==================== design 1
### config.mk
export PLATFORM = sky130hd
export DESIGN_NAME = fault_flag_gen_flat
export DESIGN_NICKNAME = d
export VERILOG_FILES = /design/src/rtl/fault_pkg.sv /design/src/rtl/fault_flag_gen_if.sv /design/src/rtl/fault_cond_filter.sv /design/src/rtl/fault_flag_gen.sv /design/src/flat_wrapper.sv
export SDC_FILE = /design/constraint.sdc
export NUM_CORES = 1
export LEC_CHECK = 0
export ABC_CLOCK_PERIOD_IN_PS = 1770
export CORE_MARGIN = 3
export CORE_UTILIZATION = 40
export DETAILED_ROUTE_END_ITERATION = 16
export PLACE_DENSITY = 0.69
export SLEW_MARGIN = 20
export SYNTH_ARGS = -nofsm -noshare
export SYNTH_HDL_FRONTEND = slang
export SYNTH_HIERARCHICAL = 1
export SYNTH_SLANG_ARGS = --single-unit
export TNS_END_PERCENT = 5
### constraint.sdc
create_clock -name clk -period 1.77 [get_ports clk]
set_input_delay 0.354 -clock clk [delete_from_list [all_inputs] [get_ports clk]]
set_output_delay 0.354 -clock clk [all_outputs]
set_load 0.05 [all_outputs]
### src/rtl/fault_pkg.sv
// fault_pkg: shared flag indices, ADC channel encoding and default tuning for fault_flag_gen.
package fault_pkg;
  localparam int FLAG_UV = 0;
  localparam int FLAG_OT = 1;
  localparam int FLAG_OV = 2;
  localparam int FLAG_OC = 3;
  localparam int FILT_N_DEF = 3;
  localparam int HYST_DEF = 16;
  localparam int STALE_CYC_DEF = 1000;
  typedef enum logic [1:0] {VBUS, TEMP, IBUS, RSVD} adc_ch_t;
endpackage

### src/rtl/fault_flag_gen_if.sv
// fault_flag_gen_if: ADC sample stream into the fault conditioning stage.
interface fault_flag_gen_if #(parameter int DATA_W = 12) ();
  logic              sample_valid;
  logic              sample_ready;
  logic [1:0]        sample_ch;
  logic [DATA_W-1:0] sample_data;
  modport master(output sample_valid, sample_ch, sample_data, input sample_ready);
  modport slave(input sample_valid, sample_ch, sample_data, output sample_ready);
endinterface

### src/rtl/fault_cond_filter.sv
// fault_cond_filter: consecutive-sample filter toggling one fault flag, with optional immediate set.
module fault_cond_filter #(
  parameter int FILT_N   = 3,
  parameter bit fast_set = 1'b0
) (
  input  logic clk,
  input  logic reset_n,
  input  logic ch_match,
  input  logic hit_set,
  input  logic hit_clr,
  output logic flag
);
  logic [3:0] cnt;
  logic       hit;
  logic       fast;
  always_comb begin
    hit  = flag ? hit_clr : hit_set;
    fast = fast_set && !flag && hit_set;
  end
  always_ff @(posedge clk or negedge reset_n) begin
    if (!reset_n) begin
      cnt  <= '0;
      flag <= 1'b0;
    end else if (ch_match) begin
      if (fast) begin
        flag <= 1'b1;
        cnt  <= '0;
      end else if (!hit) begin
        cnt <= '0;
      end else if (cnt == 4'(FILT_N - 1)) begin
        flag <= !flag;
        cnt  <= '0;
      end else begin
        cnt <= cnt + 4'd1;
      end
    end
  end
endmodule

### src/rtl/fault_flag_gen.sv
// fault_flag_gen: threshold compare with hysteresis, per-condition filtering and staleness for ADC samples.
module fault_flag_gen
  import fault_pkg::*;
#(
  parameter int DATA_W    = 12,
  parameter int FILT_N    = FILT_N_DEF,
  parameter int HYST      = HYST_DEF,
  parameter int STALE_CYC = STALE_CYC_DEF
) (
  input  logic              clk,
  input  logic              reset_n,
  fault_flag_gen_if.slave   s,
  input  logic [DATA_W-1:0] uv_thr,
  input  logic [DATA_W-1:0] ov_thr,
  input  logic [DATA_W-1:0] ot_thr,
  input  logic [DATA_W-1:0] oc_thr,
  output logic [3:0]        fault_flags,
  output logic [2:0]        stale,
  output logic              bad_ch
);
  localparam logic [DATA_W:0] HYST_W = (DATA_W + 1)'(HYST);
  localparam logic [DATA_W:0] MAX_W  = {1'b0, {DATA_W{1'b1}}};
  localparam int              SW     = $clog2(STALE_CYC + 1);
  localparam logic [SW-1:0]   SMAX   = SW'(STALE_CYC);
  function automatic logic [DATA_W:0] lo(input logic [DATA_W-1:0] t);
    return ({1'b0, t} < HYST_W) ? '0 : {1'b0, t} - HYST_W;
  endfunction
  function automatic logic [DATA_W:0] hi(input logic [DATA_W-1:0] t);
    return ({1'b0, t} + HYST_W > MAX_W) ? MAX_W : {1'b0, t} + HYST_W;
  endfunction
  adc_ch_t         ch_in;
  adc_ch_t         s1_ch;
  logic            acc;
  logic            s1_vld;
  logic [DATA_W:0] d;
  logic [3:0]      set_c, clr_c, set_q, clr_q, m;
  logic [SW-1:0]   scnt [3];
  always_comb begin
    ch_in          = adc_ch_t'(s.sample_ch);
    acc            = s.sample_valid && s.sample_ready;
    d              = {1'b0, s.sample_data};
    set_c          = '0;
    clr_c          = '0;
    set_c[FLAG_UV] = d < {1'b0, uv_thr};
    clr_c[FLAG_UV] = d > hi(uv_thr);
    set_c[FLAG_OV] = d > {1'b0, ov_thr};
    clr_c[FLAG_OV] = d < lo(ov_thr);
    set_c[FLAG_OT] = d > {1'b0, ot_thr};
    clr_c[FLAG_OT] = d < lo(ot_thr);
    set_c[FLAG_OC] = d > {1'b0, oc_thr};
    clr_c[FLAG_OC] = d < lo(oc_thr);
  end
  always_ff @(posedge clk or negedge reset_n) begin
    if (!reset_n) begin
      s.sample_ready <= 1'b0;
      s1_vld         <= 1'b0;
      s1_ch          <= VBUS;
      set_q          <= '0;
      clr_q          <= '0;
      bad_ch         <= 1'b0;
    end else begin
      s.sample_ready <= 1'b1;
      s1_vld         <= acc && ch_in != RSVD;
      bad_ch         <= acc && ch_in == RSVD;
      s1_ch          <= ch_in;
      set_q          <= set_c;
      clr_q          <= clr_c;
    end
  end
  // counters saturate at the threshold; stale is the registered compare
  always_ff @(posedge clk or negedge reset_n) begin
    if (!reset_n) begin
      for (int i = 0; i < 3; i++) scnt[i] <= '0;
      stale <= '0;
    end else begin
      for (int i = 0; i < 3; i++) begin
        scnt[i]  <= (acc && s.sample_ch == 2'(i)) ? '0 : (scnt[i] == SMAX ? scnt[i] : scnt[i] + 1'b1);
        stale[i] <= scnt[i] >= SMAX;
      end
    end
  end
  always_comb begin
    m          = '0;
    m[FLAG_UV] = s1_vld && s1_ch == VBUS && !stale[0];
    m[FLAG_OV] = s1_vld && s1_ch == VBUS && !stale[0];
    m[FLAG_OT] = s1_vld && s1_ch == TEMP && !stale[1];
    m[FLAG_OC] = s1_vld && s1_ch == IBUS && !stale[2];
  end
  for (genvar g = 0; g < 4; g++) begin : f
    fault_cond_filter #(.FILT_N(FILT_N), .fast_set(g == FLAG_OC)) u (
      .clk     (clk),
      .reset_n (reset_n),
      .ch_match(m[g]),
      .hit_set (set_q[g]),
      .hit_clr (clr_q[g]),
      .flag    (fault_flags[g])
    );
  end
endmodule

### src/flat_wrapper.sv
// flat-port wrapper written by rule: the top's interface ports become plain ports
module fault_flag_gen_flat import fault_pkg::*;
#(
  parameter int DATA_W    = 12,
  parameter int FILT_N    = FILT_N_DEF,
  parameter int HYST      = HYST_DEF,
  parameter int STALE_CYC = STALE_CYC_DEF
)
  (clk, reset_n, uv_thr, ov_thr, ot_thr, oc_thr, fault_flags, stale, bad_ch, s_sample_valid, s_sample_ch, s_sample_data, s_sample_ready);
  fault_flag_gen_if #(.DATA_W(DATA_W)) s_i ();
  input  logic clk;
  input  logic reset_n;
  input  logic [DATA_W-1:0] uv_thr;
  input  logic [DATA_W-1:0] ov_thr;
  input  logic [DATA_W-1:0] ot_thr;
  input  logic [DATA_W-1:0] oc_thr;
  output logic [3:0] fault_flags;
  output logic [2:0] stale;
  output logic bad_ch;
  input wire logic [$bits(s_i.sample_valid)-1:0] s_sample_valid;
  input wire logic [$bits(s_i.sample_ch)-1:0] s_sample_ch;
  input wire logic [$bits(s_i.sample_data)-1:0] s_sample_data;
  output wire logic [$bits(s_i.sample_ready)-1:0] s_sample_ready;
  assign s_i.sample_valid = s_sample_valid;
  assign s_i.sample_ch = s_sample_ch;
  assign s_i.sample_data = s_sample_data;
  assign s_sample_ready = s_i.sample_ready;
  fault_flag_gen #(.DATA_W(DATA_W), .FILT_N(FILT_N), .HYST(HYST), .STALE_CYC(STALE_CYC)) u_core (.clk(clk), .reset_n(reset_n), .s(s_i), .uv_thr(uv_thr), .ov_thr(ov_thr), .ot_thr(ot_thr), .oc_thr(oc_thr), .fault_flags(fault_flags), .stale(stale), .bad_ch(bad_ch));
endmodule
==================== design 2
### config.mk
export PLATFORM = sky130hd
export DESIGN_NAME = ad_pack_buff
export DESIGN_NICKNAME = d
export VERILOG_FILES = /design/src/rtl/ad_pack_buff.sv
export SDC_FILE = /design/constraint.sdc
export NUM_CORES = 1
export LEC_CHECK = 0
export CORE_MARGIN = 2
export CORE_UTILIZATION = 40
export DETAILED_ROUTE_END_ITERATION = 6
export PLACE_DENSITY = 0.65
export REMOVE_ABC_BUFFERS = 1
export SLEW_MARGIN = 5
export SYNTH_ARGS = -nofsm -noshare
export SYNTH_HDL_FRONTEND = slang
export SYNTH_SLANG_ARGS = --single-unit
export TNS_END_PERCENT = 50
### constraint.sdc
create_clock -name i_ad_clk -period 3.9 [get_ports i_ad_clk]
set_clock_uncertainty 0.2 [all_clocks]
set_input_delay 0.585 -clock i_ad_clk [delete_from_list [all_inputs] [get_ports i_ad_clk]]
set_output_delay 0.585 -clock i_ad_clk [all_outputs]
set_load 0.005 [all_outputs]
### src/rtl/ad_pack_buff.sv
// ad_pack_buff: triggered A/D capture buffer packing PACK samples per output word.
// Optional macro AD_PACK_RAMP_EN adds i_ramp, selecting an internal test ramp instead of i_ad_data.
module ad_pack_buff #(
    parameter int DSIZE = 8,
    parameter int PACK  = 2,
    parameter int CNT_W = 16,
    parameter int DLY_W = 8
) (
    input  logic                  i_ad_clk,
    input  logic                  i_rst,
    input  logic                  i_st,
    input  logic                  i_abort,
`ifdef AD_PACK_RAMP_EN
    input  logic                  i_ramp,
`endif
    input  logic [DSIZE-1:0]      i_ad_data,
    input  logic [CNT_W-1:0]      i_recv_count,
    input  logic [DLY_W-1:0]      i_delay,
    output logic [DSIZE*PACK-1:0] o_data,
    output logic                  o_data_valid,
    output logic                  o_last,
    output logic                  o_working,
    output logic                  o_done
);

    localparam int WW  = DSIZE * PACK;
    localparam int PCW = $clog2(PACK + 1);

    typedef enum logic [2:0] {
        S_IDLE,
        S_DELAY,
        S_CAPTURE,
        S_FLUSH,
        S_DONE
    } state_t;

    state_t           state;
    logic             st_d;
    logic             zero_cap;
    logic [CNT_W-1:0] count_q;
    logic [CNT_W-1:0] smp_cnt;
    logic [DLY_W-1:0] delay_q;
    logic [DLY_W-1:0] dly_cnt;
    logic [PCW-1:0]   pack_cnt;
    logic [WW-1:0]    pack_reg;
`ifdef AD_PACK_RAMP_EN
    logic             ramp_sel;
    logic [DSIZE-1:0] ramp_q;
`endif

    logic             trigger;
    logic             pack_full;
    logic             last_smp;
    logic [DSIZE-1:0] sample;
    logic [WW-1:0]    pack_next;
    logic [WW-1:0]    flush_word;

    always_comb begin
        trigger = i_st & ~st_d;
`ifdef AD_PACK_RAMP_EN
        sample = ramp_sel ? ramp_q : i_ad_data;
`else
        sample = i_ad_data;
`endif
        pack_next  = (pack_reg << DSIZE) | WW'(sample);
        pack_full  = (pack_cnt == PCW'(PACK - 1));
        last_smp   = (smp_cnt == count_q - CNT_W'(1));
        // Shifting left pushes stale bits of earlier words out and zero-fills the LSBs.
        flush_word = pack_reg << (DSIZE * (PACK - int'(pack_cnt)));
    end

    always_ff @(posedge i_ad_clk) begin
        if (i_rst) begin
            state        <= S_IDLE;
            st_d         <= 1'b0;
            zero_cap     <= 1'b0;
            count_q      <= '0;
            smp_cnt      <= '0;
            delay_q      <= '0;
            dly_cnt      <= '0;
            pack_cnt     <= '0;
            pack_reg     <= '0;
            o_data       <= '0;
            o_data_valid <= 1'b0;
            o_last       <= 1'b0;
            o_working    <= 1'b0;
            o_done       <= 1'b0;
`ifdef AD_PACK_RAMP_EN
            ramp_sel     <= 1'b0;
            ramp_q       <= '0;
`endif
        end else begin
            st_d         <= i_st;
            o_data_valid <= 1'b0;
            o_last       <= 1'b0;
            o_done       <= 1'b0;
            if (state != S_IDLE && i_abort) begin
                state     <= S_IDLE;
                o_working <= 1'b0;
            end else begin
                case (state)
                    S_IDLE: begin
                        if (trigger && !i_abort) begin
                            count_q  <= i_recv_count;
                            delay_q  <= i_delay;
                            dly_cnt  <= '0;
                            smp_cnt  <= '0;
                            pack_cnt <= '0;
`ifdef AD_PACK_RAMP_EN
                            ramp_sel <= i_ramp;
                            ramp_q   <= '0;
`endif
                            // An empty capture reports completion straight away.
                            if (i_recv_count == '0) begin
                                zero_cap <= 1'b1;
                                o_done   <= 1'b1;
                                state    <= S_DONE;
                            end else begin
                                zero_cap  <= 1'b0;
                                o_working <= 1'b1;
                                state     <= (i_delay == '0) ? S_CAPTURE : S_DELAY;
                            end
                        end
                    end
                    S_DELAY: begin
                        if (dly_cnt == delay_q - DLY_W'(1)) begin
                            state <= S_CAPTURE;
                        end else begin
                            dly_cnt <= dly_cnt + 1'b1;
                        end
                    end
                    S_CAPTURE: begin
                        pack_reg <= pack_next;
                        smp_cnt  <= smp_cnt + 1'b1;
`ifdef AD_PACK_RAMP_EN
                        ramp_q   <= ramp_q + 1'b1;
`endif
                        if (pack_full) begin
                            o_data       <= pack_next;
                            o_data_valid <= 1'b1;
                            pack_cnt     <= '0;
                        end else begin
                            pack_cnt <= pack_cnt + 1'b1;
                        end
                        if (last_smp) begin
                            if (pack_full) begin
                                o_last    <= 1'b1;
                                o_working <= 1'b0;
                                state     <= S_DONE;
                            end else begin
                                state <= S_FLUSH;
                            end
                        end
                    end
                    S_FLUSH: begin
                        o_data       <= flush_word;
                        o_data_valid <= 1'b1;
                        o_last       <= 1'b1;
                        o_working    <= 1'b0;
                        pack_cnt     <= '0;
                        state        <= S_DONE;
                    end
                    S_DONE: begin
                        o_done <= ~zero_cap;
                        state  <= S_IDLE;
                    end
                    default: begin
                        o_working <= 1'b0;
                        state     <= S_IDLE;
                    end
                endcase
            end
        end
    end

endmodule
==================== design 3
===== src/rtl/slice_pkg.sv =====
// Shared constants and helpers for the slice primitive family.
// Holds the architecture names, the offset width rule and the legal-offset check.
package slice_pkg;

   localparam string ARCH_BEHAVIORAL = "BEHAVIORAL";

   function automatic int offset_width(input int in_width);
      return (in_width > 1) ? $clog2(in_width) : 1;
   endfunction

   // A field of out_width bits starting at offset must fit inside the input word.
   function automatic bit is_legal_offset(input int offset, input int in_width,
                                          input int out_width);
      return (offset + out_width) <= in_width;
   endfunction

endpackage


===== src/rtl/slice_delay.sv =====
// Parametrised register delay line, cleared by synchronous active-low reset.
// DEPTH must be at least 1.
module slice_delay #(
   parameter int WIDTH = 1,
   parameter int DEPTH = 1
) (
   input  logic             clk,
   input  logic             rst_n,
   input  logic [WIDTH-1:0] i_data,
   output logic [WIDTH-1:0] o_data
);

   logic [WIDTH-1:0] r_pipe [DEPTH];

   always_ff @(posedge clk) begin
      if (!rst_n) begin
         for (int unsigned i = 0; i < DEPTH; i++) r_pipe[i] <= '0;
      end else begin
         r_pipe[0] <= i_data;
         for (int unsigned i = 1; i < DEPTH; i++) r_pipe[i] <= r_pipe[i-1];
      end
   end

   assign o_data = r_pipe[DEPTH-1];

endmodule


===== src/rtl/slice_dynamic.sv =====
// Run-time offset bit slicer: shadow/commit offset register, slice stage and
// a fixed-latency data/valid pipeline.
module slice_dynamic
   import slice_pkg::*;
#(
   parameter string ARCHITECTURE      = ARCH_BEHAVIORAL,
   parameter int    INPUT_DATA_WIDTH  = 8,
   parameter int    OUTPUT_DATA_WIDTH = 5,
   parameter int    NUM_CHANNELS      = 1,
   parameter int    OFFSET_REL_TO_MSB = 1,
   parameter int    DEFAULT_OFFSET    = 1,
   parameter int    LATENCY           = 1,
   localparam int   OFFSET_WIDTH      = offset_width(INPUT_DATA_WIDTH)
) (
   input  logic                                      clk,
   input  logic                                      rst_n,
   input  logic [NUM_CHANNELS*INPUT_DATA_WIDTH-1:0]  data_in,
   input  logic                                      data_in_valid,
   input  logic                                      sync,
   input  logic [OFFSET_WIDTH-1:0]                   offset_in,
   input  logic                                      offset_load,
   output logic [NUM_CHANNELS*OUTPUT_DATA_WIDTH-1:0] data_out,
   output logic                                      data_out_valid,
   output logic [OFFSET_WIDTH-1:0]                   offset_active,
   output logic                                      offset_pending,
   output logic                                      offset_err
);

   localparam int IW = INPUT_DATA_WIDTH;
   localparam int OW = OUTPUT_DATA_WIDTH;
   localparam int DW = NUM_CHANNELS * OUTPUT_DATA_WIDTH;

   logic [OFFSET_WIDTH-1:0] r_active;
   logic [OFFSET_WIDTH-1:0] r_shadow;
   logic                    r_pending;
   logic                    r_err;
   logic [DW-1:0]           r_stage1;
   logic [DW-1:0]           w_slice;
   logic [OFFSET_WIDTH-1:0] w_off_use;
   logic                    w_commit;
   logic                    w_load_legal;

   assign w_commit     = data_in_valid & sync & r_pending;
   // The committing sample is sliced with the shadow value, not the old active one.
   assign w_off_use    = w_commit ? r_shadow : r_active;
   assign w_load_legal = is_legal_offset(int'(offset_in), IW, OW);

   always_ff @(posedge clk) begin
      if (!rst_n) begin
         r_active  <= OFFSET_WIDTH'(DEFAULT_OFFSET);
         r_shadow  <= OFFSET_WIDTH'(DEFAULT_OFFSET);
         r_pending <= 1'b0;
         r_err     <= 1'b0;
      end else begin
         if (w_commit) r_active <= r_shadow;
         // A load in the commit cycle wins pending, so it survives for the next sync.
         if (offset_load && w_load_legal) begin
            r_shadow  <= offset_in;
            r_pending <= 1'b1;
         end else if (w_commit) begin
            r_pending <= 1'b0;
         end
         if (offset_load && !w_load_legal) r_err <= 1'b1;
      end
   end

   generate
      if (ARCHITECTURE == ARCH_BEHAVIORAL) begin : g_behav
         always_comb begin
            logic [IW-1:0] w_word;
            logic [IW-1:0] w_shifted;
            int            w_shamt;
            w_slice   = '0;
            w_word    = '0;
            w_shifted = '0;
            w_shamt   = 0;
            for (int unsigned ch = 0; ch < NUM_CHANNELS; ch++) begin
               w_word = data_in[ch*IW +: IW];
               if (OFFSET_REL_TO_MSB != 0) w_shamt = IW - OW - int'(w_off_use);
               else                        w_shamt = int'(w_off_use);
               w_shifted = w_word >> w_shamt;
               w_slice[ch*OW +: OW] = w_shifted[OW-1:0];
            end
         end
      end else begin : g_unsupported
         assign w_slice = '0;
      end
   endgenerate

   always_ff @(posedge clk) begin
      if (!rst_n)             r_stage1 <= '0;
      else if (data_in_valid) r_stage1 <= w_slice;
   end

   generate
      if (LATENCY > 1) begin : g_data_dly
         slice_delay #(.WIDTH(DW), .DEPTH(LATENCY-1)) u_data_dly (
            .clk    (clk),
            .rst_n  (rst_n),
            .i_data (r_stage1),
            .o_data (data_out)
         );
      end else begin : g_data_direct
         assign data_out = r_stage1;
      end
   endgenerate

   slice_delay #(.WIDTH(1), .DEPTH(LATENCY)) u_valid_dly (
      .clk    (clk),
      .rst_n  (rst_n),
      .i_data (data_in_valid),
      .o_data (data_out_valid)
   );

   assign offset_active  = r_active;
   assign offset_pending = r_pending;
   assign offset_err     = r_err;

endmodule


===== config.mk =====
export PLATFORM = sky130hd
export DESIGN_NAME = slice_dynamic
export DESIGN_NICKNAME = d
export VERILOG_FILES = /design/src/rtl/slice_pkg.sv /design/src/rtl/slice_delay.sv /design/src/rtl/slice_dynamic.sv
export SDC_FILE = /design/constraint.sdc
export NUM_CORES = 1
export LEC_CHECK = 0
export ABC_CLOCK_PERIOD_IN_PS = 1500
export CAP_MARGIN = 5
export CORE_AREA = 2 2 44 46
export DETAILED_ROUTE_END_ITERATION = 10
export DIE_AREA = 0 0 46 48
export PLACE_DENSITY = 0.73
export SYNTH_ARGS = -nofsm -noshare
export SYNTH_HDL_FRONTEND = slang
export SYNTH_SLANG_ARGS = --single-unit

===== constraint.sdc =====
create_clock -name clk -period 1.5 [get_ports clk]
set_input_delay 0.225 -clock clk [delete_from_list [all_inputs] [get_ports clk]]
set_output_delay 0.225 -clock clk [all_outputs]
set_load 0.03 [all_outputs]

**Design 2: selected gate families**

(3 px per um)
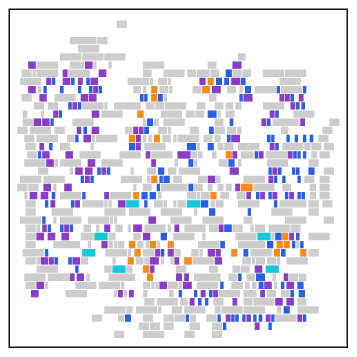
Blue marks NAND gates, cells 132, where widely spread. Orange marks AND and OR gates, cells 26. Cyan marks adder and majority cells, cells 7. Purple marks inverting AOI/OAI gates, cells 121, where widely spread.
most used logic cell in the final layout: nand2_1
non-filler cells, final: 775
Comb area share: 0.4744

==> ci_impl_report.md, design 2 <==
### Yosys + OpenROAD results

| Metric | Value |
|---|---|
| Outcome | completed |
| Post-route DRC violation count | 0 |
| Total stage count of the critical path | 10 |
| CP endpoint | state[2] |
| RSZ-0062 raised after global routing | false |
| Top class by area | multi-input combinational cells |
| TritonCTS Buffers | 9 |
| Fin crit period | 3217 ps |
| Post-synth cell types | 55 |
| Top delay family on crit path | simple AND/OR/NAND/NOR gates |
| Pin count of the biggest net entering global routing | 41 |
| CP Class | register to register |
| Antenna diodes | 0 |
| Tool Warnings | 27 |
| Xor/xnor share | 0.08603 |
| Tot GR Track Use | 0.1893 |
| CTS tree | yes |
| Drt total wl | 11.28 mm |
| Clock transition at path regs | 70 ps |
| Count of library flops with an enable pin | 0 |
| FP Rows | 39 |
| DP HPWL | 8.006 mm |
| Vias in the first global route | 4031 |
| Filler cell count | 1145 |
| Num sequential | 91 |
| Count of final hold-check violations | 0 |
| Clock-cell share | 0.05006 |
| Peak Freq | 0.3108 GHz |
| Die area | 12590 um2 |
| Placer congestion estimate | 0.8818 |
| Share of post-route cells with drive strength above 1 | 0.06171 |
| Worst Path Arrival | 3310 ps |
| Crit path from | count_q[0] |
| Ys Warns | 0 |
| Pre-CTS setup slack | 671.9 ps |
| Setup violations, final | 0 |
| Sequential area share after synthesis | 0.3890 |
| Setup TNS | 0 ps |
| Routed via count | 4277 |
| Tap cells | 143 |
| Slew Viols, Final | 0 |
| Met2 usage | 0.2896 |
| HP Start | pack_reg[12] |
| Non-clk bufs | 64 |
| CP max-delay cell | nor3b_1 |
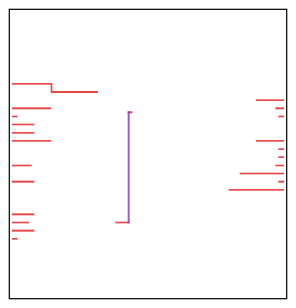
**Above:** design 3 (metal layers overlaid).
(6 px per um) Two of the layers only.
Purple marks met4, wire length 18.4 um. Red marks met3, wire length 84.2 um.
Tot GR Track Use: 0.1544
drt total wl: 1.550 mm

==> ci_impl_report.md, design 3 <==
### Yosys + OpenROAD results

| Metric | Value |
|---|---|
| Worst Path Arrival | 1620 ps |
| Chip area in the Yosys report | 671.9 um2 |
| Core area | 1689 um2 |
| Sw frac | 0.2577 |
| Setup Skew | 5.824 ps |
| Non-clk bufs | 34 |
| Sequential portion of the cell area | 0.2685 |
| CP Class | primary input to register |
| Max reg flops | 5 |
| Avg Cell Area, Syn | 9.738 um2 |
| Buffers plus inverters on the worst setup path | 1 |
| Setup violations, final | 0 |
| Simple share | 0.2309 |
| Outcome | completed |
| CP max-delay cell | clkdlybuf4s50_1 |
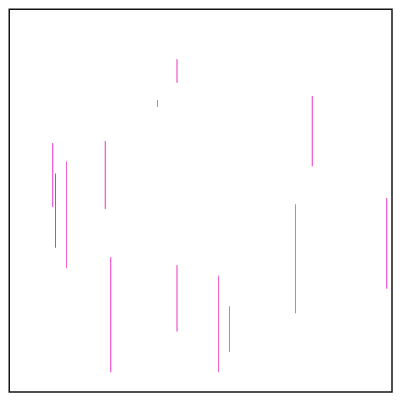
**Above:** design 1 (metal 4).
(3 px per um)
The wires run mostly vertical. The longest straight run is 38.1 um. 12 nets have wire on it.
routed via count: 5684
drt total wl: 15.80 mm

==> ci_impl_report.md, design 1 <==
### Yosys + OpenROAD results

| Metric | Value |
|---|---|
| Pint | 0.004012 W |
| Tap cells | 180 |
| DP HPWL | 12.66 mm |
| Layout area overhead | 41.18% |
| Leakage | 4.115 nW |
| Tool Warnings | 37 |
| Synth Cell Area | 5864 um2 |
| Utilization after layout | 0.5873 |
| Count of input and output buffers | 73 |
| Setup violations, final | 7 |
| Crit path cell chain | buf_12 -> inv_16 -> ha_4 -> nor4_4 -> a31oi_1 -> nor3_2 -> buf_4 -> nor2_2 -> ha_1 -> and4_4 -> nand2_2 -> a21o_1 -> a31o_2 -> a21oi_2 |
| Top power group | sequential cells |
| RSZ-0062 raised after global routing | true |
| Failing checks | negative setup slack |
| Outcome | finished, violations left |
| Final worst slack | -495.7 ps |
| Fin crit share | 1.280 |

==================== design 4
**Design 4: metal 4**

(3 px per um)
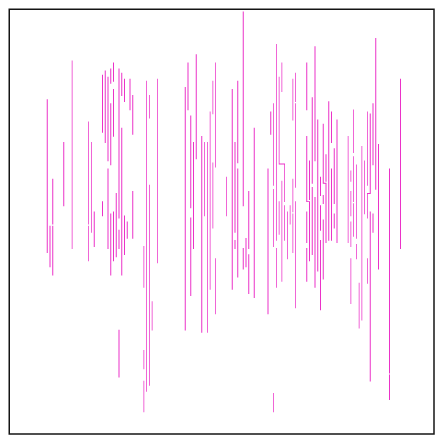

**config.mk**
```make
export PLATFORM = sky130hd
export DESIGN_NAME = avalon_bus_burst_rw_verify
export DESIGN_NICKNAME = d
export VERILOG_FILES = /design/src/rtl/avalon_bus_burst_rw_verify.sv
export SDC_FILE = /design/constraint.sdc
export NUM_CORES = 1
export LEC_CHECK = 0
export ABC_CLOCK_PERIOD_IN_PS = 4400
export CAP_MARGIN = 15
export CORE_MARGIN = 2
export CORE_UTILIZATION = 55
export DETAILED_ROUTE_END_ITERATION = 8
export GPL_TIMING_DRIVEN = 0
export PLACE_DENSITY = 0.83
export SKIP_CTS_REPAIR_TIMING = 1
export SLEW_MARGIN = 40
export SYNTH_ARGS = -nofsm -noshare
export SYNTH_HDL_FRONTEND = slang
export SYNTH_SLANG_ARGS = --single-unit
```
**constraint.sdc**
```tcl
create_clock -name iCLK -period 4.4 [get_ports iCLK]
set_clock_uncertainty 0.2 [all_clocks]
set_input_delay 1.32 -clock iCLK [delete_from_list [all_inputs] [get_ports iCLK]]
set_output_delay 1.32 -clock iCLK [all_outputs]
set_load 0.1 [all_outputs]
```
**src/rtl/avalon_bus_burst_rw_verify.sv**
```systemverilog
// Avalon-MM memory test master for the DDR controller port.
// A button press fills NUM_WORDS words with a selectable pattern in
// BURST_LEN-beat write bursts, reads the same region back burst by burst and
// compares every beat. The result is reported as pass/fail, a saturating
// error count and the address of the first mismatch.
//
// Ports:
//   iCLK, iRST_n        clock, async active-low reset
//   iBUTTON             start button (active-low, asynchronous)
//   iMODE               pattern: 0=addr, 1=~addr, 2=LFSR, 3=walking one
//   local_init_done     memory calibration done; losing it aborts the run
//   avl_*               Avalon-MM burst master towards the memory controller
//   drv_status_*        complete / pass / fail, valid in DONE
//   err_count           mismatching beats (saturating)
//   first_err_addr      word address of the first mismatch
//   c_state             current state code for debug LEDs
module avalon_bus_burst_rw_verify #(
  parameter int ADDR_W    = 27,
  parameter int DATA_W    = 32,
  parameter int NUM_WORDS = 2073600,
  parameter int BURST_LEN = 8,
  parameter int BCNT_W    = 7,
  parameter int TIMEOUT   = 1023
) (
  input  logic              iCLK,
  input  logic              iRST_n,
  input  logic              iBUTTON,
  input  logic [1:0]        iMODE,
  input  logic              local_init_done,
  input  logic              avl_waitrequest_n,
  output logic [ADDR_W-1:0] avl_address,
  output logic [BCNT_W-1:0] avl_burstcount,
  output logic              avl_burstbegin,
  output logic              avl_write,
  output logic [DATA_W-1:0] avl_writedata,
  output logic              avl_read,
  input  logic [DATA_W-1:0] avl_readdata,
  input  logic              avl_readdatavalid,
  output logic              drv_status_test_complete,
  output logic              drv_status_pass,
  output logic              drv_status_fail,
  output logic [15:0]       err_count,
  output logic [ADDR_W-1:0] first_err_addr,
  output logic [3:0]        c_state
);

  localparam int TMO_W = (TIMEOUT < 2) ? 1 : $clog2(TIMEOUT + 1);
  localparam logic [ADDR_W-1:0] LAST_ADDR  = ADDR_W'(NUM_WORDS - BURST_LEN);
  localparam logic [ADDR_W-1:0] BURST_STEP = ADDR_W'(BURST_LEN);
  localparam logic [BCNT_W-1:0] LAST_BEAT  = BCNT_W'(BURST_LEN - 1);
  localparam logic [TMO_W-1:0]  TMO_MAX    = TMO_W'(TIMEOUT);
  localparam logic [31:0]       LFSR_SEED  = 32'hACE1_0001;
  // Galois form of x^32 + x^22 + x^2 + x + 1
  localparam logic [31:0]       LFSR_TAPS  = 32'h8020_0003;

  typedef enum logic [3:0] {
    S_IDLE    = 4'd0,
    S_WR_BEAT = 4'd1,
    S_WR_NEXT = 4'd2,
    S_RD_CMD  = 4'd3,
    S_RD_DATA = 4'd4,
    S_RD_NEXT = 4'd5,
    S_DONE    = 4'd9
  } state_t;

  state_t            state_q, state_d;
  logic [1:0]        pre_button_q, pre_button_d;
  logic [1:0]        mode_q, mode_d;
  logic [ADDR_W-1:0] addr_q, addr_d;
  logic [BCNT_W-1:0] beat_q, beat_d;
  logic [31:0]       lfsr_q, lfsr_d;
  logic [15:0]       err_q, err_d;
  logic [ADDR_W-1:0] first_err_q, first_err_d;
  logic [TMO_W-1:0]  tmo_q, tmo_d;
  logic              tmo_flag_q, tmo_flag_d;
  logic              bb_q, bb_d;

  logic              trigger;
  logic [ADDR_W-1:0] beat_addr;
  logic [DATA_W-1:0] cur_pat;

  function automatic logic [31:0] lfsr_step(input logic [31:0] l);
    return {1'b0, l[31:1]} ^ (l[0] ? LFSR_TAPS : 32'h0);
  endfunction

  // Pattern word for word address a; the LFSR word is replicated to DATA_W.
  function automatic logic [DATA_W-1:0] pattern(input logic [1:0] m,
                                                input logic [ADDR_W-1:0] a,
                                                input logic [31:0] l);
    logic [DATA_W-1:0] ax, lx, oh;
    logic [ADDR_W-1:0] sh;
    sh = a % ADDR_W'(DATA_W);
    for (int i = 0; i < DATA_W; i++) begin
      ax[i] = (i < ADDR_W) ? a[i % ADDR_W] : 1'b0;
      lx[i] = l[i % 32];
      oh[i] = (sh == ADDR_W'(i));
    end
    case (m)
      2'd0:    return ax;
      2'd1:    return ~ax;
      2'd2:    return lx;
      default: return oh;
    endcase
  endfunction

  always_ff @(posedge iCLK or negedge iRST_n) begin
    if (!iRST_n) begin
      state_q      <= S_IDLE;
      pre_button_q <= 2'b11;
      mode_q       <= 2'd0;
      addr_q       <= '0;
      beat_q       <= '0;
      lfsr_q       <= LFSR_SEED;
      err_q        <= '0;
      first_err_q  <= '0;
      tmo_q        <= '0;
      tmo_flag_q   <= 1'b0;
      bb_q         <= 1'b0;
    end else begin
      state_q      <= state_d;
      pre_button_q <= pre_button_d;
      mode_q       <= mode_d;
      addr_q       <= addr_d;
      beat_q       <= beat_d;
      lfsr_q       <= lfsr_d;
      err_q        <= err_d;
      first_err_q  <= first_err_d;
      tmo_q        <= tmo_d;
      tmo_flag_q   <= tmo_flag_d;
      bb_q         <= bb_d;
    end
  end

  always_comb begin
    state_d      = state_q;
    pre_button_d = {pre_button_q[0], iBUTTON};
    mode_d       = mode_q;
    addr_d       = addr_q;
    beat_d       = beat_q;
    lfsr_d       = lfsr_q;
    err_d        = err_q;
    first_err_d  = first_err_q;
    tmo_d        = tmo_q;
    tmo_flag_d   = tmo_flag_q;
    // falling edge of the synchronised button
    trigger      = pre_button_q[1] & ~pre_button_q[0];
    beat_addr    = addr_q + ADDR_W'(beat_q);
    cur_pat      = pattern(mode_q, beat_addr, lfsr_q);

    case (state_q)
      S_IDLE, S_DONE: begin
        if (trigger && local_init_done) begin
          state_d     = S_WR_BEAT;
          mode_d      = iMODE;
          addr_d      = '0;
          beat_d      = '0;
          lfsr_d      = LFSR_SEED;
          err_d       = '0;
          first_err_d = '0;
          tmo_d       = '0;
          tmo_flag_d  = 1'b0;
        end
      end
      S_WR_BEAT: begin
        if (avl_waitrequest_n) begin
          lfsr_d = lfsr_step(lfsr_q);
          if (beat_q == LAST_BEAT) begin
            beat_d  = '0;
            state_d = S_WR_NEXT;
          end else begin
            beat_d = beat_q + 1'b1;
          end
        end
      end
      S_WR_NEXT: begin
        if (addr_q == LAST_ADDR) begin
          // read pass regenerates the same sequence from word 0
          addr_d  = '0;
          lfsr_d  = LFSR_SEED;
          state_d = S_RD_CMD;
        end else begin
          addr_d  = addr_q + BURST_STEP;
          state_d = S_WR_BEAT;
        end
      end
      S_RD_CMD: begin
        tmo_d = '0;
        if (avl_waitrequest_n) state_d = S_RD_DATA;
      end
      S_RD_DATA: begin
        if (avl_readdatavalid) begin
          tmo_d  = '0;
          lfsr_d = lfsr_step(lfsr_q);
          if (avl_readdata != cur_pat) begin
            if (err_q != 16'hFFFF) err_d = err_q + 16'd1;
            // err_q never returns to zero within a run, so it marks the first error
            if (err_q == 16'd0) first_err_d = beat_addr;
          end
          if (beat_q == LAST_BEAT) begin
            beat_d  = '0;
            state_d = S_RD_NEXT;
          end else begin
            beat_d = beat_q + 1'b1;
          end
        end else if (tmo_q == TMO_MAX) begin
          tmo_flag_d = 1'b1;
          state_d    = S_DONE;
        end else begin
          tmo_d = tmo_q + 1'b1;
        end
      end
      S_RD_NEXT: begin
        if (addr_q == LAST_ADDR) begin
          state_d = S_DONE;
        end else begin
          addr_d  = addr_q + BURST_STEP;
          state_d = S_RD_CMD;
        end
      end
      default: state_d = S_IDLE;
    endcase

    // losing calibration abandons the run without reporting a result
    if (!local_init_done && state_q != S_IDLE && state_q != S_DONE) state_d = S_IDLE;

    // burstbegin marks the first cycle a new command is presented
    bb_d = (state_d != state_q) && (state_d == S_WR_BEAT || state_d == S_RD_CMD);
  end

  // Requests are also gated by local_init_done so they drop the same cycle.
  assign avl_write      = (state_q == S_WR_BEAT) & local_init_done;
  assign avl_read       = (state_q == S_RD_CMD) & local_init_done;
  assign avl_burstbegin = bb_q & local_init_done;
  assign avl_writedata  = avl_write ? cur_pat : '0;
  assign avl_address    = addr_q;
  assign avl_burstcount = BCNT_W'(BURST_LEN);

  assign drv_status_test_complete = (state_q == S_DONE);
  assign drv_status_pass = (state_q == S_DONE) && (err_q == 16'd0) && !tmo_flag_q;
  assign drv_status_fail = (state_q == S_DONE) && ((err_q != 16'd0) || tmo_flag_q);
  assign err_count       = err_q;
  assign first_err_addr  = first_err_q;
  assign c_state         = state_q;

endmodule

```
==================== design 5
==> config.mk <==
export PLATFORM = sky130hd
export DESIGN_NAME = receiver_param
export DESIGN_NICKNAME = d
export VERILOG_FILES = /design/src/rtl/receiver_pkg.sv /design/src/rtl/rx_bit_timer.sv /design/src/rtl/receiver_param.sv
export SDC_FILE = /design/constraint.sdc
export NUM_CORES = 1
export LEC_CHECK = 0
export CORE_ASPECT_RATIO = 0.6
export CORE_MARGIN = 2
export CORE_UTILIZATION = 39
export CTS_CLUSTER_DIAMETER = 30
export DETAILED_ROUTE_END_ITERATION = 8
export GPL_ROUTABILITY_DRIVEN = 1
export SLEW_MARGIN = 10
export SYNTH_ARGS = -nofsm -noshare
export SYNTH_HDL_FRONTEND = slang
export SYNTH_HIERARCHICAL = 1
export SYNTH_SLANG_ARGS = --single-unit
==> constraint.sdc <==
create_clock -name clk -period 2.4 [get_ports clk]
set_clock_uncertainty 0.15 [all_clocks]
set_input_delay 0.24 -clock clk [delete_from_list [all_inputs] [get_ports clk]]
set_output_delay 0.24 -clock clk [all_outputs]
set_load 0.02 [all_outputs]
==> src/rtl/receiver_pkg.sv <==
// Shared types and constants for the oversampling serial receiver.
// Build option: define RECEIVER_PARITY_EN to compile in the parity bit and check.
package receiver_pkg;

  // Receiver FSM states. PARITY only exists when the parity bit is compiled in.
  typedef enum logic [2:0] {
    IDLE      = 3'd0,
    START     = 3'd1,
    DATA      = 3'd2,
`ifdef RECEIVER_PARITY_EN
    PARITY    = 3'd3,
`endif
    STOP      = 3'd4,
    WAIT_IDLE = 3'd5
  } rx_state_e;

  // Parity sense selectors for the PARITY_ODD parameter.
  localparam bit PARITY_EVEN = 1'b0;
  localparam bit PARITY_ODD  = 1'b1;

endpackage

==> src/rtl/rx_bit_timer.sv <==
// Bit-period timer for the serial receiver. Counts clk cycles within one bit
// period and flags the half-bit point (start-bit centre) and the last cycle of
// a full bit period (centre of data/parity/stop bits once re-aligned).
module rx_bit_timer #(
  parameter int OVERSAMPLE = 16
) (
  input  logic clk,
  input  logic rst,
  input  logic clear,
  input  logic en,
  output logic mid_tick,
  output logic full_tick
);

  localparam int TW = $clog2(OVERSAMPLE);
  localparam logic [TW-1:0] MID_CNT  = TW'(OVERSAMPLE/2 - 1);
  localparam logic [TW-1:0] FULL_CNT = TW'(OVERSAMPLE - 1);

  logic [TW-1:0] cnt;

  // Counter: clear wins, otherwise count and restart after a full bit period
  // (OVERSAMPLE need not be a power of two, so the wrap is explicit).
  always_ff @(posedge clk or negedge rst) begin
    if (!rst) begin
      cnt <= '0;
    end else if (clear) begin
      cnt <= '0;
    end else if (en) begin
      if (cnt == FULL_CNT) cnt <= '0;
      else                 cnt <= cnt + TW'(1);
    end
  end

  assign mid_tick  = (cnt == MID_CNT);
  assign full_tick = (cnt == FULL_CNT);

endmodule

==> src/rtl/receiver_param.sv <==
// Oversampling asynchronous serial receiver (start, DATA_BITS LSB-first,
// optional parity, stop). The line is resynchronised, the start bit is
// qualified at its centre, and every later bit is sampled one full bit period
// after the previous sample point.
// Build option: RECEIVER_PARITY_EN adds the parity bit, PARITY state and the
// parity_error report; without it parity_error is tied low.
module receiver_param #(
  parameter int DATA_BITS  = 8,
  parameter int OVERSAMPLE = 16,
  parameter int PARITY_ODD = 0
) (
  input  logic                 clk,
  input  logic                 rst,
  input  logic                 data_in,
  input  logic                 read_ack,
  output logic [DATA_BITS-1:0] data_out,
  output logic                 character_received,
  output logic                 data_valid,
  output logic                 framing_error,
  output logic                 parity_error,
  output logic                 overrun,
  output logic                 busy
);

  import receiver_pkg::*;

  localparam int BW = $clog2(DATA_BITS + 1);
  localparam logic [BW-1:0] LAST_BIT = BW'(DATA_BITS - 1);

  logic [1:0]           sync;
  logic                 rx_s;
  logic                 rx_prev;
  logic                 fall;
  rx_state_e            state;
  rx_state_e            state_n;
  logic                 tmr_clear;
  logic                 tmr_en;
  logic                 mid_tick;
  logic                 full_tick;
  logic [BW-1:0]        bit_cnt;
  logic [DATA_BITS-1:0] shreg;
  logic                 par_err;
  logic                 data_sample;
  logic                 stop_sample;
  logic                 good_stop;

  // Two-flop synchronizer (idle-high reset) plus a delayed copy for edge detect.
  always_ff @(posedge clk or negedge rst) begin
    if (!rst) begin
      sync    <= 2'b11;
      rx_prev <= 1'b1;
    end else begin
      sync    <= {sync[0], data_in};
      rx_prev <= sync[1];
    end
  end

  assign rx_s = sync[1];
  assign fall = rx_prev & ~rx_s;

  rx_bit_timer #(
    .OVERSAMPLE (OVERSAMPLE)
  ) u_timer (
    .clk       (clk),
    .rst       (rst),
    .clear     (tmr_clear),
    .en        (tmr_en),
    .mid_tick  (mid_tick),
    .full_tick (full_tick)
  );

  // FSM state register.
  always_ff @(posedge clk or negedge rst) begin
    if (!rst) state <= IDLE;
    else      state <= state_n;
  end

  // FSM next-state logic.
  always_comb begin
    state_n = state;
    case (state)
      IDLE:      if (fall) state_n = START;
      // Start bit must still be low at its centre, otherwise it was a glitch.
      START:     if (mid_tick) state_n = rx_s ? IDLE : DATA;
      DATA: begin
        if (full_tick && (bit_cnt == LAST_BIT)) begin
`ifdef RECEIVER_PARITY_EN
          state_n = PARITY;
`else
          state_n = STOP;
`endif
        end
      end
`ifdef RECEIVER_PARITY_EN
      PARITY:    if (full_tick) state_n = STOP;
`endif
      // A low stop bit means we may be mid-break: wait for the line to idle.
      STOP:      if (full_tick) state_n = rx_s ? IDLE : WAIT_IDLE;
      WAIT_IDLE: if (rx_s) state_n = IDLE;
      default:   state_n = IDLE;
    endcase
  end

  // FSM outputs: timer control and sample strobes.
  always_comb begin
    busy        = (state != IDLE);
    tmr_en      = (state != IDLE);
    // Timer is held at zero while idle so the IDLE->START edge starts it from 0;
    // it is re-zeroed at the start-bit centre to align later samples.
    tmr_clear   = (state == IDLE) || (state == WAIT_IDLE) ||
                  ((state == START) && mid_tick);
    data_sample = (state == DATA) && full_tick;
    stop_sample = (state == STOP) && full_tick;
  end

  // Data shift register (LSB arrives first, so shift towards bit 0) and bit count.
  always_ff @(posedge clk or negedge rst) begin
    if (!rst) begin
      bit_cnt <= '0;
      shreg   <= '0;
    end else if (state == START) begin
      bit_cnt <= '0;
    end else if (data_sample) begin
      shreg   <= {rx_s, shreg[DATA_BITS-1:1]};
      bit_cnt <= bit_cnt + BW'(1);
    end
  end

`ifdef RECEIVER_PARITY_EN
  logic par_exp;

  // Expected parity bit: XOR of the data, inverted for odd parity.
  assign par_exp = (^shreg) ^ (PARITY_ODD != int'(PARITY_EVEN));

  // Pending parity error, reported only once the stop bit proves the frame sound.
  always_ff @(posedge clk or negedge rst) begin
    if (!rst) begin
      par_err <= 1'b0;
    end else if (state == START) begin
      par_err <= 1'b0;
    end else if ((state == PARITY) && full_tick) begin
      par_err <= rx_s ^ par_exp;
    end
  end

  // Parity error pulse (suppressed by a framing error).
  always_ff @(posedge clk or negedge rst) begin
    if (!rst) parity_error <= 1'b0;
    else      parity_error <= stop_sample && rx_s && par_err;
  end
`else
  logic unused_cfg;

  assign par_err      = 1'b0;
  assign parity_error = 1'b0;
  assign unused_cfg   = ^PARITY_ODD;
`endif

  assign good_stop = stop_sample && rx_s && !par_err;

  // Result registers: pulses, held character and consumer handshake flags.
  // A completing character beats a same-cycle read_ack.
  always_ff @(posedge clk or negedge rst) begin
    if (!rst) begin
      data_out           <= '0;
      character_received <= 1'b0;
      framing_error      <= 1'b0;
      data_valid         <= 1'b0;
      overrun            <= 1'b0;
    end else begin
      character_received <= good_stop;
      framing_error      <= stop_sample && !rx_s;
      if (good_stop) begin
        data_out   <= shreg;
        data_valid <= 1'b1;
        if (data_valid && !read_ack) overrun <= 1'b1;
        else if (read_ack)           overrun <= 1'b0;
      end else if (read_ack && !character_received) begin
        data_valid <= 1'b0;
        overrun    <= 1'b0;
      end
    end
  end

endmodule


==> screenshots <==
The clock network.
panel A
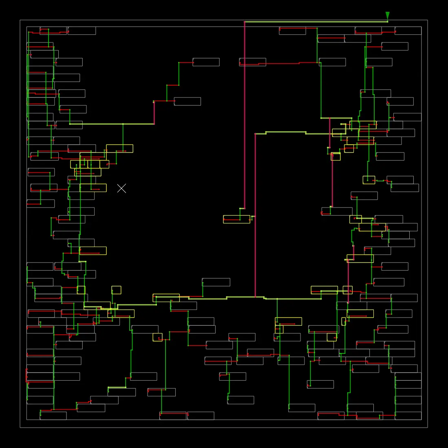
panel B
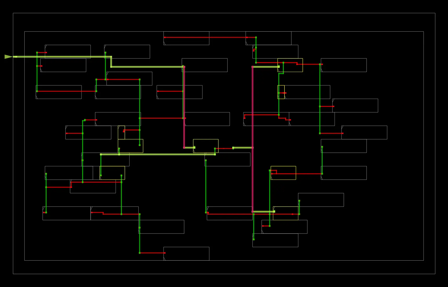
Panel A comes from design 4.
Panel B comes from design 5.

**Design 5: selected gate families**

(6 px per um)
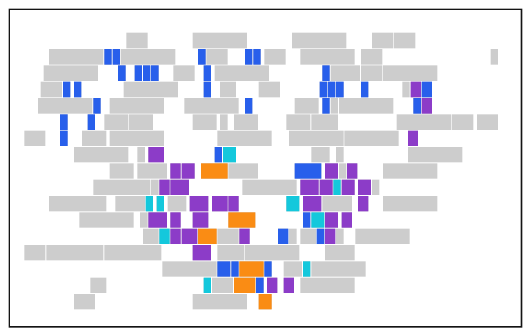
Purple marks inverting AOI/OAI gates, cells 31. Blue marks NAND gates, cells 35. Orange marks AND and OR gates, cells 6, where bottom center. Cyan marks NOR gates, cells 9.
most used logic cell in the final layout: nand2_1
non-filler cells, final: 214
Comb area share: 0.3279

==> ci_impl_report.md, design 5 <==
### Yosys + OpenROAD results

| Metric | Value |
|---|---|
| Combinational Gates | 96 |
| CTS root buf | clkbuf_8 |
| FP Rows | 17 |
| Routed via count | 1122 |
| Outcome | completed |
| Clk. pwr | 0.000421 W |
| Post-synth net total | 153 |
| NonClk Buf Share | 0.1040 |
| Utilization after layout | 0.4911 |
| Top power group | sequential cells |
| Post-synth cell types | 42 |
| Final worst slack | 185.5 ps |
| # clock sinks | 34 |
| Comb group | 0.000328 W |
| Met2 usage | 0.2240 |
| Initial antenna violation count | 0 |
| Share of post-route cells with drive strength above 1 | 0.1737 |
| Reg2reg start | u_timer/cnt[0] |
| Global-route met1 utilization | 0.2105 |
| RSZ-0062 raised after global routing | false |
| Layout area overhead | 18.68% |
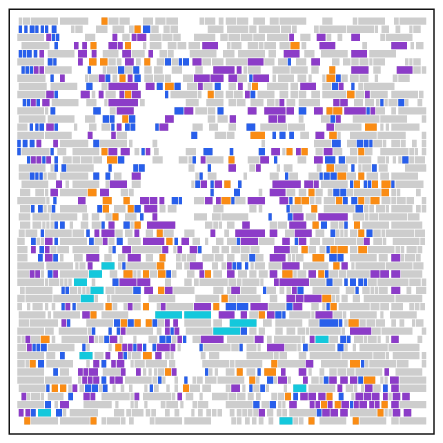
**Above:** design 4 (selected gate families).
(3 px per um)
Blue marks NAND gates, cells 251, where widely spread. Purple marks inverting AOI/OAI gates, cells 273, where widely spread. Cyan marks adder and majority cells, cells 14. Orange marks AND and OR gates, cells 107, where widely spread.
Comb area share: 0.5311
non-filler cells, final: 1749
most used logic cell in the final layout: nand2_1

## Picture notes: 'metal 4' of design 4
The layer holds 7.1% of the routed length. 115 nets have wire on it.
drt total wl: 46.99 mm
routed via count: 12.42k

==> ci_impl_report.md, design 4 <==
### Yosys + OpenROAD results

| Metric | Value |
|---|---|
| CP max-delay cell | dfrtp_4 |
| Setup violations, final | 56 |
| Sequential area share after synthesis | 0.3065 |
| Fraction of registers with async set/reset | 1.000 |
| Critical Path RT | 2880 ps |
| Combinational Gates | 1008 |
| Busiest grt layer | met2 |
| Crit-path max FO | 7 |
| I/O pin cnt | 159 |
| Peak Freq | 0.2176 GHz |
| Layout Nets | 1556 |
| Chip area in the Yosys report | 10330 um2 |
| Final worst slack | -194.6 ps |
| Antenna diodes | 0 |
| Grt total ovfl | 0 |
| Clock transition at path regs | 70 ps |
| Outcome | finished, violations left |
| Top cells by area | dfrtp_1 28%, xnor2_1 4.7%, nand2_1 4.5%, nor2_1 4.3%, xor2_1 3.3% |
| DIE HEIGHT | 141.1 um |
| Simple share | 0.2743 |
| Combinational gate area | 7405 um2 |
| CP Capture Type | primary output |
| CTS root buf | clkbuf_16 |
| Post-route DRC violation count | 3 |
| Max reg flops | 32 |
| Failing checks | design-rule violations, negative setup slack |

==================== design 6
**Design 6: metal 4**

(2 px per um)
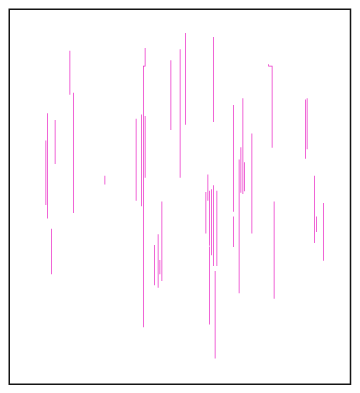

`config.mk`:
```
export PLATFORM = sky130hd
export DESIGN_NAME = tlul_timer
export DESIGN_NICKNAME = d
export VERILOG_FILES = /design/src/rtl/tlul_timer.sv
export SDC_FILE = /design/constraint.sdc
export NUM_CORES = 1
export LEC_CHECK = 0
export CAP_MARGIN = 30
export CORE_ASPECT_RATIO = 1.1
export CORE_UTILIZATION = 45
export DETAILED_ROUTE_END_ITERATION = 16
export PLACE_DENSITY = 0.62
export REMOVE_ABC_BUFFERS = 1
export SLEW_MARGIN = 0
export SYNTH_ARGS = -nofsm -noshare
export SYNTH_HDL_FRONTEND = slang
export SYNTH_SLANG_ARGS = --single-unit
```
`constraint.sdc`:
```
create_clock -name clk_i -period 3.1 [get_ports clk_i]
set_input_delay 0.31 -clock clk_i [delete_from_list [all_inputs] [get_ports clk_i]]
set_output_delay 0.31 -clock clk_i [all_outputs]
set_load 0.05 [all_outputs]
```
`src/rtl/tlul_timer.sv`:
```
// TL-UL timer peripheral: 64-bit prescaled free-running counter, 64-bit compare,
// level interrupt, and a single-outstanding registered D-channel responder.

package tlul_pkg;

  localparam logic [2:0] OpPutFull       = 3'h0;
  localparam logic [2:0] OpPutPartial    = 3'h1;
  localparam logic [2:0] OpGet           = 3'h4;
  localparam logic [2:0] OpAccessAck     = 3'h0;
  localparam logic [2:0] OpAccessAckData = 3'h1;

  typedef struct packed {
    logic        a_valid;
    logic [2:0]  a_opcode;
    logic [2:0]  a_param;
    logic [1:0]  a_size;
    logic [7:0]  a_source;
    logic [31:0] a_address;
    logic [3:0]  a_mask;
    logic [31:0] a_data;
    logic        d_ready;
  } tl_h2d_t;

  typedef struct packed {
    logic        d_valid;
    logic [2:0]  d_opcode;
    logic [2:0]  d_param;
    logic [1:0]  d_size;
    logic [7:0]  d_source;
    logic [0:0]  d_sink;
    logic [31:0] d_data;
    logic [3:0]  d_user;
    logic        d_error;
    logic        a_ready;
  } tl_d2h_t;

endpackage

module tlul_timer
  import tlul_pkg::*;
#(
  parameter int unsigned PrescW = 16
) (
  input  logic    clk_i,
  input  logic    rst_ni,
  input  tl_h2d_t tl_i,
  output tl_d2h_t tl_o,
  output logic    irq_o
);

  typedef enum logic [2:0] {
    RegCtrl   = 3'd0,
    RegPresc  = 3'd1,
    RegCntLo  = 3'd2,
    RegCntHi  = 3'd3,
    RegCmpLo  = 3'd4,
    RegCmpHi  = 3'd5,
    RegStatus = 3'd6
  } reg_idx_e;

  function automatic logic [31:0] byte_merge(input logic [31:0] old_val,
                                             input logic [31:0] wdata,
                                             input logic [3:0]  mask);
    logic [31:0] res;
    res = old_val;
    for (int b = 0; b < 4; b++) begin
      if (mask[b]) res[8*b +: 8] = wdata[8*b +: 8];
    end
    return res;
  endfunction

  // Register state
  logic              enable_q, enable_d;
  logic              irq_en_q, irq_en_d;
  logic [PrescW-1:0] prescale_q, prescale_d;
  logic [PrescW-1:0] presc_cnt_q, presc_cnt_d;
  logic [63:0]       count_q, count_d;
  logic [63:0]       cmp_q, cmp_d;
  logic [31:0]       shadow_q, shadow_d;
  logic              pending_q, pending_d;

  // Response state
  logic              rsp_valid_q, rsp_valid_d;
  logic [2:0]        rsp_opcode_q, rsp_opcode_d;
  logic [1:0]        rsp_size_q, rsp_size_d;
  logic [7:0]        rsp_source_q, rsp_source_d;
  logic [31:0]       rsp_data_q, rsp_data_d;
  logic              rsp_error_q, rsp_error_d;

  // Request decode
  logic [11:0] offset;
  reg_idx_e    reg_sel;
  logic        is_get, is_put, req_err;
  logic        accept, wr_en, rd_en;

  assign offset  = tl_i.a_address[11:0];
  assign reg_sel = reg_idx_e'(offset[4:2]);
  assign is_get  = (tl_i.a_opcode == OpGet);
  assign is_put  = (tl_i.a_opcode == OpPutFull) || (tl_i.a_opcode == OpPutPartial);
  assign req_err = !(is_get || is_put) || (offset[1:0] != 2'b00) ||
                   (tl_i.a_size > 2'd2) || (offset > 12'h018);
  assign accept  = tl_i.a_valid && !rsp_valid_q;
  assign wr_en   = accept && is_put && !req_err;
  assign rd_en   = accept && is_get && !req_err;

  logic unused_tl;
  assign unused_tl = ^{tl_i.a_param, tl_i.a_address[31:12]};

  logic [31:0] presc_ext;
  always_comb begin
    presc_ext = '0;
    presc_ext[PrescW-1:0] = prescale_q;
  end

  // Read mux: values as they stand in the accept cycle.
  logic [31:0] rdata;
  always_comb begin
    rdata = '0;
    case (reg_sel)
      RegCtrl:   rdata = {30'b0, irq_en_q, enable_q};
      RegPresc:  rdata = presc_ext;
      RegCntLo:  rdata = count_q[31:0];
      RegCntHi:  rdata = shadow_q;
      RegCmpLo:  rdata = cmp_q[31:0];
      RegCmpHi:  rdata = cmp_q[63:32];
      RegStatus: rdata = {31'b0, pending_q};
      default:   rdata = '0;
    endcase
  end

  logic        tick;
  logic        status_clr;
  logic [31:0] presc_wr;

  // NOTE: every signal gets a default before the case so no latch is inferred.
  always_comb begin
    enable_d    = enable_q;
    irq_en_d    = irq_en_q;
    prescale_d  = prescale_q;
    cmp_d       = cmp_q;
    shadow_d    = shadow_q;
    status_clr  = 1'b0;
    presc_wr    = presc_ext;
    presc_cnt_d = presc_cnt_q;

    tick = enable_q && (presc_cnt_q == prescale_q);
    if (enable_q) presc_cnt_d = tick ? '0 : presc_cnt_q + PrescW'(1);
    count_d = tick ? count_q + 64'd1 : count_q;

    if (rd_en && reg_sel == RegCntLo) shadow_d = count_q[63:32];

    // Counter writes merge over the incremented value so a same-cycle tick
    // survives in the bytes that were not written.
    if (wr_en) begin
      case (reg_sel)
        RegCtrl: if (tl_i.a_mask[0]) {irq_en_d, enable_d} = tl_i.a_data[1:0];
        RegPresc: begin
          presc_wr   = byte_merge(presc_ext, tl_i.a_data, tl_i.a_mask);
          prescale_d = presc_wr[PrescW-1:0];
        end
        RegCntLo:  count_d[31:0]  = byte_merge(count_d[31:0], tl_i.a_data, tl_i.a_mask);
        RegCntHi:  count_d[63:32] = byte_merge(count_d[63:32], tl_i.a_data, tl_i.a_mask);
        RegCmpLo:  cmp_d[31:0]    = byte_merge(cmp_q[31:0], tl_i.a_data, tl_i.a_mask);
        RegCmpHi:  cmp_d[63:32]   = byte_merge(cmp_q[63:32], tl_i.a_data, tl_i.a_mask);
        RegStatus: status_clr     = tl_i.a_mask[0] && tl_i.a_data[0];
        default: ;
      endcase
    end

    pending_d = (enable_q && (count_q >= cmp_q)) || (pending_q && !status_clr);
  end

  always_comb begin
    rsp_valid_d  = rsp_valid_q;
    rsp_opcode_d = rsp_opcode_q;
    rsp_size_d   = rsp_size_q;
    rsp_source_d = rsp_source_q;
    rsp_data_d   = rsp_data_q;
    rsp_error_d  = rsp_error_q;
    if (accept) begin
      rsp_valid_d  = 1'b1;
      rsp_opcode_d = is_get ? OpAccessAckData : OpAccessAck;
      rsp_size_d   = tl_i.a_size;
      rsp_source_d = tl_i.a_source;
      rsp_data_d   = rd_en ? rdata : '0;
      rsp_error_d  = req_err;
    end else if (rsp_valid_q && tl_i.d_ready) begin
      rsp_valid_d  = 1'b0;
    end
  end

  // NOTE: sequential state uses non-blocking assignments only.
  always_ff @(posedge clk_i or negedge rst_ni) begin
    if (!rst_ni) begin
      enable_q     <= 1'b0;
      irq_en_q     <= 1'b0;
      prescale_q   <= '0;
      presc_cnt_q  <= '0;
      count_q      <= '0;
      cmp_q        <= '0;
      shadow_q     <= '0;
      pending_q    <= 1'b0;
      rsp_valid_q  <= 1'b0;
      rsp_opcode_q <= '0;
      rsp_size_q   <= '0;
      rsp_source_q <= '0;
      rsp_data_q   <= '0;
      rsp_error_q  <= 1'b0;
    end else begin
      enable_q     <= enable_d;
      irq_en_q     <= irq_en_d;
      prescale_q   <= prescale_d;
      presc_cnt_q  <= presc_cnt_d;
      count_q      <= count_d;
      cmp_q        <= cmp_d;
      shadow_q     <= shadow_d;
      pending_q    <= pending_d;
      rsp_valid_q  <= rsp_valid_d;
      rsp_opcode_q <= rsp_opcode_d;
      rsp_size_q   <= rsp_size_d;
      rsp_source_q <= rsp_source_d;
      rsp_data_q   <= rsp_data_d;
      rsp_error_q  <= rsp_error_d;
    end
  end

  always_comb begin
    tl_o          = '0;
    tl_o.d_valid  = rsp_valid_q;
    tl_o.d_opcode = rsp_opcode_q;
    tl_o.d_size   = rsp_size_q;
    tl_o.d_source = rsp_source_q;
    tl_o.d_data   = rsp_data_q;
    tl_o.d_error  = rsp_error_q;
    tl_o.a_ready  = !rsp_valid_q;
  end

  assign irq_o = pending_q && irq_en_q;

endmodule

```
==================== design 7
==> src/rtl/fp_addsub_arbiter.sv <==
// Round-robin arbiter sharing one pipelined FP32 add/sub datapath among NUM_REQ requesters.
// Optional FPADDSUB_ARB_EXC_EN adds per-requester exception capture (res_exc_o, exc_sticky_o).
module fp_addsub_arbiter #(
  parameter int NUM_REQ  = 4,
  parameter int PIPE_LAT = 3,
  parameter int IDW      = $clog2(NUM_REQ)
) (
  input  logic                  clk,
  input  logic                  rst_n,
  input  logic [NUM_REQ-1:0]    req_valid_i,
  input  logic [32*NUM_REQ-1:0] req_a_i,
  input  logic [32*NUM_REQ-1:0] req_b_i,
  input  logic [NUM_REQ-1:0]    req_op_i,
  output logic [NUM_REQ-1:0]    req_ready_o,
  output logic                  dp_valid_o,
  output logic [31:0]           dp_a_o,
  output logic [31:0]           dp_b_o,
  output logic                  dp_op_o,
  input  logic [31:0]           dp_result_i,
  input  logic [4:0]            dp_exc_i,
  output logic [NUM_REQ-1:0]    res_valid_o,
  output logic [32*NUM_REQ-1:0] res_data_o,
  input  logic [NUM_REQ-1:0]    res_ready_i,
`ifdef FPADDSUB_ARB_EXC_EN
  output logic [5*NUM_REQ-1:0]  res_exc_o,
  output logic [4:0]            exc_sticky_o,
`endif
  output logic [NUM_REQ-1:0]    busy_o
);

  logic [IDW-1:0]     rr_ptr_q, rr_ptr_d;
  logic [NUM_REQ-1:0] busy_q, busy_d;
  logic [NUM_REQ-1:0] res_valid_q, res_valid_d;
  logic [31:0]        res_data_q [NUM_REQ];
  logic [31:0]        res_data_d [NUM_REQ];

  logic               dp_valid_q, dp_valid_d;
  logic [31:0]        dp_a_q, dp_a_d;
  logic [31:0]        dp_b_q, dp_b_d;
  logic               dp_op_q, dp_op_d;
  logic [IDW-1:0]     issue_id_q;

  logic [PIPE_LAT-1:0] tag_v_q, tag_v_d;
  logic [IDW-1:0]      tag_id_q [PIPE_LAT];
  logic [IDW-1:0]      tag_id_d [PIPE_LAT];

  logic [NUM_REQ-1:0] eligible;
  logic               gnt_found;
  logic [IDW-1:0]     gnt_id;
  int                 scan_idx;
  logic [31:0]        op_a [NUM_REQ];
  logic [31:0]        op_b [NUM_REQ];
  logic               tail_v;
  logic [IDW-1:0]     tail_id;

  assign eligible = req_valid_i & ~busy_q;

  // Scan starts at the round-robin pointer and wraps; first eligible requester wins.
  always_comb begin
    gnt_found = 1'b0;
    gnt_id    = '0;
    scan_idx  = 0;
    for (int k = 0; k < NUM_REQ; k++) begin
      scan_idx = (int'(rr_ptr_q) + k) % NUM_REQ;
      if (!gnt_found && eligible[IDW'(scan_idx)]) begin
        gnt_found = 1'b1;
        gnt_id    = IDW'(scan_idx);
      end
    end
  end

  always_comb begin
    req_ready_o = '0;
    if (gnt_found) begin
      req_ready_o[gnt_id] = 1'b1;
    end
  end

  assign rr_ptr_d = !gnt_found                     ? rr_ptr_q :
                    (gnt_id == IDW'(NUM_REQ - 1))  ? '0       :
                                                     gnt_id + IDW'(1);

  assign dp_valid_d = gnt_found;
  assign dp_a_d     = gnt_found ? op_a[gnt_id]     : dp_a_q;
  assign dp_b_d     = gnt_found ? op_b[gnt_id]     : dp_b_q;
  assign dp_op_d    = gnt_found ? req_op_i[gnt_id] : dp_op_q;

  // Tag pipe mirrors the datapath latency so the tail tag lines up with dp_result_i.
  assign tag_v_d[0]  = dp_valid_q;
  assign tag_id_d[0] = issue_id_q;

  genvar gi;
  generate
    for (gi = 1; gi < PIPE_LAT; gi++) begin : g_tag
      assign tag_v_d[gi]  = tag_v_q[gi-1];
      assign tag_id_d[gi] = tag_id_q[gi-1];
    end
  endgenerate

  assign tail_v  = tag_v_q[PIPE_LAT-1];
  assign tail_id = tag_id_q[PIPE_LAT-1];

`ifdef FPADDSUB_ARB_EXC_EN
  logic [4:0] res_exc_q [NUM_REQ];
  logic [4:0] res_exc_d [NUM_REQ];
  logic [4:0] exc_sticky_q, exc_sticky_d;

  assign exc_sticky_d = exc_sticky_q | (tail_v ? dp_exc_i : 5'd0);
  assign exc_sticky_o = exc_sticky_q;
`else
  logic unused_dp_exc;
  assign unused_dp_exc = ^dp_exc_i;
`endif

  generate
    for (gi = 0; gi < NUM_REQ; gi++) begin : g_req
      logic cap;
      logic cons;

      assign op_a[gi] = req_a_i[32*gi +: 32];
      assign op_b[gi] = req_b_i[32*gi +: 32];

      // A requester holds at most one op, so its slot is always free when its tag arrives.
      assign cap  = tail_v & (tail_id == IDW'(gi));
      assign cons = res_valid_q[gi] & res_ready_i[gi];

      assign busy_d[gi]      = (busy_q[gi] | (gnt_found & (gnt_id == IDW'(gi)))) & ~cons;
      assign res_valid_d[gi] = (res_valid_q[gi] | cap) & ~cons;
      assign res_data_d[gi]  = cap ? dp_result_i : res_data_q[gi];

      assign res_data_o[32*gi +: 32] = res_data_q[gi];
`ifdef FPADDSUB_ARB_EXC_EN
      assign res_exc_d[gi]         = cap ? dp_exc_i : res_exc_q[gi];
      assign res_exc_o[5*gi +: 5]  = res_exc_q[gi];
`endif
    end
  endgenerate

  always_ff @(posedge clk or negedge rst_n) begin
    if (!rst_n) begin
      rr_ptr_q    <= '0;
      busy_q      <= '0;
      res_valid_q <= '0;
      dp_valid_q  <= 1'b0;
      dp_a_q      <= '0;
      dp_b_q      <= '0;
      dp_op_q     <= 1'b0;
      issue_id_q  <= '0;
      tag_v_q     <= '0;
      for (int s = 0; s < PIPE_LAT; s++) begin
        tag_id_q[s] <= '0;
      end
      for (int r = 0; r < NUM_REQ; r++) begin
        res_data_q[r] <= '0;
`ifdef FPADDSUB_ARB_EXC_EN
        res_exc_q[r]  <= '0;
`endif
      end
`ifdef FPADDSUB_ARB_EXC_EN
      exc_sticky_q <= '0;
`endif
    end else begin
      rr_ptr_q    <= rr_ptr_d;
      busy_q      <= busy_d;
      res_valid_q <= res_valid_d;
      dp_valid_q  <= dp_valid_d;
      dp_a_q      <= dp_a_d;
      dp_b_q      <= dp_b_d;
      dp_op_q     <= dp_op_d;
      issue_id_q  <= gnt_id;
      tag_v_q     <= tag_v_d;
      for (int s = 0; s < PIPE_LAT; s++) begin
        tag_id_q[s] <= tag_id_d[s];
      end
      for (int r = 0; r < NUM_REQ; r++) begin
        res_data_q[r] <= res_data_d[r];
`ifdef FPADDSUB_ARB_EXC_EN
        res_exc_q[r]  <= res_exc_d[r];
`endif
      end
`ifdef FPADDSUB_ARB_EXC_EN
      exc_sticky_q <= exc_sticky_d;
`endif
    end
  end

  assign dp_valid_o  = dp_valid_q;
  assign dp_a_o      = dp_a_q;
  assign dp_b_o      = dp_b_q;
  assign dp_op_o     = dp_op_q;
  assign res_valid_o = res_valid_q;
  assign busy_o      = busy_q;

endmodule

==> config.mk <==
export PLATFORM = sky130hd
export DESIGN_NAME = fp_addsub_arbiter
export DESIGN_NICKNAME = d
export VERILOG_FILES = /design/src/rtl/fp_addsub_arbiter.sv
export SDC_FILE = /design/constraint.sdc
export NUM_CORES = 1
export LEC_CHECK = 0
export CORE_AREA = 4 4 198 200
export CTS_CLUSTER_SIZE = 24
export DETAILED_ROUTE_END_ITERATION = 16
export DIE_AREA = 0 0 202 204
export MAX_ROUTING_LAYER = met4
export SYNTH_ARGS = -nofsm -noshare
export SYNTH_HDL_FRONTEND = slang
export SYNTH_SLANG_ARGS = --single-unit
==> constraint.sdc <==
create_clock -name clk -period 5.75 [get_ports clk]
set_input_delay 1.15 -clock clk [delete_from_list [all_inputs] [get_ports clk]]
set_output_delay 1.15 -clock clk [all_outputs]
set_load 0.02 [all_outputs]
==================== design 8
File: src/rtl/instr_fetch_unit_pkg.sv
// -----------------------------------------------------------------------------
// instr_fetch_unit_pkg
// Definitions shared by the fetch, decode and execute stages of the
// segmented processor:
//   - opcode encodings (jump, nop, load word, store word)
//   - the bubble instruction word NOP_INSTR
//   - the fetch FSM state type {RUN, FAULT}
//   - a helper that recognises a relative-jump word
// No ports (package).
// -----------------------------------------------------------------------------
package instr_fetch_unit_pkg;

    localparam logic [5:0] OPC_JUMP = 6'b111110;
    localparam logic [5:0] OPC_NOP  = 6'b111111;
    localparam logic [5:0] OPC_LW   = 6'b100011;
    localparam logic [5:0] OPC_SW   = 6'b101011;

    // Bubble word: NOP opcode with an all-zero payload.
    localparam logic [31:0] NOP_INSTR = {OPC_NOP, 26'd0};

    typedef enum logic [0:0] {
        RUN   = 1'b0,
        FAULT = 1'b1
    } fetch_state_t;

    function automatic logic is_jump_word(input logic [31:0] word);
        return word[31:26] == OPC_JUMP;
    endfunction

endpackage

File: src/rtl/instr_fetch_unit_ifid.sv
// -----------------------------------------------------------------------------
// instr_fetch_unit_ifid (module ifid_reg)
// IF/ID pipeline register with hold and flush controls.
// Ports:
//   clk, reset            clock, synchronous active-high reset
//   hold                  keep current contents (decode stall)
//   flush                 load a bubble {NOP_INSTR, pc 0, valid 0}; beats hold
//   instr_in, pc_in       instruction word and its PC to capture
//   instr, pc, valid      registered IF/ID contents
// Priority on each edge: reset, flush, hold, load.
// -----------------------------------------------------------------------------
module ifid_reg
    import instr_fetch_unit_pkg::*;
#(
    parameter int          ADDR_W    = 32,
    parameter logic [31:0] NOP_WORD  = instr_fetch_unit_pkg::NOP_INSTR
) (
    input  logic              clk,
    input  logic              reset,
    input  logic              hold,
    input  logic              flush,
    input  logic [31:0]       instr_in,
    input  logic [ADDR_W-1:0] pc_in,
    output logic [31:0]       instr,
    output logic [ADDR_W-1:0] pc,
    output logic              valid
);

    always_ff @(posedge clk) begin
        if (reset || flush) begin
            instr <= NOP_WORD;
            pc    <= '0;
            valid <= 1'b0;
        end else if (!hold) begin
            instr <= instr_in;
            pc    <= pc_in;
            valid <= 1'b1;
        end
    end

endmodule

File: src/rtl/instr_fetch_unit.sv
// -----------------------------------------------------------------------------
// instr_fetch_unit
// Initiator side of the instruction-memory interface. Owns the PC, drives the
// word address to the ROM, folds unconditional relative jumps in fetch at zero
// penalty, accepts EX redirects, honours decode back-pressure and flags fetches
// that leave the ROM range.
//
// Optional build macro: FETCH_PERF_CNT_EN adds perf_fetched / perf_stalls.
//
// Ports:
//   clk, reset        clock, synchronous active-high reset
//   direinstru        word address to ROM (combinational copy of PC)
//   instru            ROM word for direinstru (zero-latency read)
//   id_ready          decode accepts a new IF/ID entry this cycle
//   redirect_valid    EX branch taken / flush request
//   redirect_pc       redirect target word address
//   ifid_instr/pc/valid  registered IF/ID contents
//   fetch_fault       sticky out-of-range flag (high while in FAULT)
//   perf_fetched      (optional) count of cycles ifid_valid is loaded with 1
//   perf_stalls       (optional) count of RUN cycles with !id_ready && !redirect_valid
//
// Handshake: decode takes the IF/ID entry on an edge where id_ready is high;
// while id_ready is low the entry and PC hold. A redirect always flushes,
// regardless of id_ready.
// -----------------------------------------------------------------------------
module instr_fetch_unit
    import instr_fetch_unit_pkg::*;
#(
    parameter int                ADDR_W    = 32,
    parameter int                ROM_DEPTH = 32,
    parameter logic [ADDR_W-1:0] RESET_PC  = '0,
    parameter logic [31:0]       NOP_INSTR = instr_fetch_unit_pkg::NOP_INSTR
) (
    input  logic              clk,
    input  logic              reset,
    output logic [ADDR_W-1:0] direinstru,
    input  logic [31:0]       instru,
    input  logic              id_ready,
    input  logic              redirect_valid,
    input  logic [ADDR_W-1:0] redirect_pc,
    output logic [31:0]       ifid_instr,
    output logic [ADDR_W-1:0] ifid_pc,
    output logic              ifid_valid,
`ifdef FETCH_PERF_CNT_EN
    output logic [31:0]       perf_fetched,
    output logic [31:0]       perf_stalls,
`endif
    output logic              fetch_fault
);

    localparam logic [ADDR_W-1:0] ROM_LIMIT = ADDR_W'(ROM_DEPTH);

    fetch_state_t      state_q, state_d;
    logic [ADDR_W-1:0] pc_q, pc_d;
    logic              ifid_flush, ifid_hold;
    logic              pc_oob, is_jump;
    logic [ADDR_W-1:0] jump_target;

    assign direinstru  = pc_q;
    assign pc_oob      = (pc_q >= ROM_LIMIT);
    assign is_jump     = is_jump_word(instru);
    // 26-bit signed offset, extended to ADDR_W; the sum wraps modulo 2^ADDR_W.
    assign jump_target = pc_q + ADDR_W'($signed(instru[25:0]));

    // ---------------- state register ----------------
    always_ff @(posedge clk) begin
        if (reset) begin
            state_q <= RUN;
        end else begin
            state_q <= state_d;
        end
    end

    // ---------------- next-state logic ----------------
    always_comb begin
        state_d = state_q;
        case (state_q)
            RUN: begin
                // A range check only fires on a real fetch: not on a flush
                // and not while decode is stalling.
                if (!redirect_valid && id_ready && pc_oob) begin
                    state_d = FAULT;
                end
            end
            FAULT: begin
                if (redirect_valid) begin
                    state_d = RUN;
                end
            end
            default: state_d = RUN;
        endcase
    end

    // ---------------- output / datapath control ----------------
    always_comb begin
        pc_d       = pc_q;
        ifid_flush = 1'b0;
        ifid_hold  = 1'b0;
        case (state_q)
            RUN: begin
                if (redirect_valid) begin
                    pc_d       = redirect_pc;
                    ifid_flush = 1'b1;
                end else if (!id_ready) begin
                    ifid_hold  = 1'b1;
                end else if (pc_oob) begin
                    ifid_flush = 1'b1;
                end else if (is_jump) begin
                    // The jump is consumed here and never reaches decode.
                    pc_d       = jump_target;
                    ifid_flush = 1'b1;
                end else begin
                    pc_d       = pc_q + ADDR_W'(1);
                end
            end
            FAULT: begin
                ifid_flush = 1'b1;
                if (redirect_valid) begin
                    pc_d = redirect_pc;
                end
            end
            default: ifid_flush = 1'b1;
        endcase
    end

    assign fetch_fault = (state_q == FAULT);

    // ---------------- program counter ----------------
    always_ff @(posedge clk) begin
        if (reset) begin
            pc_q <= RESET_PC;
        end else begin
            pc_q <= pc_d;
        end
    end

    // ---------------- IF/ID register ----------------
    ifid_reg #(
        .ADDR_W   (ADDR_W),
        .NOP_WORD (NOP_INSTR)
    ) u_ifid (
        .clk      (clk),
        .reset    (reset),
        .hold     (ifid_hold),
        .flush    (ifid_flush),
        .instr_in (instru),
        .pc_in    (pc_q),
        .instr    (ifid_instr),
        .pc       (ifid_pc),
        .valid    (ifid_valid)
    );

`ifdef FETCH_PERF_CNT_EN
    logic ifid_load;
    logic stall_cycle;

    assign ifid_load   = !ifid_flush && !ifid_hold;
    assign stall_cycle = (state_q == RUN) && !id_ready && !redirect_valid;

    always_ff @(posedge clk) begin
        if (reset) begin
            perf_fetched <= '0;
            perf_stalls  <= '0;
        end else begin
            if (ifid_load) begin
                perf_fetched <= perf_fetched + 32'd1;
            end
            if (stall_cycle) begin
                perf_stalls <= perf_stalls + 32'd1;
            end
        end
    end
`endif

endmodule

File: config.mk
export PLATFORM = sky130hd
export DESIGN_NAME = instr_fetch_unit
export DESIGN_NICKNAME = d
export VERILOG_FILES = /design/src/rtl/instr_fetch_unit_pkg.sv /design/src/rtl/instr_fetch_unit_ifid.sv /design/src/rtl/instr_fetch_unit.sv
export SDC_FILE = /design/constraint.sdc
export NUM_CORES = 1
export LEC_CHECK = 0
export CORE_MARGIN = 2
export CORE_UTILIZATION = 43
export DETAILED_ROUTE_END_ITERATION = 8
export GPL_TIMING_DRIVEN = 0
export PLACE_DENSITY = 0.77
export SLEW_MARGIN = 20
export SYNTH_ARGS = -nofsm -noshare
export SYNTH_HDL_FRONTEND = slang
export SYNTH_SLANG_ARGS = --single-unit
File: constraint.sdc
create_clock -name clk -period 3.63 [get_ports clk]
set_input_delay 0.5445 -clock clk [delete_from_list [all_inputs] [get_ports clk]]
set_output_delay 0.5445 -clock clk [all_outputs]
set_load 0.02 [all_outputs]
**Design 8: the clock network**

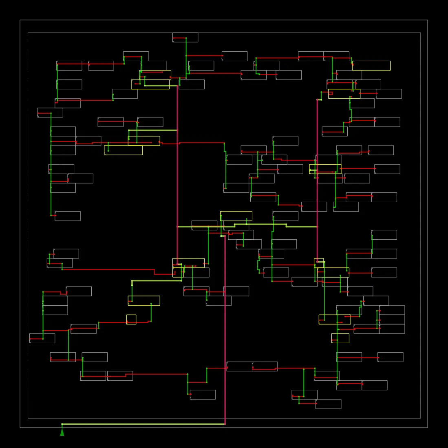
num sequential: 98
Clk. pwr: 0.00114 W
clk latency late pin: 360 ps

==> ci_impl_report.md, design 8 <==
### Yosys + OpenROAD results

| Metric | Value |
|---|---|
| Most used logic cell in the final layout | nand2_1 |
| Simple share | 0.2419 |
| Grt total ovfl | 0 |
| Antenna diodes | 0 |
| Area fraction in compound gates | 0.2428 |
| Slew @ Worst Pin | 1117 ps |
| Outcome | completed |
| Yosys Instances | 731 |
| Wire per inst | 17.33 um |
| Crit path cell chain | clkdlybuf4s15_1 -> nand4_1 -> nor3b_4 -> buf_6 -> buf_4 -> and2_1 -> ha_1 -> a21o_1 -> a221oi_4 -> o211ai_1 -> a211oi_2 -> nor2_2 -> a41oi_2 -> mux2_4 -> a211oi_2 |
| Initial antenna violation count | 0 |
| Commonest flop | dfxtp_1 |
| I/O pin cnt | 166 |
| Buffers plus inverters on the worst setup path | 3 |
| Sw frac | 0.2788 |
| Utilization after layout | 0.6293 |
| Hold slack final | 446.7 ps |
| Top delay family on crit path | AND-OR/OR-AND gates |
| Seq cells post-synth | 98 |
| DP HPWL | 14.40 mm |
| Post-CTS setup buffer count | 9 |
| TritonCTS Buffers | 9 |
| Multiplexer share of the synthesized area | 0.009191 |
| Tot GR Track Use | 0.2648 |
| Clk buf depth | 2 |
| M3 GR Usage | 0.03973 |
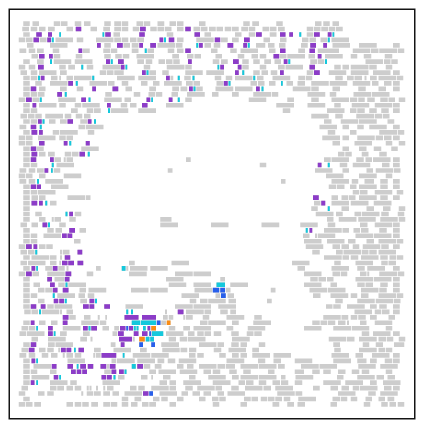
**Above:** design 7 (selected gate families).
(2 px per um)
Blue marks NAND gates, cells 9. Purple marks inverting AOI/OAI gates, cells 161, where widely spread. Cyan marks NOR gates, cells 80. Orange marks AND and OR gates, cells 3.
non-filler cells, final: 1770
Comb area share: 0.2403
most used logic cell in the final layout: clkdlybuf4s50_1

==> ci_impl_report.md, design 7 <==
### Yosys + OpenROAD results

| Metric | Value |
|---|---|
| Invs w/o clock | 21 |
| Grt total ovfl | 0 |
| Post-synthesis adder-cell area fraction | 0 |
| Setup Skew | 20.48 ps |
| Placed cells | 1723 |
| First-pass GRT wire length | 54.75 mm |
| NetSw | 0.003941 W |
| Post-route DRC violation count | 0 |
| Reg2Reg Depth | 7 |
| Wire per inst | 20.89 um |
| FP Rows | 71 |
| Fraction of registers with async set/reset | 1.000 |
| Cell with the most instances after synthesis | dfrtp_1 |
| Outcome | completed |
| Clk. pwr | 0.00161 W |
| HP Start | tag_v_q[1] |
| Slew @ Worst Pin | 990.1 ps |
| Busiest grt layer | met2 |
| Met2 usage | 0.2926 |
| Die X | 202 um |
| Share of power burned in registers | 0.278 |
| Clock-cell share | 0.05280 |
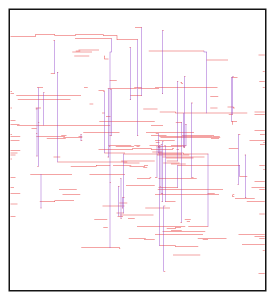
**Above:** design 6 (metal layers overlaid).
(1.5 px per um) Two of the layers only.
Purple marks met4, wire length 1490 um. Red marks met3, wire length 2160 um.
Tot GR Track Use: 0.2645
drt total wl: 40.75 mm

## Picture notes: 'metal 4' of design 6
33 nets have wire on it. The longest straight run is 131 um.
routed via count: 11.66k

==> ci_impl_report.md, design 6 <==
### Yosys + OpenROAD results

| Metric | Value |
|---|---|
| Non-clk bufs | 173 |
| Antenna diodes | 0 |
| Simple share | 0.2150 |
| HP Class | primary input to register |
| Hold path cells | 2 |
| Clk buf depth | 3 |
| Outcome | completed |
| HP Start | tl_i[0] |
| Most numerous logic cells after layout | 245 x nand2_1, 240 x dfrtp_1, 113 x o21ai_0, 109 x clkdlybuf4s50_1, 95 x nor2_1 |
| NonClk Buf Share | 0.09903 |
| Count of input and output buffers | 111 |
| Invs w/o clock | 81 |
| Post-Layout Inst Area | 16700 um2 |
| Wire per inst | 19.84 um |
| Crit path from | presc_cnt_q[12] |
| Top logic family | simple AND/OR/NAND/NOR gates |
| Critical Path Start Type | register |
| Top cells by area | dfrtp_1 43%, nand2_1 6.6%, ha_1 5.9%, mux2_2 5.7%, mux2i_1 4.1% |
| I/O pin cnt | 145 |
| Clk. pwr | 0.00335 W |
| R2R setup slack | 260 ps |
| FP Rows | 67 |
| Total stage count of the critical path | 7 |
| Rel. slew slack | 0.4091 |
| Clock share of power | 0.465 |

==================== design 9
**Design 9: pin map**

(4 px per um) Pins as bars across the die edge, other pins in gray.
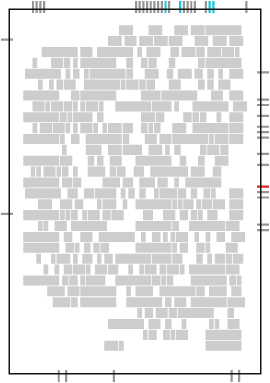

### src/rtl/qspi_arb_pkg.sv
// QSPI0 flash arbiter shared types.
// State encoding and parked-pad levels.
package qspi_arb_pkg;

   typedef enum logic [2:0] {
      ST_SOC,
      ST_HOLD,
      ST_TURN_IN,
      ST_LOADER,
      ST_TURN_OUT,
      ST_RELEASE
   } arb_state_e;

   localparam logic       PARK_CS  = 1'b1;
   localparam logic       PARK_SCK = 1'b0;
   localparam logic [3:0] PARK_OE  = 4'h0;
   localparam logic [3:0] PARK_DQ  = 4'h0;

   function automatic logic is_park(arb_state_e s);
      return (s == ST_TURN_IN) || (s == ST_TURN_OUT);
   endfunction

endpackage

### src/rtl/qspi_pad_mux.sv
// Registered 2:1 QSPI pad mux with park override.
// Reset parks the pads asynchronously.
module qspi_pad_mux
   import qspi_arb_pkg::*;
(
   input  logic       clk_i,
   input  logic       rst_i,
   input  logic       sel_ld_i,
   input  logic       park_i,
   input  logic       a_sck_i,
   input  logic       a_cs_i,
   input  logic [3:0] a_dq_i,
   input  logic [3:0] a_oe_i,
   input  logic       b_sck_i,
   input  logic       b_cs_i,
   input  logic [3:0] b_dq_i,
   input  logic [3:0] b_oe_i,
   output logic       pad_sck_o,
   output logic       pad_cs_o,
   output logic [3:0] pad_dq_o,
   output logic [3:0] pad_oe_o
);

   logic       sck_d, sck_q;
   logic       cs_d,  cs_q;
   logic [3:0] dq_d,  dq_q;
   logic [3:0] oe_d,  oe_q;

   // Pick park, loader (b) or SoC (a) for the next pad value.
   always_comb begin
      sck_d = a_sck_i;
      cs_d  = a_cs_i;
      dq_d  = a_dq_i;
      oe_d  = a_oe_i;
      if (park_i) begin
         sck_d = PARK_SCK;
         cs_d  = PARK_CS;
         dq_d  = PARK_DQ;
         oe_d  = PARK_OE;
      end else if (sel_ld_i) begin
         sck_d = b_sck_i;
         cs_d  = b_cs_i;
         dq_d  = b_dq_i;
         oe_d  = b_oe_i;
      end
   end

   // One register stage on every pad so skew is uniform.
   always_ff @(posedge clk_i or posedge rst_i) begin
      if (rst_i) begin
         sck_q <= PARK_SCK;
         cs_q  <= PARK_CS;
         dq_q  <= PARK_DQ;
         oe_q  <= PARK_OE;
      end else begin
         sck_q <= sck_d;
         cs_q  <= cs_d;
         dq_q  <= dq_d;
         oe_q  <= oe_d;
      end
   end

   assign pad_sck_o = sck_q;
   assign pad_cs_o  = cs_q;
   assign pad_dq_o  = dq_q;
   assign pad_oe_o  = oe_q;

endmodule

### src/rtl/qspi0_flash_arbiter.sv
// QSPI0 flash port arbiter: SoC controller vs FPGA loader.
// Quiet-wait, turnaround gap and loader hold watchdog.
module qspi0_flash_arbiter
   import qspi_arb_pkg::*;
#(
   parameter int unsigned QUIET_CYC = 8,
   parameter int unsigned TURN_CYC  = 4,
   parameter int unsigned HOLD_MAX  = 1048575
) (
   input  logic       clk_16M,
   input  logic       reset_periph,
   input  logic       soc_sck,
   input  logic       soc_cs,
   input  logic [3:0] soc_dq_o,
   input  logic [3:0] soc_dq_oe,
   input  logic       ld_req,
   output logic       ld_gnt,
   input  logic       ld_sck,
   input  logic       ld_cs,
   input  logic [3:0] ld_dq_o,
   input  logic [3:0] ld_dq_oe,
   output logic [3:0] dq_i,
   output logic       soc_hold,
   output logic       timeout,
   output logic       pad_sck,
   output logic       pad_cs,
   output logic [3:0] pad_dq_o,
   output logic [3:0] pad_dq_oe,
   input  logic [3:0] pad_dq_i
);

   localparam int QW = $clog2(QUIET_CYC + 1);
   localparam logic [QW-1:0] QUIET_N = QW'(QUIET_CYC);
   localparam logic [7:0]    TURN_N  = 8'(TURN_CYC);
   localparam logic [19:0]   HOLD_N  = 20'(HOLD_MAX);

   arb_state_e    state_d, state_q;
   logic [QW-1:0] quiet_d, quiet_q, quiet_inc;
   logic [7:0]    turn_d,  turn_q,  turn_inc;
   logic [19:0]   wd_d,    wd_q,    wd_inc;
   logic          timeout_d, timeout_q;
   logic          block_d,   block_q;

   assign quiet_inc = quiet_q + 1'b1;
   assign turn_inc  = turn_q + 8'd1;
   assign wd_inc    = wd_q + 20'd1;

   // Next state, counters and re-grant block.
   always_comb begin
      state_d   = state_q;
      quiet_d   = '0;
      turn_d    = '0;
      wd_d      = '0;
      timeout_d = timeout_q;
      block_d   = block_q;
      if (!ld_req) block_d = 1'b0;
      unique case (state_q)
         ST_SOC: begin
            if (ld_req && !block_q) state_d = ST_HOLD;
         end
         ST_HOLD: begin
            if (!ld_req) begin
               state_d = ST_RELEASE;
            end else if (soc_cs) begin
               if (quiet_inc == QUIET_N) state_d = ST_TURN_IN;
               else quiet_d = quiet_inc;
            end
         end
         ST_TURN_IN: begin
            if (turn_inc == TURN_N) state_d = ST_LOADER;
            else turn_d = turn_inc;
         end
         ST_LOADER: begin
            if (!ld_req) begin
               state_d = ST_TURN_OUT;
            end else if (ld_cs) begin
               if (wd_inc == HOLD_N) begin
                  state_d   = ST_TURN_OUT;
                  timeout_d = 1'b1;
                  block_d   = 1'b1;
               end else begin
                  wd_d = wd_inc;
               end
            end
         end
         ST_TURN_OUT: begin
            if (turn_inc == TURN_N) state_d = ST_RELEASE;
            else turn_d = turn_inc;
         end
         ST_RELEASE: state_d = ST_SOC;
         default:    state_d = ST_SOC;
      endcase
   end

   // State and counter registers.
   always_ff @(posedge clk_16M or posedge reset_periph) begin
      if (reset_periph) begin
         state_q   <= ST_SOC;
         quiet_q   <= '0;
         turn_q    <= '0;
         wd_q      <= '0;
         timeout_q <= 1'b0;
         block_q   <= 1'b0;
      end else begin
         state_q   <= state_d;
         quiet_q   <= quiet_d;
         turn_q    <= turn_d;
         wd_q      <= wd_d;
         timeout_q <= timeout_d;
         block_q   <= block_d;
      end
   end

   assign ld_gnt   = (state_q == ST_LOADER);
   assign soc_hold = (state_q == ST_HOLD)    ||
                     (state_q == ST_TURN_IN) ||
                     (state_q == ST_LOADER)  ||
                     (state_q == ST_TURN_OUT);
   assign timeout  = timeout_q;
   assign dq_i     = pad_dq_i;

   // Mux keys off the next state so pads change with ownership.
   qspi_pad_mux u_mux (
      .clk_i     (clk_16M),
      .rst_i     (reset_periph),
      .sel_ld_i  (state_d == ST_LOADER),
      .park_i    (is_park(state_d)),
      .a_sck_i   (soc_sck),
      .a_cs_i    (soc_cs),
      .a_dq_i    (soc_dq_o),
      .a_oe_i    (soc_dq_oe),
      .b_sck_i   (ld_sck),
      .b_cs_i    (ld_cs),
      .b_dq_i    (ld_dq_o),
      .b_oe_i    (ld_dq_oe),
      .pad_sck_o (pad_sck),
      .pad_cs_o  (pad_cs),
      .pad_dq_o  (pad_dq_o),
      .pad_oe_o  (pad_dq_oe)
   );

endmodule
### config.mk
export PLATFORM = sky130hd
export DESIGN_NAME = qspi0_flash_arbiter
export DESIGN_NICKNAME = d
export VERILOG_FILES = /design/src/rtl/qspi_arb_pkg.sv /design/src/rtl/qspi_pad_mux.sv /design/src/rtl/qspi0_flash_arbiter.sv
export SDC_FILE = /design/constraint.sdc
export NUM_CORES = 1
export LEC_CHECK = 0
export CORE_ASPECT_RATIO = 1.5
export CORE_MARGIN = 3
export CORE_UTILIZATION = 55
export CTS_BUF_LIST = sky130_fd_sc_hd__clkbuf_8
export CTS_CLUSTER_DIAMETER = 150
export DETAILED_ROUTE_END_ITERATION = 16
export HOLD_SLACK_MARGIN = 0.08
export PLACE_DENSITY_LB_ADDON = 0.25
export SYNTH_ARGS = -nofsm -noshare
export SYNTH_HDL_FRONTEND = slang
export SYNTH_SLANG_ARGS = --single-unit
### constraint.sdc
create_clock -name clk_16M -period 3.2 [get_ports clk_16M]
set_input_delay 0.64 -clock clk_16M [delete_from_list [all_inputs] [get_ports clk_16M]]
set_output_delay 0.64 -clock clk_16M [all_outputs]
set_load 0.02 [all_outputs]
==================== design 10
===== src/rtl/muldiv_unit.sv =====
// Iterative RV32M multiply/divide unit.
// Single-cycle multiply, 32-step restoring divide, registered write-back result.
module muldiv_unit (
  input  logic        clk,
  input  logic        reset,
  input  logic        flush,
  input  logic        start,
  input  logic [2:0]  op,
  input  logic [31:0] rs1_data,
  input  logic [31:0] rs2_data,
  input  logic [4:0]  rd_addr,
  output logic        busy,
  output logic        done,
  output logic [31:0] result,
  output logic [4:0]  wb_rd
);

  typedef enum logic [2:0] {
    S_IDLE,
    S_MUL,
    S_DIV,
    S_FIX,
    S_DONE
  } state_t;

  state_t state, state_d;

  logic [2:0]  op_q;
  logic [4:0]  rd_q;
  logic [5:0]  cnt;
  logic [31:0] a_mag;
  logic [31:0] b_mag;
  logic [31:0] quo;
  logic [31:0] rem;
  logic        a_neg;
  logic        neg_res;
  logic        div_zero;
  logic        ovf;

  logic        a_sgn, b_sgn;
  logic        a_neg_in, b_neg_in;
  logic        neg_in;
  logic [31:0] a_in, b_in;
  logic        accept;

  always_comb begin
    a_sgn = 1'b0;
    b_sgn = 1'b0;
    unique case (op)
      3'd1, 3'd4, 3'd6: begin
        a_sgn = 1'b1;
        b_sgn = 1'b1;
      end
      3'd2: a_sgn = 1'b1;
      default: ;
    endcase
    a_neg_in = a_sgn & rs1_data[31];
    b_neg_in = b_sgn & rs2_data[31];
    a_in = a_neg_in ? -rs1_data : rs1_data;
    b_in = b_neg_in ? -rs2_data : rs2_data;
    // Remainder takes the dividend's sign; everything else the XOR.
    neg_in = (op[2] & op[1]) ? a_neg_in
                             : (a_neg_in ^ b_neg_in);
  end

  assign accept = (state == S_IDLE) & start & ~flush;

  logic [63:0] prod;
  logic [63:0] prod_s;
  logic [31:0] mul_res;

  always_comb begin
    prod    = {32'd0, a_mag} * {32'd0, b_mag};
    prod_s  = neg_res ? -prod : prod;
    mul_res = (op_q == 3'd0) ? prod_s[31:0]
                             : prod_s[63:32];
  end

  logic [32:0] rem_sh;
  logic [32:0] rem_sub;
  logic        fits;
  logic [31:0] rem_nx;
  logic [31:0] quo_nx;

  always_comb begin
    rem_sh  = {rem, quo[31]};
    rem_sub = rem_sh - {1'b0, b_mag};
    fits    = ~rem_sub[32];
    rem_nx  = fits ? rem_sub[31:0] : rem_sh[31:0];
    quo_nx  = {quo[30:0], fits};
  end

  logic [31:0] q_s;
  logic [31:0] r_s;
  logic [31:0] a_raw;
  logic [31:0] fix_res;

  always_comb begin
    q_s   = neg_res ? -quo : quo;
    r_s   = neg_res ? -rem : rem;
    a_raw = a_neg ? -a_mag : a_mag;
    if (div_zero)
      fix_res = op_q[1] ? a_raw : 32'hFFFF_FFFF;
    else if (ovf)
      fix_res = op_q[1] ? 32'd0 : 32'h8000_0000;
    else
      fix_res = op_q[1] ? r_s : q_s;
  end

  always_comb begin
    state_d = state;
    unique case (state)
      S_IDLE: begin
        if (start)
          state_d = op[2] ? S_DIV : S_MUL;
      end
      S_MUL:  state_d = S_DONE;
      S_DIV: begin
        if (cnt == 6'd31)
          state_d = S_FIX;
      end
      S_FIX:  state_d = S_DONE;
      S_DONE: state_d = S_IDLE;
      default: state_d = S_IDLE;
    endcase
    if (flush)
      state_d = S_IDLE;
  end

  always_ff @(posedge clk) begin
    if (reset)
      state <= S_IDLE;
    else
      state <= state_d;
  end

  always_ff @(posedge clk) begin
    if (reset) begin
      op_q     <= 3'd0;
      rd_q     <= 5'd0;
      cnt      <= 6'd0;
      a_mag    <= 32'd0;
      b_mag    <= 32'd0;
      quo      <= 32'd0;
      rem      <= 32'd0;
      a_neg    <= 1'b0;
      neg_res  <= 1'b0;
      div_zero <= 1'b0;
      ovf      <= 1'b0;
      result   <= 32'd0;
      wb_rd    <= 5'd0;
    end else if (accept) begin
      op_q     <= op;
      rd_q     <= rd_addr;
      cnt      <= 6'd0;
      a_mag    <= a_in;
      b_mag    <= b_in;
      quo      <= a_in;
      rem      <= 32'd0;
      a_neg    <= a_neg_in;
      neg_res  <= neg_in;
      div_zero <= (rs2_data == 32'd0);
      ovf      <= a_sgn & op[2]
                  & (rs1_data == 32'h8000_0000)
                  & (rs2_data == 32'hFFFF_FFFF);
    end else if (!flush) begin
      unique case (state)
        S_MUL: begin
          result <= mul_res;
          wb_rd  <= rd_q;
        end
        S_DIV: begin
          rem <= rem_nx;
          quo <= quo_nx;
          cnt <= cnt + 6'd1;
        end
        S_FIX: begin
          result <= fix_res;
          wb_rd  <= rd_q;
        end
        default: ;
      endcase
    end
  end

  assign busy = (state != S_IDLE);
  assign done = (state == S_DONE);

endmodule

===== config.mk =====
export PLATFORM = sky130hd
export DESIGN_NAME = muldiv_unit
export DESIGN_NICKNAME = d
export VERILOG_FILES = /design/src/rtl/muldiv_unit.sv
export SDC_FILE = /design/constraint.sdc
export NUM_CORES = 2
export LEC_CHECK = 0
export ABC_AREA = 1
export CORE_MARGIN = 4
export CORE_UTILIZATION = 62
export DETAILED_ROUTE_END_ITERATION = 7
export PLACE_DENSITY = 0.88
export REMOVE_ABC_BUFFERS = 1
export SYNTH_ARGS = -nofsm -noshare
export SYNTH_HDL_FRONTEND = slang
export SYNTH_SLANG_ARGS = --single-unit

===== constraint.sdc =====
create_clock -name clk -period 21.7 [get_ports clk]
set_input_delay 4.34 -clock clk [delete_from_list [all_inputs] [get_ports clk]]
set_output_delay 4.34 -clock clk [all_outputs]
set_load 0.03 [all_outputs]

==================== design 11
<file path="src/rtl/logic_unit_sequencer_if.sv">
// ---------------------------------------------------------------------------
// logic_unit_sequencer_if : control and logic-unit signals of the sequencer
// Revision 1.0
// ---------------------------------------------------------------------------
`default_nettype none

interface logic_unit_sequencer_if;
  logic       start;
  logic       abort;
  logic       mode;
  logic       aout_in;
  logic       aandb_in;
  logic       nota_in;
  logic       a_out;
  logic       b_out;
  logic [1:0] vec_idx;
  logic       busy;
  logic       done;
  logic       pass;
  logic [2:0] err_count;

  // Sequencer side
  modport master (
    input  start, abort, mode, aout_in, aandb_in, nota_in,
    output a_out, b_out, vec_idx, busy, done, pass, err_count
  );

  // Board control / logic unit side
  modport slave (
    output start, abort, mode, aout_in, aandb_in, nota_in,
    input  a_out, b_out, vec_idx, busy, done, pass, err_count
  );
endinterface

`default_nettype wire

</file>
<file path="src/rtl/logic_unit_sequencer.sv">
// ---------------------------------------------------------------------------
// logic_unit_sequencer : sweeps a 2-input logic unit through all vectors
// and counts vectors whose A / A&B / ~A outputs are wrong.
// Revision 1.0
// ---------------------------------------------------------------------------
`default_nettype none

module logic_unit_sequencer #(
  parameter int unsigned DWELL = 4
) (
  input  wire logic                 clk,
  input  wire logic                 rst_n,
  logic_unit_sequencer_if.master    bus
);

  typedef enum logic [1:0] {
    IDLE   = 2'd0,
    SETTLE = 2'd1,
    SAMPLE = 2'd2,
    DONE   = 2'd3
  } state_t;

  localparam logic [7:0] C_DWELL_LAST = 8'(DWELL - 1);

  state_t     r_state;
  logic [7:0] r_settle_cnt;
  logic [1:0] r_vec;
  logic [2:0] r_err;
  logic       r_busy;
  logic       r_done;
  logic       r_pass;
  logic       w_mismatch;

  // Vector bits are {A, B}; the unit is checked against its ideal truth table.
  assign w_mismatch = (bus.aout_in  != r_vec[1]) ||
                      (bus.aandb_in != (r_vec[1] & r_vec[0])) ||
                      (bus.nota_in  != ~r_vec[1]);

  always_ff @(posedge clk) begin
    if (!rst_n) begin
      r_state      <= IDLE;
      r_settle_cnt <= 8'd0;
      r_vec        <= 2'd0;
      r_err        <= 3'd0;
      r_busy       <= 1'b0;
      r_done       <= 1'b0;
      r_pass       <= 1'b0;
    end else if (bus.abort) begin
      // Partial error count and previous pass result are deliberately kept.
      r_state      <= IDLE;
      r_settle_cnt <= 8'd0;
      r_vec        <= 2'd0;
      r_busy       <= 1'b0;
      r_done       <= 1'b0;
    end else begin
      r_done <= 1'b0;
      case (r_state)
        IDLE: begin
          r_vec <= 2'd0;
          if (bus.start) begin
            r_state      <= SETTLE;
            r_settle_cnt <= 8'd0;
            r_err        <= 3'd0;
            r_busy       <= 1'b1;
          end
        end

        SETTLE: begin
          if (r_settle_cnt == C_DWELL_LAST) begin
            r_state <= SAMPLE;
          end else begin
            r_settle_cnt <= r_settle_cnt + 8'd1;
          end
        end

        SAMPLE: begin
          if (w_mismatch && (r_err != 3'd4)) begin
            r_err <= r_err + 3'd1;
          end
          if (r_vec != 2'd3) begin
            r_vec        <= r_vec + 2'd1;
            r_settle_cnt <= 8'd0;
            r_state      <= SETTLE;
          end else begin
            r_state <= DONE;
            r_done  <= 1'b1;
          end
        end

        DONE: begin
          r_pass <= (r_err == 3'd0);
          r_vec  <= 2'd0;
          if (bus.mode) begin
            r_state      <= SETTLE;
            r_settle_cnt <= 8'd0;
            r_err        <= 3'd0;
          end else begin
            r_state <= IDLE;
            r_busy  <= 1'b0;
          end
        end

        default: begin
          r_state <= IDLE;
          r_vec   <= 2'd0;
          r_busy  <= 1'b0;
        end
      endcase
    end
  end

  assign bus.a_out     = r_vec[1];
  assign bus.b_out     = r_vec[0];
  assign bus.vec_idx   = r_vec;
  assign bus.busy      = r_busy;
  assign bus.done      = r_done;
  assign bus.pass      = r_pass;
  assign bus.err_count = r_err;

endmodule

`default_nettype wire

</file>
<file path="src/flat_wrapper.sv">
// flat-port wrapper written by rule: the top's interface ports become plain ports
module logic_unit_sequencer_flat 
#(
  parameter int unsigned DWELL = 4
)
  (clk, rst_n, bus_start, bus_abort, bus_mode, bus_aout_in, bus_aandb_in, bus_nota_in, bus_a_out, bus_b_out, bus_vec_idx, bus_busy, bus_done, bus_pass, bus_err_count);
  logic_unit_sequencer_if bus_i ();
  input  wire logic clk;
  input  wire logic rst_n;
  input wire logic [$bits(bus_i.start)-1:0] bus_start;
  input wire logic [$bits(bus_i.abort)-1:0] bus_abort;
  input wire logic [$bits(bus_i.mode)-1:0] bus_mode;
  input wire logic [$bits(bus_i.aout_in)-1:0] bus_aout_in;
  input wire logic [$bits(bus_i.aandb_in)-1:0] bus_aandb_in;
  input wire logic [$bits(bus_i.nota_in)-1:0] bus_nota_in;
  output wire logic [$bits(bus_i.a_out)-1:0] bus_a_out;
  output wire logic [$bits(bus_i.b_out)-1:0] bus_b_out;
  output wire logic [$bits(bus_i.vec_idx)-1:0] bus_vec_idx;
  output wire logic [$bits(bus_i.busy)-1:0] bus_busy;
  output wire logic [$bits(bus_i.done)-1:0] bus_done;
  output wire logic [$bits(bus_i.pass)-1:0] bus_pass;
  output wire logic [$bits(bus_i.err_count)-1:0] bus_err_count;
  assign bus_i.start = bus_start;
  assign bus_i.abort = bus_abort;
  assign bus_i.mode = bus_mode;
  assign bus_i.aout_in = bus_aout_in;
  assign bus_i.aandb_in = bus_aandb_in;
  assign bus_i.nota_in = bus_nota_in;
  assign bus_a_out = bus_i.a_out;
  assign bus_b_out = bus_i.b_out;
  assign bus_vec_idx = bus_i.vec_idx;
  assign bus_busy = bus_i.busy;
  assign bus_done = bus_i.done;
  assign bus_pass = bus_i.pass;
  assign bus_err_count = bus_i.err_count;
  logic_unit_sequencer #(.DWELL(DWELL)) u_core (.clk(clk), .rst_n(rst_n), .bus(bus_i));
endmodule
</file>
<file path="config.mk">
export PLATFORM = sky130hd
export DESIGN_NAME = logic_unit_sequencer_flat
export DESIGN_NICKNAME = d
export VERILOG_FILES = /design/src/rtl/logic_unit_sequencer_if.sv /design/src/rtl/logic_unit_sequencer.sv /design/src/flat_wrapper.sv
export SDC_FILE = /design/constraint.sdc
export NUM_CORES = 1
export LEC_CHECK = 0
export CORE_MARGIN = 4
export CORE_UTILIZATION = 47
export DETAILED_ROUTE_END_ITERATION = 10
export PLACE_DENSITY = 0.74
export SYNTH_ARGS = -nofsm -noshare
export SYNTH_HDL_FRONTEND = slang
export SYNTH_SLANG_ARGS = --single-unit
</file>
<file path="constraint.sdc">
create_clock -name clk -period 1.7 [get_ports clk]
set_clock_uncertainty 0.1 [all_clocks]
set_input_delay 0.34 -clock clk [delete_from_list [all_inputs] [get_ports clk]]
set_output_delay 0.34 -clock clk [all_outputs]
set_load 0.02 [all_outputs]
</file>
==================== design 12
`config.mk`:
```
export PLATFORM = sky130hd
export DESIGN_NAME = mux4_rr_sched
export DESIGN_NICKNAME = d
export VERILOG_FILES = /design/src/rtl/mux4_rr_sched_pkg.sv /design/src/rtl/mux4_rr_sched_rr_pick4.sv /design/src/rtl/mux4_rr_sched.sv
export SDC_FILE = /design/constraint.sdc
export NUM_CORES = 1
export LEC_CHECK = 0
export ABC_AREA = 1
export CORE_UTILIZATION = 45
export DETAILED_ROUTE_END_ITERATION = 12
export MAX_ROUTING_LAYER = met4
export PLACE_DENSITY_LB_ADDON = 0.08
export SLEW_MARGIN = 30
export SYNTH_ARGS = -nofsm -noshare
export SYNTH_HDL_FRONTEND = slang
export SYNTH_SLANG_ARGS = --single-unit
```
`constraint.sdc`:
```
create_clock -name clk -period 3.6 [get_ports clk]
set_input_delay 0.54 -clock clk [delete_from_list [all_inputs] [get_ports clk]]
set_output_delay 0.54 -clock clk [all_outputs]
set_load 0.01 [all_outputs]
```
`src/rtl/mux4_rr_sched_pkg.sv`:
```
// Shared encodings and defaults for the round-robin 4:1 mux scheduler.
package mux4_rr_sched_pkg;

  typedef enum logic [0:0] {
    ST_IDLE  = 1'b0,
    ST_GRANT = 1'b1
  } state_e;

  localparam int unsigned HOLD_MAX_DEFAULT = 4;

endpackage

```
`src/rtl/mux4_rr_sched_rr_pick4.sv`:
```
// Combinational rotating priority pick: first set bit of req_i scanning base_i, base_i+1, ...
module rr_pick4 (
  input  logic [3:0] req_i,
  input  logic [1:0] base_i,
  output logic       found_o,
  output logic [1:0] idx_o
);

  always_comb begin
    logic [1:0] cand;
    cand    = base_i;
    found_o = 1'b0;
    idx_o   = base_i;
    // Scan from the far end so the candidate closest to base_i wins.
    for (int k = 3; k >= 0; k--) begin
      cand = base_i + 2'(k);
      if (req_i[cand]) begin
        found_o = 1'b1;
        idx_o   = cand;
      end
    end
  end

endmodule

```
`src/rtl/mux4_rr_sched.sv`:
```
// Round-robin scheduler time-sharing one 4:1 single-bit mux, with a bounded hold per owner.
module mux4_rr_sched
  import mux4_rr_sched_pkg::*;
#(
  parameter int unsigned HOLD_MAX = HOLD_MAX_DEFAULT
) (
  input  logic       clk,
  input  logic       rst_n,
  input  logic [3:0] req_i,
  input  logic       i3_i,
  input  logic       i2_i,
  input  logic       i1_i,
  input  logic       i0_i,
  output logic [3:0] gnt_o,
  output logic       s1_o,
  output logic       s0_o,
  output logic       valid_o,
  output logic       z_o
);

  state_e     state_q;
  logic [3:0] hold_q;
  logic [1:0] last_q;
  logic [1:0] sel_q;
  logic [3:0] gnt_q;
  logic       valid_q;

  logic [1:0] base_new;
  logic [1:0] base_sw;
  logic [3:0] req_other;
  logic       new_found;
  logic [1:0] new_idx;
  logic       sw_found;
  logic [1:0] sw_idx;
  logic [3:0] data_vec;

  assign base_new  = last_q + 2'd1;
  assign base_sw   = sel_q + 2'd1;
  // gnt_q is the owner's one-hot while granted, so this masks out the owner.
  assign req_other = req_i & ~gnt_q;

  rr_pick4 u_pick_new (
    .req_i   (req_i),
    .base_i  (base_new),
    .found_o (new_found),
    .idx_o   (new_idx)
  );

  rr_pick4 u_pick_sw (
    .req_i   (req_other),
    .base_i  (base_sw),
    .found_o (sw_found),
    .idx_o   (sw_idx)
  );

  always_ff @(posedge clk or negedge rst_n) begin
    if (!rst_n) begin
      state_q <= ST_IDLE;
      hold_q  <= 4'd0;
      last_q  <= 2'd3;
      sel_q   <= 2'd0;
      gnt_q   <= 4'b0000;
      valid_q <= 1'b0;
    end else begin
      unique case (state_q)
        ST_IDLE: begin
          if (new_found) begin
            state_q <= ST_GRANT;
            hold_q  <= 4'd1;
            last_q  <= new_idx;
            sel_q   <= new_idx;
            gnt_q   <= 4'b0001 << new_idx;
            valid_q <= 1'b1;
          end
        end
        ST_GRANT: begin
          if (req_i[sel_q] && (hold_q < 4'(HOLD_MAX))) begin
            hold_q <= hold_q + 4'd1;
          end else if (sw_found) begin
            hold_q <= 4'd1;
            last_q <= sw_idx;
            sel_q  <= sw_idx;
            gnt_q  <= 4'b0001 << sw_idx;
          end else if (req_i[sel_q]) begin
            hold_q <= 4'd1;
          end else begin
            state_q <= ST_IDLE;
            hold_q  <= 4'd0;
            gnt_q   <= 4'b0000;
            valid_q <= 1'b0;
          end
        end
        default: begin
          state_q <= ST_IDLE;
          gnt_q   <= 4'b0000;
          valid_q <= 1'b0;
        end
      endcase
    end
  end

  assign data_vec = {i3_i, i2_i, i1_i, i0_i};
  assign z_o      = valid_q & data_vec[sel_q];
  assign gnt_o    = gnt_q;
  assign s1_o     = sel_q[1];
  assign s0_o     = sel_q[0];
  assign valid_o  = valid_q;

endmodule
```
**Design 11: metal layers overlaid**

(4 px per um) Two of the layers only.
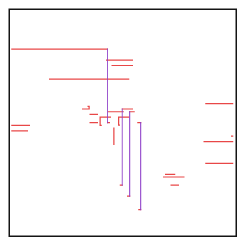
Purple marks met4, wire length 80.2 um. Red marks met3, wire length 122 um.
drt total wl: 3.007 mm
Tot GR Track Use: 0.1783
wire per inst: 15.34 um

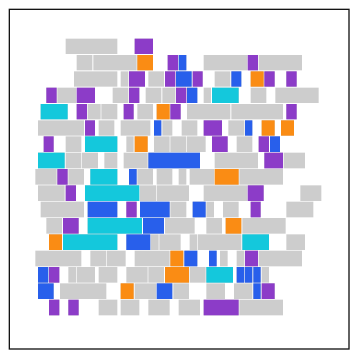
**Above:** design 11 (selected gate families).
(6 px per um)
Cyan marks adder and majority cells, cells 10. Blue marks NAND gates, cells 23. Purple marks inverting AOI/OAI gates, cells 34, where widely spread. Orange marks AND and OR gates, cells 12.
Comb area share: 0.4875
non-filler cells, final: 196
most used logic cell in the final layout: buf_4

==> ci_impl_report.md, design 11 <==
### Yosys + OpenROAD results

| Metric | Value |
|---|---|
| HP Class | register to register |
| CTS tree | yes |
| DP HPWL | 2.090 mm |
| Routed via count | 1122 |
| CTS root buf | clkbuf_4 |
| Hold path cells | 2 |
| H-Tree Depth | 1 |
| Synth cell count leaders | 18 x dfxtp_1, 16 x a21oi_1, 11 x inv_1 |
| DIE HEIGHT | 56.38 um |
| Outcome | completed |
| Post-synth cell types | 40 |
| Area occupied by registers | 367.9 um2 |
| Slew @ Worst Pin | 344.0 ps |
| Yosys Instances | 127 |
| Slew Viols, Final | 0 |
| Seq cells post-synth | 18 |
| Fin crit share | 0.9868 |
| Sequential area share after synthesis | 0.3276 |
| # clk buffers | 4 |
| Grt total ovfl | 0 |
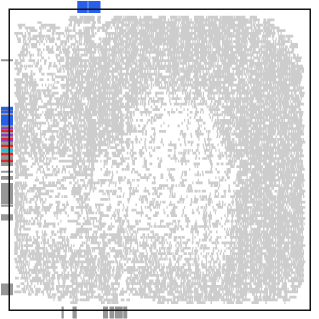
**Above:** design 10 (pin map).
(1 px per um) Pins as bars across the die edge, other pins in gray.
Cyan marks `reset`, pins 1, direction input, edge left. Blue marks `rs2_data`, pins 32, direction input, edge 22 top, 10 left. Red marks `wb_rd`, pins 5, direction output, edge left. Purple marks `op`, pins 3, direction input, edge left.
All pins by edge: 75 left, 22 top, 18 bottom.
DIE HEIGHT: 299.5 um
count of input and output buffers: 114
Die X: 299.5 um

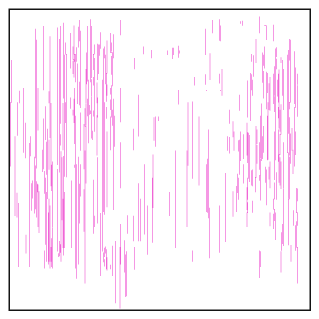
**Above:** design 10 (metal 4).
(1 px per um)
The wires run mostly vertical. The layer carries 12000 um of wire. The longest straight run is 171 um. The layer holds 6.8% of the routed length.
drt total wl: 177.0 mm
routed via count: 50.26k

==> ci_impl_report.md, design 10 <==
### Yosys + OpenROAD results

| Metric | Value |
|---|---|
| Pre-CTS setup slack | 13080 ps |
| Top logic family | adder cells |
| DRT iter0 DRCs | 4714 |
| Outcome | finished, violations left |
| M3 GR Usage | 0.07163 |
| First-pass GRT wire length | 279.3 mm |
| Post-route DRC violation count | 1 |
| Post-synth top area cell | fa_1 |
| Seq cells post-synth | 186 |
| Clock transition at path regs | 90 ps |
| Fin crit period | 8804 ps |
| Most used logic cell in the final layout | nand2_1 |
| Synth Cell Area | 52670 um2 |
| Fin crit share | 0.4057 |
| Slew @ Worst Pin | 1078 ps |
| Final worst slack | 12900 ps |
| Most numerous logic cells after layout | 2225 x nand2_1, 2060 x inv_1, 897 x fa_1, 383 x nor2_1, 320 x a21oi_1 |
| Cell with the most instances after synthesis | nand2_1 |
| Simple share | 0.2478 |
| DP HPWL | 142.7 mm |
| Cts hold-fix bufs | 0 |
| Failing checks | design-rule violations |
| Core area | 83950 um2 |
| CP endpoint | result[15] |
| Non-clk bufs | 201 |
| Placed Area | 54490 um2 |
| Layout Nets | 8981 |
| Ys Warns | 0 |
| Pin count of the biggest net entering global routing | 62 |
| Top delay family on crit path | adder cells |
| Non-filler cells, final | 8854 |
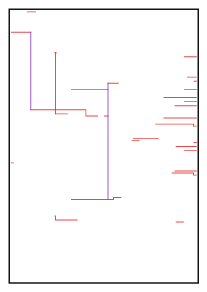
**Above:** design 9 (metal layers overlaid).
(3 px per um) Two of the layers only.
Red marks met3, wire length 180 um. Purple marks met4, wire length 85.0 um.
routed via count: 2097
drt total wl: 5.370 mm
wire per inst: 14.06 um
Tot GR Track Use: 0.2036

About 'pin map' of design 9:
Cyan marks `ld_dq_o`, pins 4, direction input, edge top. Red marks `ld_gnt`, pins 1, direction output, edge right.
All pins by edge: 23 top, 14 right, 5 bottom, 2 left.
count of input and output buffers: 35
Die X: 62.49 um
DIE HEIGHT: 90.73 um

==> ci_impl_report.md, design 9 <==
### Yosys + OpenROAD results

| Metric | Value |
|---|---|
| Total stage count of the critical path | 8 |
| Sequential area share after synthesis | 0.4472 |
| Setup Skew | 5.067 ps |
| Global-route met1 utilization | 0.2504 |
| CP endpoint | wd_q[6] |
| TritonCTS Buffers | 5 |
| Rel. slew slack | 0.3608 |
| Outcome | completed |
| Mapped Cells | 290 |
| CP max-delay cell | or4_1 |
| HP Start | turn_q[0] |
| Post-route DRC violation count | 0 |
| Vias per cell | 5.490 |
| Chip area in the Yosys report | 2633 um2 |
| Commonest flop | dfrtp_1 |
| Clock-cell share | 0.02836 |
| Cell with the most instances after synthesis | dfrtp_1 |
| Crit path cell chain | ha_1 -> nand3_1 -> or4_1 -> or3_4 -> a211oi_2 -> nor3b_2 -> a21o_4 -> o21ba_2 |
| Critical R2R Capture | wd_q[6] |
| Clock transition at path regs | 80 ps |
| Biggest registers after layout | wd_q: 20 flops, turn_q: 8 flops |
| Routed met2 length | 2.844 mm |
| Post-synth top area cell | dfrtp_1 |
| Sequential portion of the cell area | 0.3813 |
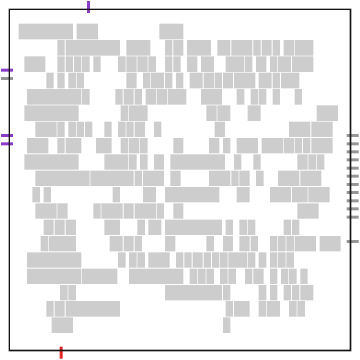
**Above:** design 12 (pin map).
(6 px per um) Pins as bars across the die edge, other pins in gray.
Purple marks `gnt_o`, pins 4, direction output, edge 3 left, 1 top. Red marks `rst_n`, pins 1, direction input, edge bottom.
All pins by edge: 12 right, 4 left, 1 top, 1 bottom.
DIE HEIGHT: 56.62 um
count of input and output buffers: 17

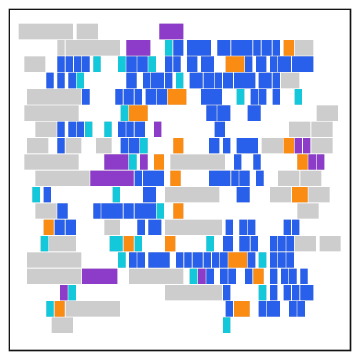
**Above:** design 12 (selected gate families).
(6 px per um)
Orange marks inverting AOI/OAI gates, cells 18. Cyan marks inverters, cells 27. Purple marks NOR gates, cells 13, where widely spread. Blue marks NAND gates, cells 124, where widely spread.
most used logic cell in the final layout: nand2_1
Comb area share: 0.5511
non-filler cells, final: 252

==> ci_impl_report.md, design 12 <==
### Yosys + OpenROAD results

| Metric | Value |
|---|---|
| Fin crit share | 0.7320 |
| Ys Warns | 0 |
| DR pass1 iterations | 4 |
| Top class by area | multi-input combinational cells |
| Post-synth cell types | 30 |
| Tap cells | 31 |
| Area occupied by registers | 352.8 um2 |
| Post-synth net total | 216 |
| Count of library flops with an enable pin | 0 |
| Busiest grt layer | met2 |
| Antenna diodes | 0 |
| Setup Skew | 4.194 ps |
| Pre-CTS setup slack | 1135 ps |
| Post-synthesis adder-cell area fraction | 0.009320 |
| Share of post-route cells with drive strength above 1 | 0.1991 |
| Outcome | completed |


==> gallery <==
Selected gate families.
(a)
(2 px per um)
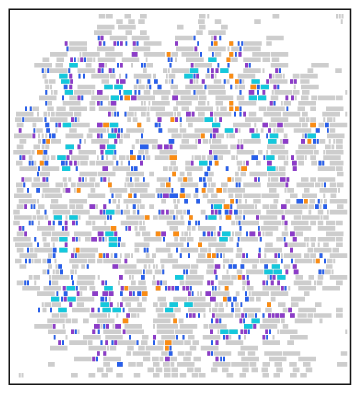
(b)
(4 px per um)
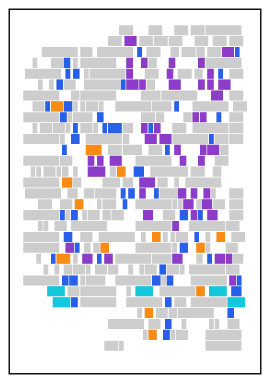
(c)
(3 px per um)
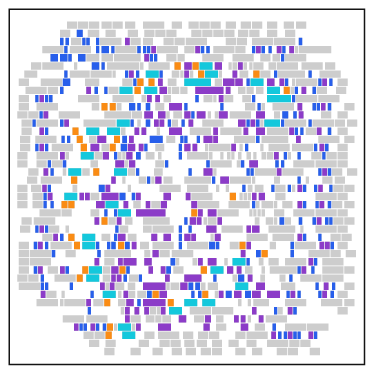
(d)
(8 px per um)
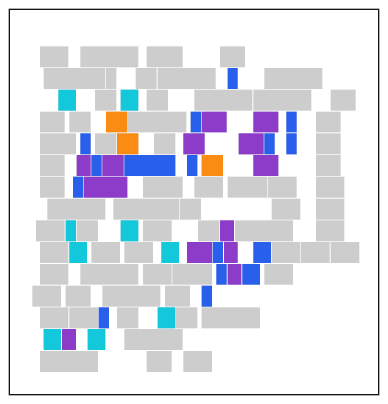
(e)
(3 px per um)
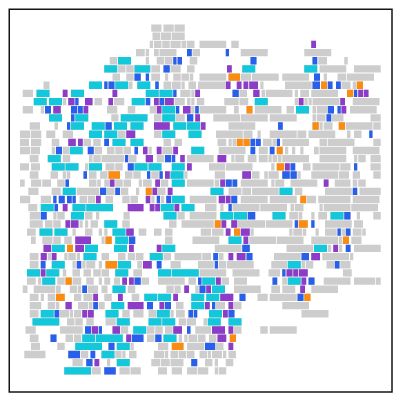
design 1: (e)
design 3: (d)
design 9: (b)
design 8: (c)
design 6: (a)


==> layout pictures side by side <==
Metal 4.
picture 1
(3 px per um)
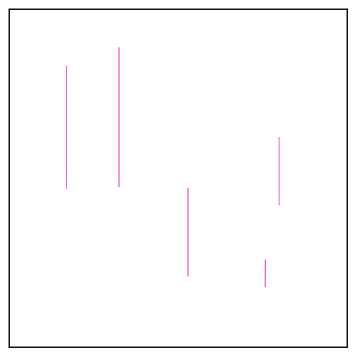
picture 2
(2 px per um)
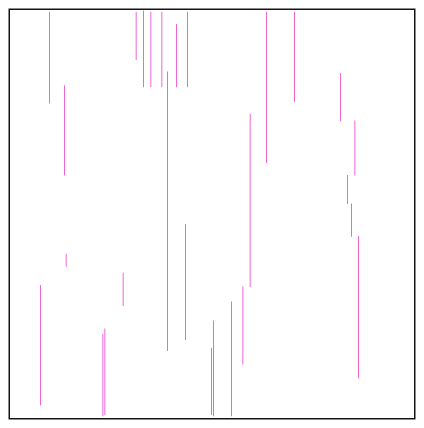
picture 3
(3 px per um)
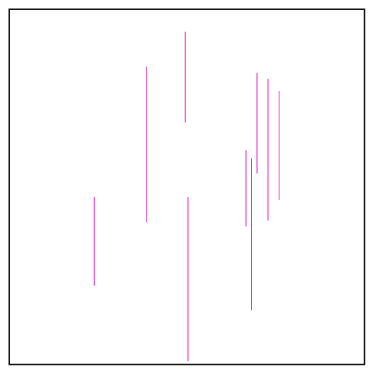
| picture | from |
|---|---|
| picture 3 | design 8 |
| picture 1 | design 2 |
| picture 2 | design 7 |

Key to picture 2:
The layer holds 3.2% of the routed length. The layer carries 1190 um of wire. The longest straight run is 139 um. 19 nets have wire on it.

Power and IR drop assume default switching activity.
